# ---- design 1 ----
`src/rtl/seg_scan_controller.sv`:
```
// Four-digit common-anode seven-segment scanner: one digit per scan tick, an
// all-off blank gap between digits, hex decode, blinking and leading-zero blanking.
module seg_scan_controller #(
  parameter int BLANK_CYCLES = 1000,
  parameter int CNT_W        = 10
) (
  input  logic        clk,
  input  logic        rst,
  input  logic        en,
  input  logic        scan_tick,
  input  logic        blink_clk,
  input  logic [15:0] digits,
  input  logic [3:0]  blink_mask,
  input  logic [3:0]  dp_mask,
  input  logic        lz_en,
  output logic [3:0]  an,
  output logic [6:0]  seg,
  output logic        dp,
  output logic [1:0]  cur_digit
);

  localparam logic [1:0] IDLE  = 2'd0;
  localparam logic [1:0] BLANK = 2'd1;
  localparam logic [1:0] DRIVE = 2'd2;

  localparam logic [CNT_W-1:0] CNT_TC = CNT_W'(BLANK_CYCLES - 1);

  logic [1:0]       state_q, state_d;
  logic [CNT_W-1:0] cnt_q, cnt_d;
  logic [1:0]       cur_q, cur_d;
  logic             scan_q;
  logic [6:0]       seg_lat_q, seg_lat_d;
  logic             dp_lat_q, dp_lat_d;
  logic             sup_q, sup_d;
  logic [3:0]       an_q, an_d;
  logic [6:0]       seg_q, seg_d;
  logic             dp_q, dp_d;

  logic       tick;
  logic [3:0] nibble;
  logic       sup_now;
  logic [6:0] seg_now;
  logic       lit;

  assign tick   = scan_tick & ~scan_q;
  assign nibble = digits[{cur_q, 2'b00} +: 4];

  always_comb begin
    sup_now = 1'b0;
    case (cur_q)
      2'd1:    sup_now = lz_en && (digits[15:4] == 12'h000);
      2'd2:    sup_now = lz_en && (digits[15:8] == 8'h00);
      2'd3:    sup_now = lz_en && (digits[15:12] == 4'h0);
      default: sup_now = 1'b0;
    endcase
  end

  always_comb begin
    seg_now = 7'h7F;
    case (nibble)
      4'h0: seg_now = 7'h40;
      4'h1: seg_now = 7'h79;
      4'h2: seg_now = 7'h24;
      4'h3: seg_now = 7'h30;
      4'h4: seg_now = 7'h19;
      4'h5: seg_now = 7'h12;
      4'h6: seg_now = 7'h02;
      4'h7: seg_now = 7'h78;
      4'h8: seg_now = 7'h00;
      4'h9: seg_now = 7'h10;
      4'hA: seg_now = 7'h08;
      4'hB: seg_now = 7'h03;
      4'hC: seg_now = 7'h46;
      4'hD: seg_now = 7'h21;
      4'hE: seg_now = 7'h06;
      4'hF: seg_now = 7'h0E;
      default: seg_now = 7'h7F;
    endcase
  end

  always_comb begin
    state_d   = state_q;
    cnt_d     = cnt_q;
    cur_d     = cur_q;
    seg_lat_d = seg_lat_q;
    dp_lat_d  = dp_lat_q;
    sup_d     = sup_q;
    case (state_q)
      IDLE: begin
        if (tick) begin
          state_d = BLANK;
          cnt_d   = '0;
        end
      end
      BLANK: begin
        if (cnt_q == CNT_TC) begin
          state_d   = DRIVE;
          seg_lat_d = seg_now;
          dp_lat_d  = dp_mask[cur_q];
          sup_d     = sup_now;
        end else begin
          cnt_d = cnt_q + 1'b1;
        end
      end
      DRIVE: begin
        if (tick) begin
          state_d = BLANK;
          cnt_d   = '0;
          cur_d   = cur_q + 2'd1;
        end
      end
      default: begin
        state_d = IDLE;
        cnt_d   = '0;
      end
    endcase
    if (!en) begin
      state_d = IDLE;
      cnt_d   = '0;
      cur_d   = cur_q;
    end
  end

  // The output flops act as the blink_q stage, so blink edges reach the pins one cycle later.
  always_comb begin
    lit  = (state_d == DRIVE) && !sup_d && !(blink_mask[cur_d] && blink_clk);
    an_d  = lit ? ~(4'b0001 << cur_d) : 4'b1111;
    seg_d = lit ? seg_lat_d : 7'h7F;
    dp_d  = lit ? ~dp_lat_d : 1'b1;
  end

  always_ff @(posedge clk) begin
    scan_q <= scan_tick;
    if (rst) begin
      state_q   <= IDLE;
      cnt_q     <= '0;
      cur_q     <= 2'd0;
      seg_lat_q <= 7'h7F;
      dp_lat_q  <= 1'b0;
      sup_q     <= 1'b0;
      an_q      <= 4'b1111;
      seg_q     <= 7'h7F;
      dp_q      <= 1'b1;
    end else begin
      state_q   <= state_d;
      cnt_q     <= cnt_d;
      cur_q     <= cur_d;
      seg_lat_q <= seg_lat_d;
      dp_lat_q  <= dp_lat_d;
      sup_q     <= sup_d;
      an_q      <= an_d;
      seg_q     <= seg_d;
      dp_q      <= dp_d;
    end
  end

  assign an        = an_q;
  assign seg       = seg_q;
  assign dp        = dp_q;
  assign cur_digit = cur_q;

endmodule

```
`config.mk`:
```
export PLATFORM = sky130hd
export DESIGN_NAME = seg_scan_controller
export DESIGN_NICKNAME = d
export VERILOG_FILES = /design/src/rtl/seg_scan_controller.sv
export SDC_FILE = /design/constraint.sdc
export NUM_CORES = 1
export LEC_CHECK = 0
export CELL_PAD_IN_SITES_DETAIL_PLACEMENT = 2
export CELL_PAD_IN_SITES_GLOBAL_PLACEMENT = 2
export CORE_MARGIN = 5
export CORE_UTILIZATION = 30
export CTS_BUF_LIST = sky130_fd_sc_hd__clkbuf_8 sky130_fd_sc_hd__clkbuf_16
export DETAILED_ROUTE_END_ITERATION = 7
export GPL_ROUTABILITY_DRIVEN = 1
export HOLD_SLACK_MARGIN = 0.06
export MAX_ROUTING_LAYER = met4
export PLACE_DENSITY = 0.88
export SLEW_MARGIN = 10
export SYNTH_ARGS = -nofsm -noshare
export SYNTH_HDL_FRONTEND = slang
export SYNTH_SLANG_ARGS = --single-unit
```
`constraint.sdc`:
```
create_clock -name clk -period 2.9 [get_ports clk]
set_input_delay 0.435 -clock clk [delete_from_list [all_inputs] [get_ports clk]]
set_output_delay 0.435 -clock clk [all_outputs]
set_load 0.005 [all_outputs]
```
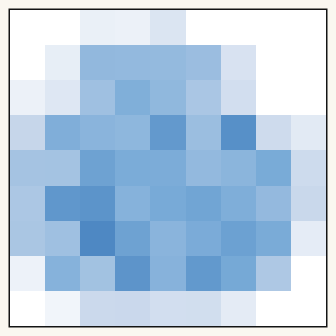
Figure 1: design 1, cell area per tile.
9 x 9 tiles, from white (low) to dark blue (high), 0 to 100% covered.
mean over tiles	30%
nearly empty tiles	19%
fullest tile	64%
total core area: 6310 um^2
core utilization at floorplan: 30.5%
post-layout utilization of the core: 40.1%

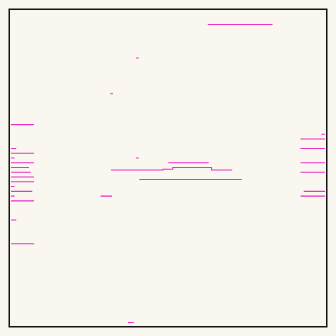
Figure 2: design 1, the metal 3 layer.
nets with wire on the layer	27
main direction	horizontal
longest straight run	29.0 um
share of all routed wire	3.7%
Global Route met3 Usage: 2.59%
overall via count from detail_route: 1681
wire length after detailed routing: 5540 um

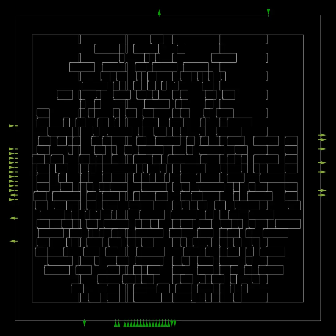
Figure 3: design 1, placed standard cells.
number of filler instances in the final layout: 698
number of flip-flops and latches: 36
flip-flop and latch share of the layout cell area: 28.5%

==> results_tabular.tex <==
% Synthesis and place-and-route results
\begin{tabular}{lr}
\hline
Metric & Value \\
\hline
\multicolumn{2}{l}{\textbf{Outcome}} \\
Run status & finished, final reports clean \\
\multicolumn{2}{l}{\textbf{Logic synthesis}} \\
Cell count after synthesis & roughly 210 \\
Count leader, synth & sky130\_fd\_sc\_hd\_\_dfxtp\_1 \\
Dominant non-sequential cell family after synthesis & simple AND/OR/NAND/NOR gates \\
Async SR Flop Fraction & 0\% \\
Post-synth regs & 36 \\
Number of synthesized flops with an enable pin & 0 \\
\multicolumn{2}{l}{\textbf{Detailed routing}} \\
Drt wl/cell & 16.9 um \\
\multicolumn{2}{l}{\textbf{Flow run}} \\
Max Cap Viol & 0 \\
\multicolumn{2}{l}{\textbf{Die}} \\
Die outline height & $\sim$90 um \\
\multicolumn{2}{l}{\textbf{Pwr}} \\
LEAKAGE & 0.851 nW \\
\multicolumn{2}{l}{\textbf{Worst setup path}} \\
R2R Setup Slk & 360 ps \\
\multicolumn{2}{l}{\textbf{Layout}} \\
Count of non-CTS buffers in the layout & 48 \\
Largest reg by FF count & cnt\_q \\
Area used by multi-input combinational logic & 1110 um\^{}2 \\
Share of cells above drive strength 1 & about a tenth \\
\hline
\end{tabular}
-- per-stage QoR --
step	worst slack (ps)	util, %	cell area (um^2)	std cells	hold slack (ps)
floorplan	737	-	1930	207	442
global placement	350	38.5	2430	320	463
detailed placement	253	38.5	2430	320	476
CTS	294	40.1	2530	327	487
global route	92.8	40.1	2530	327	510
finish	361	40.1	2530	327	483
-- where the power goes --
group	internal, mW	leakage [nW]	switching, mW	total (mW)
logic	0.0595	0.509	0.0455	0.105
registers	0.496	0.291	0.00197	0.497
clock network	0.212	0.0503	0.175	0.387

# ---- design 2 ----
**src/rtl/gru_seq_driver.sv**
```systemverilog
// Time-steps a combinational gru_lstm cell: holds X and the hidden state on the cell
// inputs for SETTLE cycles, captures h_out as the new hidden state and streams it out.
module gru_seq_driver #(
    parameter int          W       = 8,
    parameter int          SEQ_LEN = 4,
    parameter int          SETTLE  = 2,
    parameter logic [W-1:0] H_INIT = {W{1'b0}},
    localparam int         SW      = (SEQ_LEN > 1) ? $clog2(SEQ_LEN) : 1,
    localparam int         CW      = (SETTLE > 1) ? $clog2(SETTLE) : 1
) (
    input  logic          clk,
    input  logic          rst,
    input  logic          x_valid,
    output logic          x_ready,
    input  logic [W-1:0]  x_data,
    input  logic          seq_clear,
    output logic [W-1:0]  cell_x,
    output logic [W-1:0]  cell_h_in,
    input  logic [W-1:0]  cell_h_out,
    output logic          h_valid,
    input  logic          h_ready,
    output logic [W-1:0]  h_data,
    output logic          h_last,
    output logic [SW-1:0] step_idx,
    output logic          busy
);

    typedef enum logic [1:0] {
        IDLE = 2'd0,
        EVAL = 2'd1,
        OUT  = 2'd2
    } state_t;

    state_t         state;
    logic [W-1:0]   h_r;
    logic [W-1:0]   x_r;
    logic [CW-1:0]  cnt;
    logic           clear_pend;

    assign cell_x    = x_r;
    assign cell_h_in = h_r;

    // Step sequencer; x_ready and busy are registered alongside the state they decode.
    always_ff @(posedge clk or posedge rst) begin
        if (rst) begin
            state      <= IDLE;
            h_r        <= H_INIT;
            x_r        <= {W{1'b0}};
            cnt        <= {CW{1'b0}};
            step_idx   <= {SW{1'b0}};
            clear_pend <= 1'b0;
            h_valid    <= 1'b0;
            h_data     <= {W{1'b0}};
            h_last     <= 1'b0;
            x_ready    <= 1'b1;
            busy       <= 1'b0;
        end else begin
            case (state)
                IDLE: begin
                    // A clear issued together with an accept still makes the new sample step 0.
                    if (seq_clear) begin
                        h_r      <= H_INIT;
                        step_idx <= {SW{1'b0}};
                    end
                    if (x_valid) begin
                        x_r     <= x_data;
                        cnt     <= {CW{1'b0}};
                        state   <= EVAL;
                        x_ready <= 1'b0;
                        busy    <= 1'b1;
                    end
                end
                EVAL: begin
                    if (seq_clear) begin
                        clear_pend <= 1'b1;
                    end
                    if (cnt == CW'(SETTLE - 1)) begin
                        h_r     <= cell_h_out;
                        h_data  <= cell_h_out;
                        h_last  <= (step_idx == SW'(SEQ_LEN - 1));
                        h_valid <= 1'b1;
                        state   <= OUT;
                    end else begin
                        cnt <= cnt + CW'(1);
                    end
                end
                OUT: begin
                    if (seq_clear) begin
                        clear_pend <= 1'b1;
                    end
                    if (h_valid && h_ready) begin
                        h_valid <= 1'b0;
                        state   <= IDLE;
                        x_ready <= 1'b1;
                        busy    <= 1'b0;
                        // A clear arriving on the handshake cycle itself is honoured here too.
                        if (h_last || clear_pend || seq_clear) begin
                            h_r        <= H_INIT;
                            step_idx   <= {SW{1'b0}};
                            clear_pend <= 1'b0;
                        end else begin
                            step_idx <= step_idx + SW'(1);
                        end
                    end
                end
                default: begin
                    state   <= IDLE;
                    h_valid <= 1'b0;
                    x_ready <= 1'b1;
                    busy    <= 1'b0;
                end
            endcase
        end
    end

endmodule

```
**config.mk**
```make
export PLATFORM = sky130hd
export DESIGN_NAME = gru_seq_driver
export DESIGN_NICKNAME = d
export VERILOG_FILES = /design/src/rtl/gru_seq_driver.sv
export SDC_FILE = /design/constraint.sdc
export NUM_CORES = 1
export LEC_CHECK = 0
export ABC_AREA = 1
export CORE_MARGIN = 3
export CORE_UTILIZATION = 50
export CTS_BUF_LIST = sky130_fd_sc_hd__clkbuf_4 sky130_fd_sc_hd__clkbuf_8
export DETAILED_ROUTE_END_ITERATION = 10
export PLACE_DENSITY = 0.85
export SETUP_SLACK_MARGIN = 0.05
export SLEW_MARGIN = 30
export SYNTH_ARGS = -nofsm -noshare
export SYNTH_HDL_FRONTEND = slang
export SYNTH_SLANG_ARGS = --single-unit
export TNS_END_PERCENT = 50
```
**constraint.sdc**
```tcl
create_clock -name clk -period 2.95 [get_ports clk]
set_input_delay 0.59 -clock clk [delete_from_list [all_inputs] [get_ports clk]]
set_output_delay 0.59 -clock clk [all_outputs]
set_load 0.1 [all_outputs]
```
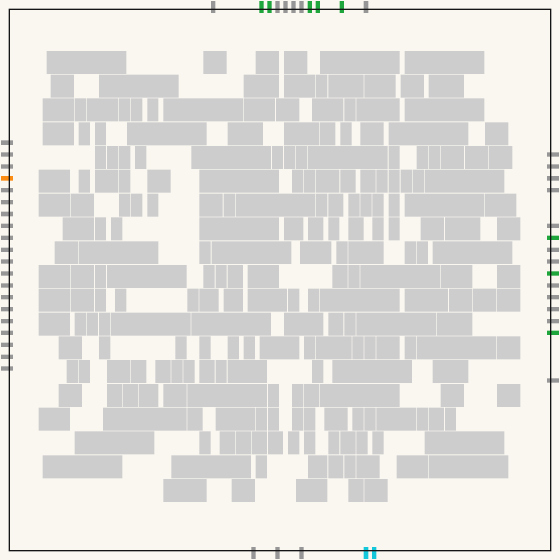
Figure 4: design 2, pin placement.
Pins as bars across the die edge, other pins in gray.
color	port	pins	direction	edge
orange	`rst`	1	input	left
cyan	`step_idx`	2	output	bottom
green	`cell_h_out`	8	input	5 top, 3 right
all pins by edge	20 left, 15 right, 11 top, 5 bottom
die outline width: 61.8 um
die outline height: 61.8 um
number of port buffers: 50

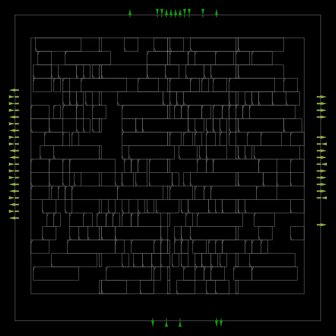
Figure 5: design 2, placed standard cells.
number of filler instances in the final layout: 205
final cell count without fillers: 261
post-layout utilization of the core: 73.3%
flip-flop and latch share of the layout cell area: 40.8%

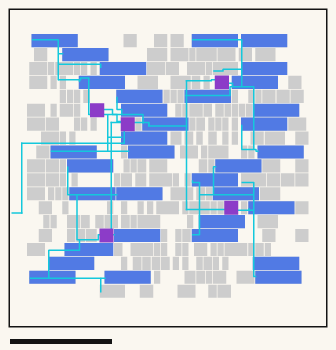
Figure 6: design 2, routed clock nets over the placement.
Bar = 20 um.
[cyan] clock wires | length: 386 um
[purple] clock drivers | count: 5
[blue] flip-flops | count: 34
routed clock nets	6
Power Clock: 0.312 mW
worst clock skew: 4.72 ps

==> results_tabular.tex <==
% Synthesis and place-and-route results
\begin{tabular}{lr}
\hline
Metric & Value \\
\hline
\multicolumn{2}{l}{\textbf{Clock network}} \\
Number of levels the H-tree was split into & 2 \\
Clock tree from TritonCTS & yes \\
CTS clock-pin slew for the worst setup and hold paths & roughly 100 ps \\
Post-cts repair resize count & 0 \\
Post-CTS Setup Inserts & 0 \\
\multicolumn{2}{l}{\textbf{Timing}} \\
TNS Setup & 0 ps \\
Final period utilization & 59.3\% \\
\multicolumn{2}{l}{\textbf{Placement}} \\
Setup slack at placement & about 1100 ps \\
Routability Congestion & 0.780 \\
Placed insts & 253 \\
\multicolumn{2}{l}{\textbf{Logic synthesis}} \\
And+or+nand+nor area frac & between 20\% and 30\% \\
Top cell type by total area after synthesis & sky130\_fd\_sc\_hd\_\_dfrtp\_1 \\
Chip area estimate from yosys synthesis & $\sim$1600 um\^{}2 \\
Count of yosys warnings during synthesis & 0 \\
\multicolumn{2}{l}{\textbf{Detailed routing}} \\
Count of unresolved DRC violations after routing & 0 \\
Initial DRC Count & 63 \\
Avg Vias per Cell & just over 5 \\
Count of antenna-violating nets left after detailed routing & 0 \\
\multicolumn{2}{l}{\textbf{Worst setup path}} \\
Startpoint type of the worst setup path & register \\
Path depth of the worst reg2reg path & 8 \\
Kind of end point of the critical path & output port \\
\multicolumn{2}{l}{\textbf{Worst hold path}} \\
Worst Hold Path EP & cell\_h\_in[5]\$\_DFFE\_PP0P\_ \\
\multicolumn{2}{l}{\textbf{Layout}} \\
Most instantiated logic cell after routing & sky130\_fd\_sc\_hd\_\_nand2\_1 \\
Net count, final & 256 \\
\multicolumn{2}{l}{\textbf{Outcome}} \\
Run status & finished, final reports clean \\
\multicolumn{2}{l}{\textbf{Pwr}} \\
Logic gate share of total power & 11.0\% \\
Highest-power group & registers \\
\multicolumn{2}{l}{\textbf{Flow run}} \\
Number of warnings the tools reported & 30 \\
\hline
\end{tabular}
==> area by class of cell <==
class / instances / area [um^2]
Fill cell: 205 / 762
Inverter: 23 / 87.6
Multi-Input combinational cell: 113 / 593
Sequential cell: 34 / 852
Clock buffer: 8 / 78.8
Tap cell: 31 / 38.8
Timing Repair Buffer: 52 / 440
==> cells by family after synthesis <==
kind of cell | count (synthesis)
compound gates | 12
buf+inv | 25
mux | 8
flops | 34
fa+ha+maj | 6
simple gates | 87

# ---- design 3 ----
Figure 7. Cell area per tile (design 3).
14 x 14 tiles, from white (low) to dark blue (high), 0 to 100% covered.
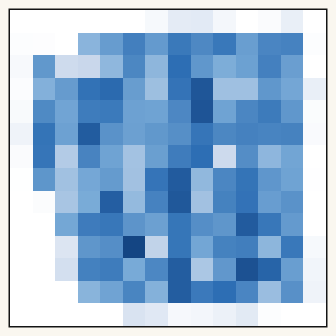
Figure 8. The metal 3 layer (design 3).
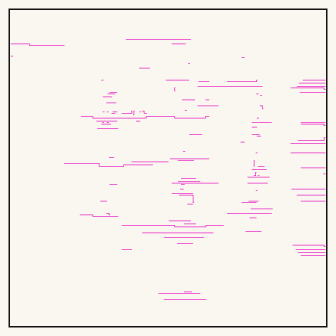
$ cat src/rtl/mash_pkg.sv
// mash_pkg: shared constants for the MASH delta-sigma modulator.
//   MAX_ORDER   - number of cascaded first-order stages
//   LFSR_*      - dither LFSR width, feedback taps and reload seed
//   ord_e       - encodings of the ord_i order-select input
//   lfsr_next() - one Fibonacci step of the dither LFSR
package mash_pkg;

    localparam int MAX_ORDER = 3;

    localparam int                LFSR_W    = 15;
    // x^15 + x^14 + 1: feedback is the XOR of bits 14 and 13.
    localparam logic [LFSR_W-1:0] LFSR_TAPS = 15'h6000;
    localparam logic [LFSR_W-1:0] LFSR_SEED = 15'h0001;

    typedef enum logic [1:0] {
        ORD_BYPASS  = 2'd0,
        ORD_MASH1   = 2'd1,
        ORD_MASH11  = 2'd2,
        ORD_MASH111 = 2'd3
    } ord_e;

    function automatic logic [LFSR_W-1:0] lfsr_next(input logic [LFSR_W-1:0] s);
        return {s[LFSR_W-2:0], ^(s & LFSR_TAPS)};
    endfunction

endpackage

$ cat src/rtl/efm_stage.sv
// efm_stage: one error-feedback first-order modulator stage.
//   clk, rst    - clock, asynchronous active-high reset
//   en          - advance the accumulator this cycle
//   clr         - synchronous clear of the accumulator
//   force_zero  - stage is outside the selected order; hold accumulator at 0
//   in_word     - stage input (x_eff for stage 1, previous stage error otherwise)
//   carry       - combinational overflow of in_word + acc
//   err         - combinational low WIDTH bits of in_word + acc
module efm_stage
    import mash_pkg::*;
#(
    parameter int WIDTH = 24
) (
    input  logic             clk,
    input  logic             rst,
    input  logic             en,
    input  logic             clr,
    input  logic             force_zero,
    input  logic [WIDTH-1:0] in_word,
    output logic             carry,
    output logic [WIDTH-1:0] err
);

    logic [WIDTH-1:0] acc_q;
    logic [WIDTH:0]   sum;

    assign sum   = {1'b0, in_word} + {1'b0, acc_q};
    assign carry = sum[WIDTH];
    assign err   = sum[WIDTH-1:0];

    // Clear and force-zero act every cycle, independent of en.
    always_ff @(posedge clk or posedge rst) begin
        if (rst) begin
            acc_q <= '0;
        end else if (clr || force_zero) begin
            acc_q <= '0;
        end else if (en) begin
            acc_q <= err;
        end
    end

endmodule

$ cat src/rtl/mash_dsm.sv
// mash_dsm: MASH 1 / 1-1 / 1-1-1 delta-sigma modulator with optional LFSR dither.
//   clk, rst     - clock, asynchronous active-high reset
//   en_i         - advance enable; all state holds when low
//   clr_i        - synchronous clear of all state (overrides en_i)
//   ord_i        - 0 bypass, 1/2/3 = MASH 1, 1-1, 1-1-1
//   dither_en_i  - add the LFSR output bit to the stage-1 input
//   x_i          - unsigned fractional word, mean(y_o) = x_i / 2^WIDTH
//   y_o          - registered signed correction word
//   vld_o        - registered copy of en_i (low on clearing cycles)
// Output timing: vld_o is high exactly in the cycle after an enabled,
// non-clearing cycle, and y_o then carries that cycle's result. There is
// no ready; the output cannot be back-pressured.
module mash_dsm
    import mash_pkg::*;
#(
    parameter int WIDTH = 24,
    parameter int OUT_W = 4
) (
    input  logic             clk,
    input  logic             rst,
    input  logic             en_i,
    input  logic             clr_i,
    input  logic [1:0]       ord_i,
    input  logic             dither_en_i,
    input  logic [WIDTH-1:0] x_i,
    output logic [OUT_W-1:0] y_o,
    output logic             vld_o
);

    ord_e ord;
    assign ord = ord_e'(ord_i);

    logic [LFSR_W-1:0] lfsr_q;
    logic              dith_bit;
    logic [WIDTH-1:0]  x_eff;

    // Wraps modulo 2^WIDTH: all-ones plus a dither bit gives 0.
    assign dith_bit = dither_en_i & lfsr_q[0];
    assign x_eff    = x_i + {{(WIDTH-1){1'b0}}, dith_bit};

    logic             c1, c2, c3;
    logic [WIDTH-1:0] e1, e2;
    logic [WIDTH-1:0] e3_unused;  // last stage error feeds no further stage

    efm_stage #(.WIDTH(WIDTH)) u_stage1 (
        .clk(clk), .rst(rst), .en(en_i), .clr(clr_i),
        .force_zero(ord == ORD_BYPASS),
        .in_word(x_eff), .carry(c1), .err(e1)
    );

    efm_stage #(.WIDTH(WIDTH)) u_stage2 (
        .clk(clk), .rst(rst), .en(en_i), .clr(clr_i),
        .force_zero(ord < ORD_MASH11),
        .in_word(e1), .carry(c2), .err(e2)
    );

    efm_stage #(.WIDTH(WIDTH)) u_stage3 (
        .clk(clk), .rst(rst), .en(en_i), .clr(clr_i),
        .force_zero(ord < ORD_MASH111),
        .in_word(e2), .carry(c3), .err(e3_unused)
    );

    // Noise cancellation: differentiate carries of the later stages.
    logic c2_d, c3_d, c3_dd;
    logic signed [OUT_W-1:0] t1, t2, t2d, t3, t3d, t3dd, y_next;

    assign t1   = {{(OUT_W-1){1'b0}}, c1};
    assign t2   = {{(OUT_W-1){1'b0}}, c2};
    assign t2d  = {{(OUT_W-1){1'b0}}, c2_d};
    assign t3   = {{(OUT_W-1){1'b0}}, c3};
    assign t3d  = {{(OUT_W-1){1'b0}}, c3_d};
    assign t3dd = {{(OUT_W-1){1'b0}}, c3_dd};

    // Order-3 range is -3..+4, which fits OUT_W >= 4 without overflow.
    always_comb begin
        y_next = '0;
        case (ord)
            ORD_MASH1:   y_next = t1;
            ORD_MASH11:  y_next = t1 + t2 - t2d;
            ORD_MASH111: y_next = t1 + t2 - t2d + t3 - (t3d <<< 1) + t3dd;
            default:     y_next = '0;
        endcase
    end

    always_ff @(posedge clk or posedge rst) begin
        if (rst) begin
            lfsr_q <= LFSR_SEED;
            c2_d   <= 1'b0;
            c3_d   <= 1'b0;
            c3_dd  <= 1'b0;
            y_o    <= '0;
            vld_o  <= 1'b0;
        end else begin
            vld_o <= en_i & ~clr_i;
            if (clr_i) begin
                lfsr_q <= LFSR_SEED;
                c2_d   <= 1'b0;
                c3_d   <= 1'b0;
                c3_dd  <= 1'b0;
                y_o    <= '0;
            end else begin
                if (en_i) begin
                    lfsr_q <= lfsr_next(lfsr_q);
                    c2_d   <= c2;
                    c3_d   <= c3;
                    c3_dd  <= c3_d;
                    y_o    <= y_next;
                end
                // Unused stages are flushed every cycle; later assignments win.
                if (ord < ORD_MASH11) begin
                    c2_d <= 1'b0;
                end
                if (ord < ORD_MASH111) begin
                    c3_d  <= 1'b0;
                    c3_dd <= 1'b0;
                end
                if (ord == ORD_BYPASS) begin
                    y_o <= '0;
                end
            end
        end
    end

endmodule

$ cat config.mk
export PLATFORM = sky130hd
export DESIGN_NAME = mash_dsm
export DESIGN_NICKNAME = d
export VERILOG_FILES = /design/src/rtl/mash_pkg.sv /design/src/rtl/efm_stage.sv /design/src/rtl/mash_dsm.sv
export SDC_FILE = /design/constraint.sdc
export NUM_CORES = 1
export LEC_CHECK = 0
export CAP_MARGIN = 10
export CORE_MARGIN = 8
export CORE_UTILIZATION = 50
export DETAILED_ROUTE_END_ITERATION = 8
export HOLD_SLACK_MARGIN = 0.15
export PLACE_DENSITY_LB_ADDON = 0.12
export SYNTH_ARGS = -nofsm -noshare
export SYNTH_HDL_FRONTEND = slang
export SYNTH_SLANG_ARGS = --single-unit
$ cat constraint.sdc
create_clock -name clk -period 9.1 [get_ports clk]
set_clock_uncertainty 0.1 [all_clocks]
set_input_delay 1.365 -clock clk [delete_from_list [all_inputs] [get_ports clk]]
set_output_delay 1.365 -clock clk [all_outputs]
set_load 0.005 [all_outputs]
==> results_tabular.tex <==
% Synthesis and place-and-route results
\begin{tabular}{lr}
\hline
Metric & Value \\
\hline
\multicolumn{2}{l}{\textbf{Clock network}} \\
Number of levels the H-tree was split into & 3 \\
\multicolumn{2}{l}{\textbf{Worst hold path}} \\
Instance count along the most critical hold path & 2 \\
\multicolumn{2}{l}{\textbf{Logic synthesis}} \\
Mux area share & 4.41\% \\
Post-synth top flop & sky130\_fd\_sc\_hd\_\_dfrtp\_1 \\
\multicolumn{2}{l}{\textbf{Layout}} \\
Flip-flop and latch share of the layout cell area & 27.3\% \\
Area used by multi-input combinational logic & 5310 um\^{}2 \\
\multicolumn{2}{l}{\textbf{Worst setup path}} \\
Startpoint of the worst register-to-register path & lfsr\_q[0]\$\_DFFE\_PP1P\_ \\
Path depth of the worst reg2reg path & 34 \\
Slowest Stage Delay on Critical Path & approximately 440 ps \\
Capturing element of the worst setup path & y\_o[1]\$\_DFFE\_PP0P\_ \\
Total stage count of the critical path & 35 \\
Startpoint type of the worst setup path & input pin \\
\multicolumn{2}{l}{\textbf{Outcome}} \\
Run status & finished, final reports clean \\
\multicolumn{2}{l}{\textbf{Detailed routing}} \\
Avg Vias per Cell & 5.83 \\
Count of antenna-violating nets left after detailed routing & 0 \\
\multicolumn{2}{l}{\textbf{Global route}} \\
Met1 track utilization from global routing & about a quarter \\
Maximum number of pins on one net before global-route repair & around 65 \\
GRT Util Overall & 19.4\% \\
\multicolumn{2}{l}{\textbf{Flow run}} \\
Max Cap Viol & 0 \\
\multicolumn{2}{l}{\textbf{Die}} \\
DIE AREA & 20200 um\^{}2 \\
\hline
\end{tabular}
About Figure 7:
fullest tile	92%
densest ninth of the die	middle
emptiest ninth of the die	bottom left
mean over tiles	42%
core utilization at floorplan: 50.6%
total core area: 15700 um^2
post-layout utilization of the core: 55.4%

About Figure 8:
main direction	horizontal
longest straight run	31.7 um
wire length on this layer	932 um
share of all routed wire	4.9%
nets with wire on the layer	86
overall via count from detail_route: 6557
Global Route met3 Usage: 3.76%
wire length after detailed routing: 19100 um

## per-layer routing
layer,wire length [um],vias to the layer above
met4,319,0
met3,931,30
li1,-,3286
met1,9020,3065
met5,0,-
met2,8780,176
## flip-flops by register name (all words and copies together), names as in the netlist
name / count
u_stage2.acc_q: 24
y_o: 4
u_stage3.acc_q: 24
u_stage1.acc_q: 24
c3_d: 1
c3_dd: 1
vld_o: 1
lfsr_q: 15
c2_d: 1

# ---- design 4 ----
Figure 9. Pin placement (design 4).
Pins as bars across the die edge, other pins in gray.
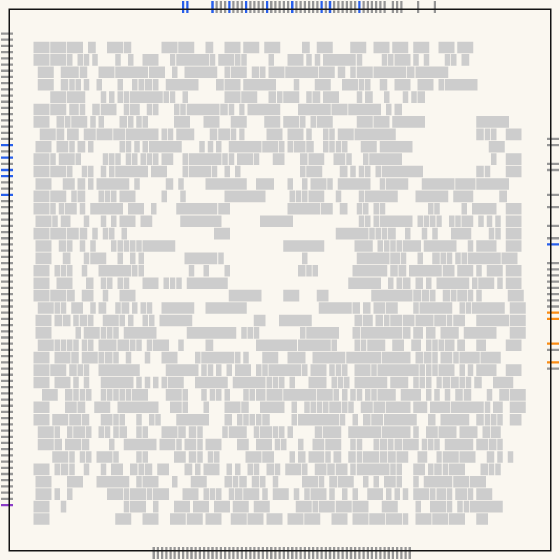
Figure 10. The metal 3 layer (design 4).
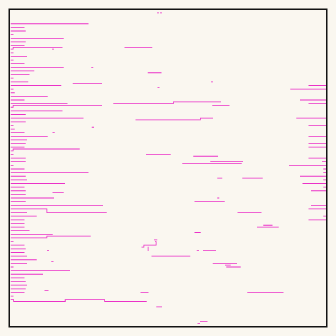
Figure 11. Routed clock nets over the placement (design 4).
Bar = 20 um.
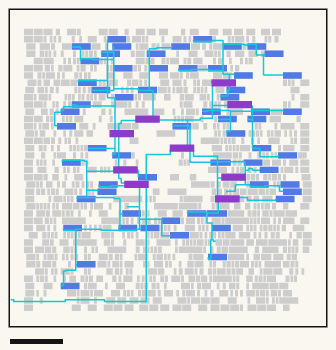
==> src/rtl/dmem_arb_pkg.sv <==
// Shared definitions for the data-memory arbiter: FSM encoding, default
// bus widths and the request-to-ack latencies seen by a core.
package dmem_arb_pkg;

  localparam int AW_DEFAULT = 16;
  localparam int DW_DEFAULT = 16;

  // Cycles from the request-sampling edge to the edge where the core sees ack
  localparam int WRITE_LATENCY = 3;
  localparam int READ_LATENCY  = 4;

  typedef logic [1:0] state_t;

  localparam state_t ST_IDLE      = 2'd0;
  localparam state_t ST_ACCESS    = 2'd1;
  localparam state_t ST_READ_WAIT = 2'd2;
  localparam state_t ST_ACK       = 2'd3;

endpackage

==> src/rtl/rr_picker.sv <==
// Combinational round-robin picker: first requester found searching upward
// from last_grant+1 with wrap-around; grant is one-hot, all-zero if no request.
module rr_picker #(
  parameter int N  = 4,
  parameter int IW = 2
) (
  input  logic [N-1:0]  req,
  input  logic [IW-1:0] last_grant,
  output logic [N-1:0]  grant,
  output logic [IW-1:0] idx
);

  logic [IW-1:0] cand;
  logic          found;

  always_comb begin
    grant = '0;
    idx   = '0;
    found = 1'b0;
    cand  = '0;
    for (int i = 1; i <= N; i++) begin
      cand = IW'((int'(last_grant) + i) % N);
      if (!found && req[cand]) begin
        found       = 1'b1;
        grant[cand] = 1'b1;
        idx         = cand;
      end
    end
  end

endmodule

==> src/rtl/dmem_arbiter.sv <==
// Round-robin arbiter giving NUM_CORES cores serialised access to one
// single-port, synchronous-read data memory.
module dmem_arbiter
  import dmem_arb_pkg::*;
#(
  parameter int NUM_CORES = 4,
  parameter int AW        = AW_DEFAULT,
  parameter int DW        = DW_DEFAULT
) (
  input  logic                         clk,
  input  logic                         RESET_N,
  input  logic [NUM_CORES-1:0]         core_dread,
  input  logic [NUM_CORES-1:0]         core_dwrite,
  input  logic [NUM_CORES*AW-1:0]      core_addr,
  input  logic [NUM_CORES*DW-1:0]      core_wdata,
  output logic [NUM_CORES-1:0]         core_ack,
  output logic [DW-1:0]                core_rdata,
  output logic [AW-1:0]                mem_addr,
  output logic [DW-1:0]                mem_wdata,
  output logic                         mem_read,
  output logic                         mem_write,
  input  logic [DW-1:0]                mem_rdata,
  output logic [$clog2(NUM_CORES)-1:0] grant_id,
  output logic                         busy
);

  localparam int IW = $clog2(NUM_CORES);

  logic [NUM_CORES-1:0] core_req;
  logic [AW-1:0]        addr_arr  [NUM_CORES];
  logic [DW-1:0]        wdata_arr [NUM_CORES];

  genvar gi;
  generate
    for (gi = 0; gi < NUM_CORES; gi++) begin : g_core
      assign core_req[gi]  = core_dread[gi] | core_dwrite[gi];
      assign addr_arr[gi]  = core_addr[AW*gi +: AW];
      assign wdata_arr[gi] = core_wdata[DW*gi +: DW];
    end
  endgenerate

  state_t               state_reg, state_next;
  logic [IW-1:0]        last_grant_reg, last_grant_next;
  logic [NUM_CORES-1:0] win_reg, win_next;
  logic [AW-1:0]        addr_reg, addr_next;
  logic [DW-1:0]        wdata_reg, wdata_next;
  logic                 op_write_reg, op_write_next;
  logic [NUM_CORES-1:0] ack_reg, ack_next;
  logic [DW-1:0]        rdata_reg, rdata_next;

  // A core still holds its request during the cycle it sees ack; mask it out
  logic [NUM_CORES-1:0] req_masked;
  logic [NUM_CORES-1:0] pick_grant;
  logic [IW-1:0]        pick_idx;

  assign req_masked = core_req & ~ack_reg;

  rr_picker #(
    .N  (NUM_CORES),
    .IW (IW)
  ) u_rr_picker (
    .req        (req_masked),
    .last_grant (last_grant_reg),
    .grant      (pick_grant),
    .idx        (pick_idx)
  );

  always_comb begin
    state_next      = state_reg;
    last_grant_next = last_grant_reg;
    win_next        = win_reg;
    addr_next       = addr_reg;
    wdata_next      = wdata_reg;
    op_write_next   = op_write_reg;
    ack_next        = '0;
    rdata_next      = rdata_reg;
    case (state_reg)
      ST_IDLE: begin
        if (|pick_grant) begin
          last_grant_next = pick_idx;
          win_next        = pick_grant;
          addr_next       = addr_arr[pick_idx];
          wdata_next      = wdata_arr[pick_idx];
          // Write wins when a core raises both dread and dwrite
          op_write_next   = core_dwrite[pick_idx];
          state_next      = ST_ACCESS;
        end
      end
      ST_ACCESS: begin
        state_next = op_write_reg ? ST_ACK : ST_READ_WAIT;
      end
      ST_READ_WAIT: begin
        rdata_next = mem_rdata;
        state_next = ST_ACK;
      end
      ST_ACK: begin
        ack_next   = win_reg;
        state_next = ST_IDLE;
      end
      default: state_next = ST_IDLE;
    endcase
  end

  always_ff @(posedge clk) begin
    if (!RESET_N) begin
      state_reg      <= ST_IDLE;
      last_grant_reg <= IW'(NUM_CORES - 1);
      win_reg        <= '0;
      addr_reg       <= '0;
      wdata_reg      <= '0;
      op_write_reg   <= 1'b0;
      ack_reg        <= '0;
      rdata_reg      <= '0;
    end else begin
      state_reg      <= state_next;
      last_grant_reg <= last_grant_next;
      win_reg        <= win_next;
      addr_reg       <= addr_next;
      wdata_reg      <= wdata_next;
      op_write_reg   <= op_write_next;
      ack_reg        <= ack_next;
      rdata_reg      <= rdata_next;
    end
  end

  assign core_ack   = ack_reg;
  assign core_rdata = rdata_reg;
  assign mem_addr   = addr_reg;
  assign mem_wdata  = wdata_reg;
  assign mem_read   = (state_reg == ST_ACCESS) && !op_write_reg;
  assign mem_write  = (state_reg == ST_ACCESS) && op_write_reg;
  assign grant_id   = last_grant_reg;
  assign busy       = (state_reg != ST_IDLE);

endmodule

==> config.mk <==
export PLATFORM = sky130hd
export DESIGN_NAME = dmem_arbiter
export DESIGN_NICKNAME = d
export VERILOG_FILES = /design/src/rtl/dmem_arb_pkg.sv /design/src/rtl/rr_picker.sv /design/src/rtl/dmem_arbiter.sv
export SDC_FILE = /design/constraint.sdc
export NUM_CORES = 1
export LEC_CHECK = 0
export ABC_AREA = 1
export CAP_MARGIN = 40
export CORE_MARGIN = 5
export CORE_UTILIZATION = 38
export CTS_CLUSTER_SIZE = 25
export DETAILED_ROUTE_END_ITERATION = 8
export PLACE_DENSITY = 0.78
export SYNTH_ARGS = -nofsm -noshare
export SYNTH_HDL_FRONTEND = slang
export SYNTH_SLANG_ARGS = --single-unit
==> constraint.sdc <==
create_clock -name clk -period 2.2 [get_ports clk]
set_input_delay 0.22 -clock clk [delete_from_list [all_inputs] [get_ports clk]]
set_output_delay 0.22 -clock clk [all_outputs]
set_load 0.005 [all_outputs]
==> results_tabular.tex <==
% Synthesis and place-and-route results
\begin{tabular}{lr}
\hline
Metric & Value \\
\hline
\multicolumn{2}{l}{\textbf{Pwr}} \\
Logic gate share of total power & 75.5\% \\
\multicolumn{2}{l}{\textbf{Clock network}} \\
TritonCTS sink count & 61 \\
Post-cts repair resize count & 4 \\
\multicolumn{2}{l}{\textbf{Outcome}} \\
Run status & finished, final reports clean \\
\multicolumn{2}{l}{\textbf{Die}} \\
N\_taps & 143 \\
Total core area & around 11000 um\^{}2 \\
\multicolumn{2}{l}{\textbf{Logic synthesis}} \\
Post-synthesis instance area & 4460 um\^{}2 \\
And+or+nand+nor area frac & 53.0\% \\
\multicolumn{2}{l}{\textbf{Layout}} \\
Fraction of area in non-clock buffers & 36.1\% \\
Layout Cell Area excl Fill & between 7000 and 8000 um\^{}2 \\
\multicolumn{2}{l}{\textbf{Placement}} \\
Routability Congestion & 0.849 \\
\multicolumn{2}{l}{\textbf{Timing}} \\
Remaining max-slew budget at the tightest pin & between 60 and 70\% \\
\multicolumn{2}{l}{\textbf{Global route}} \\
First-pass GRT wire length & between 20000 and 25000 um \\
Global-route met2 utilization & a little under two fifths \\
Met1 track utilization from global routing & 23.4\% \\
\multicolumn{2}{l}{\textbf{Flow run}} \\
Max Cap Viol & 0 \\
\multicolumn{2}{l}{\textbf{Worst setup path}} \\
Number of buffers and inverters on the critical path & 3 \\
\hline
\end{tabular}
Notes on Figure 9 above:
color	port	pins	direction	edge
purple	`clk`	1	input	left
orange	`core_ack`	4	output	right
blue	`mem_addr`	16	output	10 top, 5 left, 1 right
die outline height: 118 um
die outline width: 118 um
number of port buffers: 210

Notes on Figure 10 above:
longest straight run	34.3 um
share of all routed wire	7.3%
nets with wire on the layer	129
main direction	horizontal
wire length on this layer	1180 um
Global Route met3 Usage: 5.78%
overall via count from detail_route: 5446
wire length after detailed routing: 16200 um

Notes on Figure 11 above:
[cyan] clock wires | length: 964 um
[blue] flip-flops | count: 61
[purple] clock drivers | count: 9
routed clock nets	10
worst clock skew: 8.86 ps
power share of the clock group: 11.3%

through the flow:
stage / setup slack, ps / hold WS (ps) / utilization (%) / total power [mW] / setup TNS, ps
floorplan: 12.9 / 355 / - / 6.88 / 0
global placement: -157 / 418 / 60.2 / 9.51 / -3930
detailed placement: -176 / 414 / 60.2 / 9.58 / -5060
CTS: 15.4 / 377 / 63.0 / 11.1 / 0
global route: -102 / 408 / 66.7 / 13.9 / -2490
finish: 17.5 / 378 / 66.7 / 12.7 / 0
worst reg2reg max path, delay by kind of cell (launching register included):
family	cells	cell delay (ps)
fa+ha+maj	1	270
buf+inv	3	320
flops	1	330
simple gates	11	1160

# ---- design 5 ----
$ cat src/rtl/wta_disparity.sv
// wta_disparity: winner-take-all disparity selection over a serial stream of census costs.
// Tracks best and second-best cost per pixel and publishes them with a uniqueness flag.
module wta_disparity #(
    parameter int COST_WIDTH  = 5,
    parameter int NUM_DISP    = 16,
    parameter int DISP_WIDTH  = 4,
    parameter int UNIQ_MARGIN = 2
) (
    input  logic                  clk,
    input  logic                  reset,
    input  logic                  cost_valid,
    input  logic [COST_WIDTH-1:0] cost_in,
    input  logic                  pixel_clear,
    output logic                  disp_valid,
    output logic [DISP_WIDTH-1:0] disp_out,
    output logic [COST_WIDTH-1:0] min_cost,
    output logic [COST_WIDTH-1:0] second_cost,
    output logic                  confident
);
    localparam logic [DISP_WIDTH-1:0] LAST = DISP_WIDTH'(NUM_DISP - 1);
    localparam logic [COST_WIDTH-1:0] MARGIN = COST_WIDTH'(UNIQ_MARGIN);

    logic [DISP_WIDTH-1:0] idx, best_idx, nxt_best_idx;
    logic [COST_WIDTH-1:0] best, second, nxt_best, nxt_second;
    logic                  accept, first, better, runner_up, done;

    assign accept    = cost_valid && !pixel_clear;
    assign first     = idx == '0;
    assign better    = cost_in < best;
    assign runner_up = cost_in < second;
    assign done      = accept && idx == LAST;

    // Index 0 restarts the search, so stale best/second never leak between pixels.
    always_comb begin
        nxt_best     = first ? cost_in : (better ? cost_in : best);
        nxt_best_idx = first ? '0 : (better ? idx : best_idx);
        nxt_second   = first ? '1 : (better ? best : (runner_up ? cost_in : second));
    end

    always_ff @(posedge clk or negedge reset) begin
        if (!reset) begin
            idx         <= '0;
            best        <= '0;
            second      <= '0;
            best_idx    <= '0;
            disp_valid  <= 1'b0;
            disp_out    <= '0;
            min_cost    <= '0;
            second_cost <= '0;
            confident   <= 1'b0;
        end else begin
            disp_valid <= done;
            if (pixel_clear) begin
                idx <= '0;
            end else if (accept) begin
                idx      <= done ? '0 : idx + 1'b1;
                best     <= nxt_best;
                second   <= nxt_second;
                best_idx <= nxt_best_idx;
            end
            if (done) begin
                disp_out    <= nxt_best_idx;
                min_cost    <= nxt_best;
                second_cost <= nxt_second;
                confident   <= (nxt_second - nxt_best) >= MARGIN;
            end
        end
    end
endmodule

$ cat config.mk
export PLATFORM = sky130hd
export DESIGN_NAME = wta_disparity
export DESIGN_NICKNAME = d
export VERILOG_FILES = /design/src/rtl/wta_disparity.sv
export SDC_FILE = /design/constraint.sdc
export NUM_CORES = 1
export LEC_CHECK = 0
export ABC_AREA = 1
export CAP_MARGIN = 20
export CORE_ASPECT_RATIO = 1.1
export CORE_MARGIN = 2
export CORE_UTILIZATION = 35
export CTS_CLUSTER_SIZE = 12
export DETAILED_ROUTE_END_ITERATION = 6
export HOLD_SLACK_MARGIN = 0.03
export RECOVER_POWER = 25
export SLEW_MARGIN = 20
export SYNTH_ARGS = -nofsm -noshare
export SYNTH_HDL_FRONTEND = slang
export SYNTH_SLANG_ARGS = --single-unit
$ cat constraint.sdc
create_clock -name clk -period 2.7 [get_ports clk]
set_input_delay 0.54 -clock clk [delete_from_list [all_inputs] [get_ports clk]]
set_output_delay 0.54 -clock clk [all_outputs]
set_load 0.01 [all_outputs]
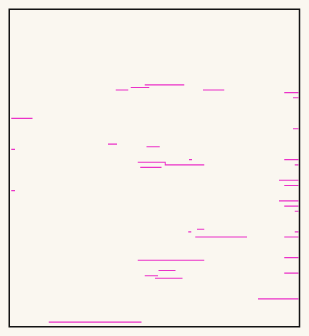
Figure 12: design 5, the metal 3 layer.
main direction	horizontal
nets with wire on the layer	29
longest straight run	24.1 um
wire length on this layer	178 um
share of all routed wire	3.5%
Global Route met3 Usage: 3.37%
wire length after detailed routing: 5140 um
overall via count from detail_route: 1911

==> results_tabular.tex <==
% Synthesis and place-and-route results
\begin{tabular}{lr}
\hline
Metric & Value \\
\hline
\multicolumn{2}{l}{\textbf{Detailed routing}} \\
Met2 wire length & 2440 um \\
Drt wl/cell & 12.6 um \\
Metal-1 WL & 2410 um \\
Detailed Routing Iterations Pass 1 & 4 \\
Met3 Routed Length & 177 um \\
\multicolumn{2}{l}{\textbf{Timing}} \\
Slew of the pin with the lowest slew margin & 873 ps \\
Final setup slack of the worst path & -72.3 ps \\
Timing-limited maximum frequency & $\sim$360 MHz \\
Setup-failing EPs final & 1 \\
\multicolumn{2}{l}{\textbf{Logic synthesis}} \\
Post-synth top flop & sky130\_fd\_sc\_hd\_\_dfrtp\_1 \\
Area fraction of the dominant cell type after synthesis & 42.5\% \\
\multicolumn{2}{l}{\textbf{Pwr}} \\
Max VDD drop & 0.305 mV \\
\multicolumn{2}{l}{\textbf{Worst hold path}} \\
Kind of path behind the tightest hold check & reg2reg \\
Hold path start & best\_idx[1]\$\_DFFE\_PN0P\_ \\
\multicolumn{2}{l}{\textbf{Layout}} \\
Area used by multi-input combinational logic & 1230 um\^{}2 \\
Most instantiated logic cell after routing & sky130\_fd\_sc\_hd\_\_nand2\_1 \\
\multicolumn{2}{l}{\textbf{Outcome}} \\
Run status & finished, violations left \\
Failing checks & setup timing \\
\multicolumn{2}{l}{\textbf{Worst setup path}} \\
Cell type group with the largest total delay on the critical path & simple AND/OR/NAND/NOR gates \\
R2R Setup Slk & -70 ps \\
Kind of end point of the critical path & register \\
CP max FO & 4 \\
\multicolumn{2}{l}{\textbf{Die}} \\
I/O pin cnt & 25 \\
\hline
\end{tabular}
flip-flops by register name, indices dropped and copies added, names as in the netlist:
register     cells
best             5
best_idx         4
confident        1
disp_out         4
disp_valid       1
idx              4
min_cost         5
second           5
second_cost      5
routing by layer:
layer | vias to the layer above | GRT usage, %
met4 | 0 | 7.11
met3 | 10 | 3.37
met2 | 43 | 27.1
li1 | 973 | -
met1 | 885 | 21.8
met5 | - | 0
power by group:
group,internal (mW),total [mW],switching (mW)
registers,0.560,0.596,0.0363
logic,0.419,0.880,0.461
clock network,0.205,0.397,0.193

# ---- design 6 ----
Figure 13. Pin placement (design 6).
Pins as bars across the die edge, other pins in gray.
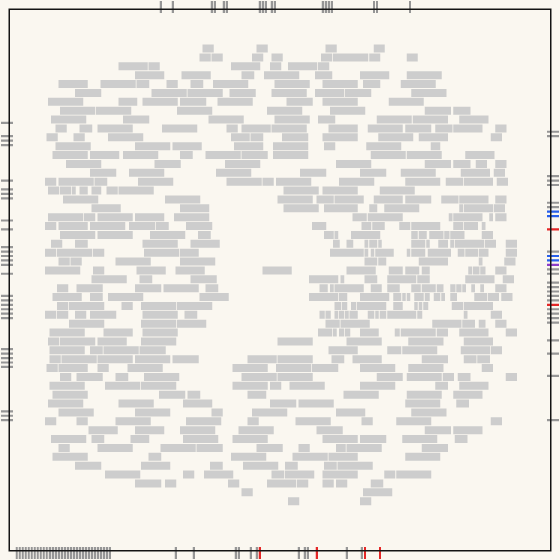
Figure 14. Placed standard cells (design 6).
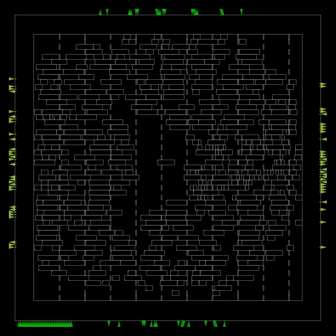
Figure 15. Routed clock nets over the placement (design 6).
Bar = 50 um.
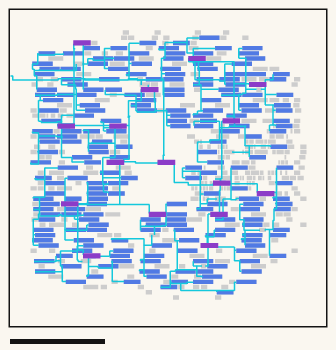
<file path="src/rtl/prism_cfg_loader.sv">
// prism_cfg_loader: buffers (addr,data) writes and replays them into PRISM under reset, then releases it.
// Optional `PRISM_LOADER_CHECKSUM_EN adds an XOR checksum check on the written data.
module prism_cfg_loader #(
  parameter int FIFO_DEPTH    = 4,
  parameter int SETTLE_CYCLES = 2
) (
  input  logic        clk,
  input  logic        rst,
  input  logic        push,
  input  logic [5:0]  push_addr,
  input  logic [31:0] push_data,
  output logic        push_ready,
  input  logic        commit,
  input  logic        run_after,
  input  logic [31:0] expect_sum,
  input  logic        abort,
  output logic [5:0]  dbg_addr,
  output logic        dbg_wr,
  output logic [31:0] dbg_wdata,
  output logic        prism_reset,
  output logic        prism_enable,
  output logic        busy,
  output logic        done,
  output logic        error,
  output logic [3:0]  fifo_level
);
  localparam int AW = $clog2(FIFO_DEPTH);
  typedef enum logic [1:0] {IDLE, HALT, LOAD, SETTLE} state_t;
  state_t state, state_n;
  logic [37:0] mem [FIFO_DEPTH];
  logic [AW-1:0] wp, rp;
  logic [3:0] level, level_n, cnt, cnt_n;
  logic push_ok, go, pop, flush, bad, run_lat, run_n;
  logic dbg_wr_n, done_n, prst_n, en_n, err_n;
  assign push_ready = state == IDLE && level < 4'(FIFO_DEPTH);
  assign push_ok    = push && push_ready;
  assign go         = state == IDLE && commit && (level != 4'd0 || push_ok);
  assign busy       = state != IDLE;
  assign fifo_level = level;
`ifdef PRISM_LOADER_CHECKSUM_EN
  logic [31:0] acc, sum_lat;
  always_ff @(posedge clk or posedge rst) begin
    if (rst) begin
      acc     <= '0;
      sum_lat <= '0;
    end else begin
      acc <= go ? '0 : pop ? acc ^ mem[rp][31:0] : acc;
      if (go) sum_lat <= expect_sum;
    end
  end
  assign bad = acc != sum_lat;
`else
  logic unused_sum;
  assign unused_sum = ^expect_sum;
  assign bad = 1'b0;
`endif
  always_ff @(posedge clk)
    if (push_ok) mem[wp] <= {push_addr, push_data};
  always_comb begin
    state_n  = state;
    cnt_n    = cnt;
    run_n    = run_lat;
    pop      = 1'b0;
    flush    = 1'b0;
    done_n   = 1'b0;
    prst_n   = prism_reset;
    en_n     = prism_enable;
    err_n    = error;
    case (state)
      IDLE: begin
        if (go) begin
          state_n = HALT;
          prst_n  = 1'b1;
          en_n    = 1'b0;
          err_n   = 1'b0;
          run_n   = run_after;
        end else done_n = commit;
      end
      HALT: begin
        state_n = LOAD;
        pop     = 1'b1;
      end
      LOAD: begin
        pop = level != 4'd0;
        if (level == 4'd0) begin
          state_n = SETTLE;
          cnt_n   = 4'(SETTLE_CYCLES - 1);
        end
      end
      SETTLE: begin
        cnt_n = cnt - 4'd1;
        if (cnt == 4'd0) begin
          state_n = IDLE;
          done_n  = 1'b1;
          err_n   = error | bad;
          prst_n  = bad;
          en_n    = run_lat && !bad;
        end
      end
    endcase
    // abort overrides everything decided above
    if (abort && state != IDLE) begin
      state_n = IDLE;
      pop     = 1'b0;
      flush   = 1'b1;
      done_n  = 1'b0;
      prst_n  = 1'b1;
      en_n    = 1'b0;
      err_n   = 1'b1;
    end
    dbg_wr_n = pop;
    level_n  = flush ? 4'd0 : level + 4'(push_ok) - 4'(pop);
  end
  always_ff @(posedge clk or posedge rst) begin
    if (rst) begin
      state        <= IDLE;
      wp           <= '0;
      rp           <= '0;
      level        <= '0;
      cnt          <= '0;
      run_lat      <= 1'b0;
      dbg_addr     <= '0;
      dbg_wdata    <= '0;
      dbg_wr       <= 1'b0;
      done         <= 1'b0;
      prism_reset  <= 1'b0;
      prism_enable <= 1'b0;
      error        <= 1'b0;
    end else begin
      state        <= state_n;
      level        <= level_n;
      cnt          <= cnt_n;
      run_lat      <= run_n;
      wp           <= flush ? '0 : wp + AW'(push_ok);
      rp           <= flush ? '0 : rp + AW'(pop);
      dbg_wr       <= dbg_wr_n;
      done         <= done_n;
      prism_reset  <= prst_n;
      prism_enable <= en_n;
      error        <= err_n;
      if (pop) {dbg_addr, dbg_wdata} <= mem[rp];
    end
  end
endmodule

</file>
<file path="config.mk">
export PLATFORM = sky130hd
export DESIGN_NAME = prism_cfg_loader
export DESIGN_NICKNAME = d
export VERILOG_FILES = /design/src/rtl/prism_cfg_loader.sv
export SDC_FILE = /design/constraint.sdc
export NUM_CORES = 1
export LEC_CHECK = 0
export CORE_MARGIN = 10
export CORE_UTILIZATION = 38
export CTS_CLUSTER_DIAMETER = 60
export CTS_CLUSTER_SIZE = 28
export DETAILED_ROUTE_END_ITERATION = 10
export MAX_ROUTING_LAYER = met4
export SLEW_MARGIN = 20
export SYNTH_ARGS = -nofsm -noshare
export SYNTH_HDL_FRONTEND = slang
export SYNTH_SLANG_ARGS = --single-unit
</file>
<file path="constraint.sdc">
create_clock -name clk -period 12.7 [get_ports clk]
set_clock_uncertainty 0.15 [all_clocks]
set_input_delay 3.175 -clock clk [delete_from_list [all_inputs] [get_ports clk]]
set_output_delay 3.175 -clock clk [all_outputs]
set_load 0.02 [all_outputs]
</file>
==> results_tabular.tex <==
% Synthesis and place-and-route results
\begin{tabular}{lr}
\hline
Metric & Value \\
\hline
\multicolumn{2}{l}{\textbf{Layout}} \\
Top cell category & sequential cells \\
Area growth from synthesis to layout & 22.9\% \\
Largest reg by FF count & mem \\
Layout Cell Area excl Fill & 9880 um\^{}2 \\
Clk\_buf instances & 17 \\
\multicolumn{2}{l}{\textbf{Logic synthesis}} \\
Count leader, synth & sky130\_fd\_sc\_hd\_\_edfxtp\_1 \\
Area share of fa/ha/maj cells after synthesis & between 2 and 2.5\% \\
Chip area estimate from yosys synthesis & 8040 um\^{}2 \\
Post-synthesis cell count from yosys & 393 \\
Net count after synthesis & 483 \\
Mux area share & 16.9\% \\
Async SR Flop Fraction & 27.6\% \\
And+or+nand+nor area frac & under 10\% \\
\multicolumn{2}{l}{\textbf{Global route}} \\
Via count of the first global-routing pass & between 4000 and 5000 \\
GRT Util Overall & 11.7\% \\
First-pass GRT wire length & 24000 um \\
\multicolumn{2}{l}{\textbf{Timing}} \\
Final Hold Vio Count & 0 \\
TNS Setup & 0 ps \\
Timing-limited maximum frequency & 185 MHz \\
\multicolumn{2}{l}{\textbf{Pwr}} \\
Comb power & 0.707 mW \\
Power after layout & $\sim$2.2 mW \\
\multicolumn{2}{l}{\textbf{Detailed routing}} \\
Count of antenna-violating nets left after detailed routing & 0 \\
Detailed Routing Iterations Pass 1 & 4 \\
\multicolumn{2}{l}{\textbf{Clock network}} \\
TritonCTS sink count & 210 \\
Buffer levels on the longest clock path & 3 \\
\multicolumn{2}{l}{\textbf{Worst hold path}} \\
Worst Hold Path EP & run\_lat\$\_DFFE\_PP0P\_ \\
Instance count along the most critical hold path & 1 \\
\multicolumn{2}{l}{\textbf{Worst setup path}} \\
Crit Reg-Reg Endpoint & rp[0]\$\_DFF\_PP0\_ \\
Data required, critical path & 9380 ps \\
\multicolumn{2}{l}{\textbf{Outcome}} \\
Run status & finished, final reports clean \\
\hline
\end{tabular}
Notes on Figure 13 above:
color	port	pins	direction	edge
purple	`push`	1	input	right
red	`push_addr`	6	input	4 bottom, 2 right
blue	`fifo_level`	4	output	right
all pins by edge	47 bottom, 30 right, 30 left, 18 top
die outline width: 165 um
die outline height: 165 um
number of port buffers: 92

Notes on Figure 14 above:
number of filler instances in the final layout: 1820
total core area: 21000 um^2
flip-flop and latch share of the layout cell area: 60.9%

Notes on Figure 15 above:
[blue] flip-flops | count: 210
[cyan] clock wires | length: 2290 um
[purple] clock drivers | count: 16
flops lie	widely spread
routed clock nets	17
Power Clock: 0.540 mW
insertion delay at the late pin of the worst-skew pair: 480 ps
power share of the clock group: 24.3%

layer usage:
layer  vias to the layer above  track usage (%)  part of all wire (%)
met5                         -                -                     0
met4                         0             2.27                   1.4
met3                        19             2.90                   6.3
met2                        99             18.8                    48
met1                      2015             14.9                    44
li1                       1747                -                     -
metrics by stage:
| step | worst slack, ps | hold slack, ps |
|---|---|---|
| finish | 7310 | 358 |
| global route | 7220 | 380 |
| CTS | 7300 | 364 |
| detailed placement | 7060 | 343 |
| global placement | 7060 | 339 |
| floorplan | 6210 | 322 |

# ---- design 7 ----
Figure 16. Routed clock nets over the placement (design 7).
Bar = 20 um.
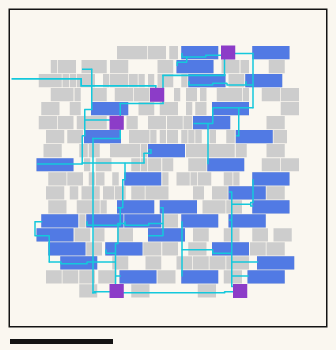
$ cat src/rtl/bcd_pkg.sv
// Shared constants, state encoding and digit-check helper for the
// reverse double-dabble BCD-to-binary converter.
package bcd_pkg;

    localparam int BIN_W = 8;                // result width and iteration count
    localparam int NDIG  = 3;                // number of BCD input digits
    localparam int BCD_W = 4 * NDIG;         // packed BCD width
    localparam int SR_W  = BCD_W + BIN_W;    // {bcd, acc} shift register width
    localparam int CNT_W = $clog2(BIN_W);    // iteration counter width

    localparam logic [3:0] BCD_DIGIT_MAX = 4'd9;
    localparam logic [3:0] RDD_THRESH    = 4'd8;
    localparam logic [3:0] RDD_ADJ       = 4'd3;

    typedef enum logic {
        IDLE = 1'b0,
        CONV = 1'b1
    } state_e;

    // True when any packed nibble is not a legal decimal digit.
    function automatic logic bcd_has_invalid(input logic [BCD_W-1:0] v);
        logic bad;
        bad = 1'b0;
        for (int i = 0; i < NDIG; i++) begin
            if (v[4*i +: 4] > BCD_DIGIT_MAX) bad = 1'b1;
        end
        return bad;
    endfunction

endpackage

$ cat src/rtl/bcd_to_bin_seq_if.sv
// Request/result bundle for the BCD-to-binary converter.
// master = requester (keypad/register side), slave = converter.
interface bcd_to_bin_seq_if;
    import bcd_pkg::*;

    logic             start;
    logic [BCD_W-1:0] bcd_in;
    logic             busy;
    logic             done;
    logic [BIN_W-1:0] bin;
    logic             ovf;
    logic             err;

    modport master (
        output start, bcd_in,
        input  busy, done, bin, ovf, err
    );

    modport slave (
        input  start, bcd_in,
        output busy, done, bin, ovf, err
    );

endinterface

$ cat src/rtl/bcd_to_bin_seq_rdd_digit_adj.sv
// Reverse double-dabble correction cell: after a right shift, a BCD
// digit that reads 8 or more received a borrowed half-ten (8 instead
// of 5), so 3 is taken back off.
module rdd_digit_adj
    import bcd_pkg::*;
(
    input  logic [3:0] d,
    output logic [3:0] q
);

    // Conditional subtract-3 on a single shifted digit.
    always_comb begin
        q = (d >= RDD_THRESH) ? (d - RDD_ADJ) : d;
    end

endmodule

$ cat src/rtl/bcd_to_bin_seq.sv
// Sequential 3-digit BCD to 8-bit binary converter (reverse double-dabble).
// One shift-and-correct iteration per clock; 8 iterations per conversion.
// Invalid digits are rejected in one cycle with err set and bin forced to 0.
module bcd_to_bin_seq
    import bcd_pkg::*;
(
    input  logic             clk,
    input  logic             rst,
    bcd_to_bin_seq_if.slave  bus
);

    state_e             state_q, state_d;
    logic [CNT_W-1:0]   count_q, count_d;
    logic [BCD_W-1:0]   bcd_q,   bcd_d;
    logic [BIN_W-1:0]   acc_q,   acc_d;
    logic [BIN_W-1:0]   bin_q,   bin_d;
    logic               ovf_q,   ovf_d;
    logic               err_q,   err_d;
    logic               done_q,  done_d;

    logic [SR_W-1:0]    sr_shift;
    logic [BCD_W-1:0]   bcd_adj;
    logic [BIN_W-1:0]   acc_shift;
    logic               last_iter;

    // One right shift of the combined {bcd, acc} register per iteration.
    always_comb begin
        sr_shift  = {bcd_q, acc_q} >> 1;
        acc_shift = sr_shift[BIN_W-1:0];
        last_iter = (count_q == CNT_W'(BIN_W - 1));
    end

    for (genvar g = 0; g < NDIG; g++) begin : g_adj
        rdd_digit_adj u_adj (
            .d (sr_shift[BIN_W + 4*g +: 4]),
            .q (bcd_adj[4*g +: 4])
        );
    end

    // Next-state and datapath update for the IDLE/CONV controller.
    always_comb begin
        // NOTE: every variable gets a default first so no path leaves one
        // unassigned, which would otherwise infer a latch.
        state_d = state_q;
        count_d = count_q;
        bcd_d   = bcd_q;
        acc_d   = acc_q;
        bin_d   = bin_q;
        ovf_d   = ovf_q;
        err_d   = err_q;
        done_d  = 1'b0;

        case (state_q)
            IDLE: begin
                if (bus.start) begin
                    if (bcd_has_invalid(bus.bcd_in)) begin
                        err_d  = 1'b1;
                        ovf_d  = 1'b0;
                        bin_d  = '0;
                        done_d = 1'b1;
                    end else begin
                        bcd_d   = bus.bcd_in;
                        acc_d   = '0;
                        count_d = '0;
                        err_d   = 1'b0;
                        ovf_d   = 1'b0;
                        state_d = CONV;
                    end
                end
            end
            CONV: begin
                bcd_d   = bcd_adj;
                acc_d   = acc_shift;
                count_d = count_q + 1'b1;
                if (last_iter) begin
                    // Anything left in the BCD field is the part above 255.
                    bin_d   = acc_shift;
                    ovf_d   = |bcd_adj;
                    done_d  = 1'b1;
                    state_d = IDLE;
                end
            end
        endcase
    end

    // State and datapath registers with synchronous reset.
    always_ff @(posedge clk) begin
        // NOTE: non-blocking assignments so every flop samples pre-edge values.
        if (rst) begin
            state_q <= IDLE;
            count_q <= '0;
            bcd_q   <= '0;
            acc_q   <= '0;
            bin_q   <= '0;
            ovf_q   <= 1'b0;
            err_q   <= 1'b0;
            done_q  <= 1'b0;
        end else begin
            state_q <= state_d;
            count_q <= count_d;
            bcd_q   <= bcd_d;
            acc_q   <= acc_d;
            bin_q   <= bin_d;
            ovf_q   <= ovf_d;
            err_q   <= err_d;
            done_q  <= done_d;
        end
    end

    // Outputs come straight from registers; busy is the CONV state itself.
    always_comb begin
        bus.busy = (state_q == CONV);
        bus.done = done_q;
        bus.bin  = bin_q;
        bus.ovf  = ovf_q;
        bus.err  = err_q;
    end

endmodule

$ cat src/flat_wrapper.sv
// flat-port wrapper written by rule: the top's interface ports become plain ports
module bcd_to_bin_seq_flat import bcd_pkg::*;
  (clk, rst, bus_start, bus_bcd_in, bus_busy, bus_done, bus_bin, bus_ovf, bus_err);
  bcd_to_bin_seq_if bus_i ();
  input  logic clk;
  input  logic rst;
  input wire logic [$bits(bus_i.start)-1:0] bus_start;
  input wire logic [$bits(bus_i.bcd_in)-1:0] bus_bcd_in;
  output wire logic [$bits(bus_i.busy)-1:0] bus_busy;
  output wire logic [$bits(bus_i.done)-1:0] bus_done;
  output wire logic [$bits(bus_i.bin)-1:0] bus_bin;
  output wire logic [$bits(bus_i.ovf)-1:0] bus_ovf;
  output wire logic [$bits(bus_i.err)-1:0] bus_err;
  assign bus_i.start = bus_start;
  assign bus_i.bcd_in = bus_bcd_in;
  assign bus_busy = bus_i.busy;
  assign bus_done = bus_i.done;
  assign bus_bin = bus_i.bin;
  assign bus_ovf = bus_i.ovf;
  assign bus_err = bus_i.err;
  bcd_to_bin_seq u_core (.clk(clk), .rst(rst), .bus(bus_i));
endmodule
$ cat config.mk
export PLATFORM = sky130hd
export DESIGN_NAME = bcd_to_bin_seq_flat
export DESIGN_NICKNAME = d
export VERILOG_FILES = /design/src/rtl/bcd_pkg.sv /design/src/rtl/bcd_to_bin_seq_if.sv /design/src/rtl/bcd_to_bin_seq_rdd_digit_adj.sv /design/src/rtl/bcd_to_bin_seq.sv /design/src/flat_wrapper.sv
export SDC_FILE = /design/constraint.sdc
export NUM_CORES = 1
export LEC_CHECK = 0
export CORE_MARGIN = 5
export CORE_UTILIZATION = 58
export CTS_BUF_LIST = sky130_fd_sc_hd__clkbuf_2 sky130_fd_sc_hd__clkbuf_4 sky130_fd_sc_hd__clkbuf_8
export DETAILED_ROUTE_END_ITERATION = 8
export PLACE_DENSITY_LB_ADDON = 0.25
export SYNTH_ARGS = -nofsm -noshare
export SYNTH_HDL_FRONTEND = slang
export SYNTH_SLANG_ARGS = --single-unit
$ cat constraint.sdc
create_clock -name clk -period 3.2 [get_ports clk]
set_input_delay 0.8 -clock clk [delete_from_list [all_inputs] [get_ports clk]]
set_output_delay 0.8 -clock clk [all_outputs]
set_load 0.05 [all_outputs]
==> results_tabular.tex <==
% Synthesis and place-and-route results
\begin{tabular}{lr}
\hline
Metric & Value \\
\hline
\multicolumn{2}{l}{\textbf{Layout}} \\
Number of filler instances in the final layout & 193 \\
Area growth from synthesis to layout & 20.8\% \\
Fraction of area in non-clock buffers & $\sim$15\% \\
Logic Gate Count & $\sim$100 \\
Post-layout utilization of the core & between 70 and 80\% \\
\multicolumn{2}{l}{\textbf{Worst setup path}} \\
R2R Setup Slk & $\sim$1600 ps \\
Slowest Stage Delay on Critical Path & 860 ps \\
Cell type group with the largest total delay on the critical path & buffers and inverters \\
\multicolumn{2}{l}{\textbf{Logic synthesis}} \\
Area fraction of the dominant cell type after synthesis & 44.6\% \\
Count of yosys warnings during synthesis & 0 \\
Post-synthesis cell count from yosys & 146 \\
\multicolumn{2}{l}{\textbf{Placement}} \\
Routability Congestion & 0.955 \\
\multicolumn{2}{l}{\textbf{Detailed routing}} \\
Drt wl/cell & 17.3 um \\
Wire length after detailed routing & 3530 um \\
\multicolumn{2}{l}{\textbf{Worst hold path}} \\
Hold path start & u\_core.bus.bin[4]\$\_SDFFE\_PP0P\_ \\
\multicolumn{2}{l}{\textbf{Global route}} \\
Global-route met2 utilization & between 30\% and 40\% \\
\multicolumn{2}{l}{\textbf{Outcome}} \\
Run status & finished, final reports clean \\
\hline
\end{tabular}
Notes on Figure 16 above:
[blue] flip-flops | count: 34
[cyan] clock wires | length: 399 um
[purple] clock drivers | count: 5
routed clock nets	6
power share of the clock group: 29.0%
insertion delay at the late pin of the worst-skew pair: 340 ps
worst clock skew: 6.62 ps

how the worst max path moves through the flow:
stage                                    start                           end  cells after the start
finish              u_core.bus.busy$_SDFF_PP0_                      bus_busy                      2
floorplan                        bus_bcd_in[9]  u_core.acc_q[1]$_SDFFE_PP0P_                      5
CTS                 u_core.bus.busy$_SDFF_PP0_                      bus_busy                      2
global route        u_core.bus.busy$_SDFF_PP0_                      bus_busy                      2
global placement                           rst  u_core.bcd_q[6]$_SDFFE_PP0P_                      3
detailed placement              bus_bcd_in[11]  u_core.bcd_q[2]$_SDFFE_PP0P_                      5

# ---- design 8 ----
Figure 17. The metal 3 layer (design 8).
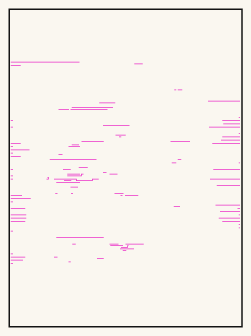
===== src/rtl/halt_pkg.sv =====
`default_nettype none
// ============================================================================
// Package     : halt_pkg
// Description : Shared state encoding and halt-cause bit positions for halt_ctrl
// Revision    : 1.0
// ============================================================================
package halt_pkg;

    typedef enum logic [1:0] {
        ST_RUN    = 2'd0,
        ST_DRAIN  = 2'd1,
        ST_HALTED = 2'd2,
        ST_STEP   = 2'd3
    } state_t;

    localparam int DRAIN_W = 8;

    // Cause vector layout: sources first, then the watchdog bit, then the step bit.
    function automatic int CAUSE_LIMIT(input int num_src);
        return num_src;
    endfunction

    function automatic int CAUSE_STEP(input int num_src);
        return num_src + 1;
    endfunction

endpackage
`default_nettype wire


===== src/rtl/halt_ctrl_sat_counter.sv =====
`default_nettype none
// ============================================================================
// Module      : sat_counter
// Description : Up counter with enable, synchronous clear and saturation at all-ones
// Revision    : 1.0
// ============================================================================
module sat_counter #(
    parameter int WIDTH = 32
) (
    input  logic             clk,
    input  logic             rst,
    input  logic             i_en,
    input  logic             i_clr,
    output logic [WIDTH-1:0] o_count
);

    localparam logic [WIDTH-1:0] c_ONE = {{(WIDTH-1){1'b0}}, 1'b1};

    logic [WIDTH-1:0] r_count;

    always_ff @(posedge clk or negedge rst) begin
        if (!rst) begin
            r_count <= '0;
        end else if (i_clr) begin
            r_count <= '0;
        end else if (i_en && (r_count != '1)) begin
            r_count <= r_count + c_ONE;
        end
    end

    assign o_count = r_count;

endmodule
`default_nettype wire


===== src/rtl/halt_ctrl.sv =====
`default_nettype none
// ============================================================================
// Module      : halt_ctrl
// Description : Halt/run controller: maskable halt sources, cycle-limit watchdog,
//               pipeline drain, halt cause recording, resume and single-step
// Revision    : 1.0
// ============================================================================
module halt_ctrl
    import halt_pkg::*;
#(
    parameter int NUM_SRC      = 4,
    parameter int CNT_W        = 32,
    parameter int DRAIN_CYCLES = 3
) (
    input  logic                 clk,
    input  logic                 rst,
    input  logic [NUM_SRC-1:0]   halt_req,
    input  logic [NUM_SRC-1:0]   halt_mask,
    input  logic [CNT_W-1:0]     cycle_limit,
    input  logic                 clr_count,
    input  logic                 step_mode,
    input  logic                 resume_req,
    output logic                 run_en,
    output logic                 halt_program,
    output logic [NUM_SRC+1:0]   halt_cause,
    output logic [CNT_W-1:0]     cycle_count
);

    localparam int                 c_LIM_BIT    = CAUSE_LIMIT(NUM_SRC);
    localparam int                 c_STEP_BIT   = CAUSE_STEP(NUM_SRC);
    localparam logic [DRAIN_W-1:0] c_DRAIN_LOAD = DRAIN_W'(DRAIN_CYCLES - 1);
    localparam logic [DRAIN_W-1:0] c_DRAIN_DEC  = DRAIN_W'(1);
    localparam logic [CNT_W-1:0]   c_CNT_ONE    = {{(CNT_W-1){1'b0}}, 1'b1};

    state_t               r_state,  w_state_nxt;
    logic [DRAIN_W-1:0]   r_drain,  w_drain_nxt;
    logic [NUM_SRC+1:0]   r_cause,  w_cause_nxt;
    logic [NUM_SRC-1:0]   w_unmasked;
    logic                 w_limit_hit;
    logic                 w_run;

    assign w_unmasked = halt_req & ~halt_mask;
    // Trigger one count early so exactly cycle_limit run cycles complete before run_en drops.
    assign w_limit_hit = (cycle_limit != '0) && (cycle_count >= (cycle_limit - c_CNT_ONE));
    assign w_run       = (r_state == ST_RUN) || (r_state == ST_STEP);

    sat_counter #(
        .WIDTH (CNT_W)
    ) u_cycle_cnt (
        .clk     (clk),
        .rst     (rst),
        .i_en    (w_run),
        .i_clr   (clr_count),
        .o_count (cycle_count)
    );

    always_ff @(posedge clk or negedge rst) begin
        if (!rst) begin
            r_state <= ST_RUN;
            r_drain <= '0;
            r_cause <= '0;
        end else begin
            r_state <= w_state_nxt;
            r_drain <= w_drain_nxt;
            r_cause <= w_cause_nxt;
        end
    end

    always_comb begin
        w_state_nxt = r_state;
        w_drain_nxt = r_drain;
        w_cause_nxt = r_cause;
        case (r_state)
            ST_RUN: begin
                if ((|w_unmasked) || w_limit_hit) begin
                    w_state_nxt                  = ST_DRAIN;
                    w_drain_nxt                  = c_DRAIN_LOAD;
                    w_cause_nxt                  = '0;
                    w_cause_nxt[NUM_SRC-1:0]     = w_unmasked;
                    w_cause_nxt[c_LIM_BIT]       = w_limit_hit;
                end
            end
            ST_DRAIN: begin
                if (r_drain == '0) begin
                    w_state_nxt = ST_HALTED;
                end else begin
                    w_drain_nxt = r_drain - c_DRAIN_DEC;
                end
            end
            ST_HALTED: begin
                if (resume_req) begin
                    w_cause_nxt = '0;
                    w_state_nxt = step_mode ? ST_STEP : ST_RUN;
                end
            end
            ST_STEP: begin
                w_state_nxt              = ST_DRAIN;
                w_drain_nxt              = c_DRAIN_LOAD;
                w_cause_nxt              = '0;
                w_cause_nxt[NUM_SRC-1:0] = w_unmasked;
                w_cause_nxt[c_STEP_BIT]  = 1'b1;
            end
            default: begin
                w_state_nxt = ST_RUN;
            end
        endcase
    end

    assign run_en       = w_run;
    assign halt_program = (r_state == ST_HALTED);
    assign halt_cause   = r_cause;

endmodule
`default_nettype wire

===== config.mk =====
export PLATFORM = sky130hd
export DESIGN_NAME = halt_ctrl
export DESIGN_NICKNAME = d
export VERILOG_FILES = /design/src/rtl/halt_pkg.sv /design/src/rtl/halt_ctrl_sat_counter.sv /design/src/rtl/halt_ctrl.sv
export SDC_FILE = /design/constraint.sdc
export NUM_CORES = 1
export LEC_CHECK = 0
export CORE_ASPECT_RATIO = 1.4
export CORE_MARGIN = 4
export CORE_UTILIZATION = 35
export DETAILED_ROUTE_END_ITERATION = 10
export HOLD_SLACK_MARGIN = 0.08
export PLACE_DENSITY = 0.71
export SLEW_MARGIN = 20
export SYNTH_ARGS = -nofsm -noshare
export SYNTH_HDL_FRONTEND = slang
export SYNTH_SLANG_ARGS = --single-unit

===== constraint.sdc =====
create_clock -name clk -period 2.85 [get_ports clk]
set_input_delay 0.4275 -clock clk [delete_from_list [all_inputs] [get_ports clk]]
set_output_delay 0.4275 -clock clk [all_outputs]
set_load 0.02 [all_outputs]

==> results_tabular.tex <==
% Synthesis and place-and-route results
\begin{tabular}{lr}
\hline
Metric & Value \\
\hline
\multicolumn{2}{l}{\textbf{Global route}} \\
Maximum number of pins on one net before global-route repair & 49 \\
Global-route met2 utilization & 33.1\% \\
\multicolumn{2}{l}{\textbf{Timing}} \\
Setup-failing EPs final & 16 \\
Final setup slack of the worst path & -1190 ps \\
Slew of the pin with the lowest slew margin & 665 ps \\
\multicolumn{2}{l}{\textbf{Worst setup path}} \\
CP Launch Point & cycle\_limit[12] \\
Startpoint of the worst register-to-register path & u\_cycle\_cnt.o\_count[27]\$\_DFFE\_PN0P\_ \\
Slowest Stage Delay on Critical Path & roughly 570 ps \\
CP Class & in2reg \\
\multicolumn{2}{l}{\textbf{Clock network}} \\
Post-cts hold-fix buffer tally & 0 \\
\multicolumn{2}{l}{\textbf{Outcome}} \\
Run status & finished, violations left \\
Failing checks & setup timing \\
\multicolumn{2}{l}{\textbf{Logic synthesis}} \\
Cell count after synthesis & 445 \\
Count of different cell masters after synthesis & approximately 52 \\
Post-synth regs & 48 \\
\multicolumn{2}{l}{\textbf{Pwr}} \\
Logic gate share of total power & 49.1\% \\
\hline
\end{tabular}
## Picture notes: Figure 17
nets with wire on the layer	76
main direction	horizontal
longest straight run	28.5 um
wire length on this layer	469 um
share of all routed wire	4.0%
wire length after detailed routing: 11900 um
overall via count from detail_route: 3980
Global Route met3 Usage: 2.59%

logic make-up after synthesis:
logic type	after synthesis	share of synthesized area (%)
AOI/OAI and AO/OA	55	10.0
buffers and inverters	20	2.14
adders and majority gates	40	12.9
xor gates and xnor gates	56	12.7
and+or+nand+nor	214	27.6
DFF	48	31.1
muxes	12	3.53
cell type report:
type,count,area [um^2]
fill,968,4910
multi-input combinational,377,2830
tap,141,176
timing repair buffer,169,1510
clock buffer,6,129
sequential,48,1200
inverter,12,45.0
clock inverter,1,5.00
state kept, by name (all words and copies together) (netlist names):
name	flops
u_cycle_cnt.o_count	32
r_drain	8
halt_cause	6
r_state	2


==> notes/layouts.md <==
Pictures saved along the way, in no particular order.

Cell area per tile.
image #1
10 x 13 tiles, from white (low) to dark blue (high), 0 to 100% covered.
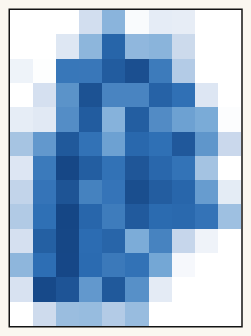
image #2
6 x 6 tiles, from white (low) to dark blue (high), 0 to 100% covered.
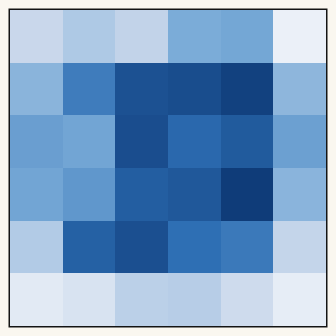
image #3
6 x 6 tiles, from white (low) to dark blue (high), 0 to 100% covered.
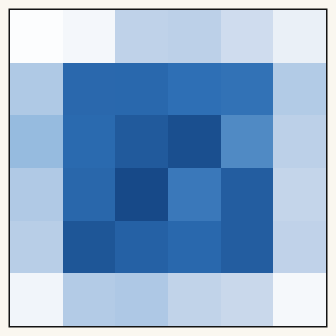
image #4
8 x 8 tiles, from white (low) to dark blue (high), 0 to 100% covered.
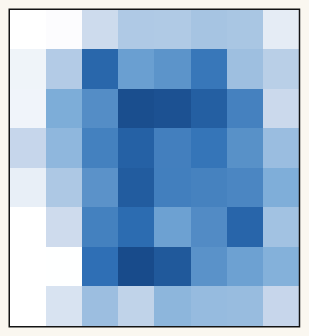
image #5
17 x 17 tiles, from white (low) to dark blue (high), 0 to 100% covered.
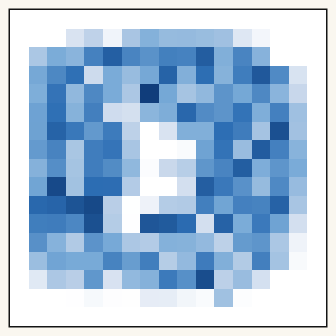
image #6
12 x 12 tiles, from white (low) to dark blue (high), 0 to 100% covered.
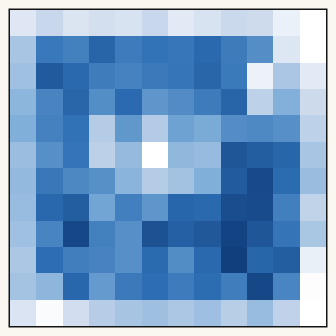
image #4: design 5
image #5: design 6
image #1: design 8
image #6: design 4
image #2: design 2
image #3: design 7

Key to image #5:
nearly empty tiles	31%
emptiest ninth of the die	bottom right
fullest tile	95%
tiles over 75% full	9.0%
mean over tiles	35%


==> gallery <==
Placed standard cells.
picture 1
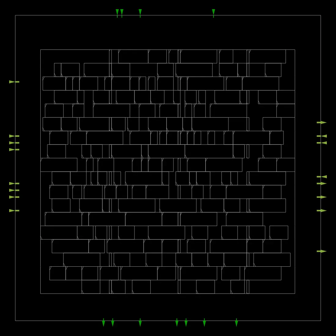
picture 2
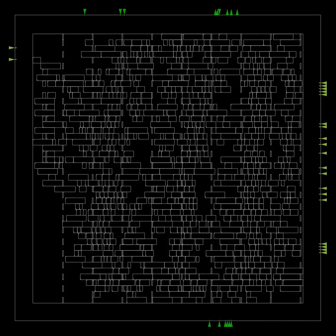
picture 3
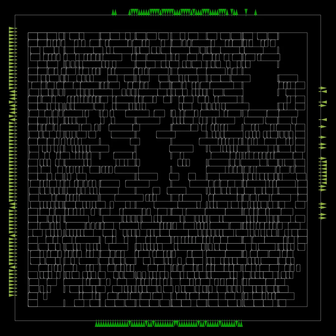
picture 4
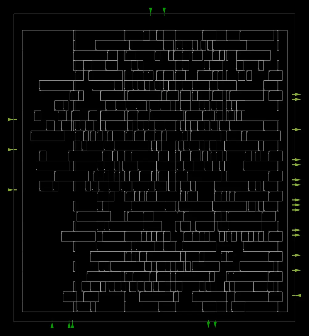
picture 5
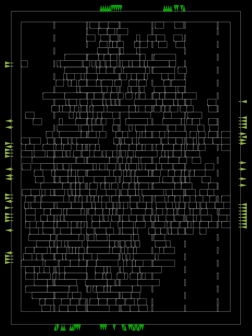
- picture 5 = design 8
- picture 2 = design 3
- picture 3 = design 4
- picture 4 = design 5
- picture 1 = design 7

No activity file was given, so power comes from the tool's default toggle rates.
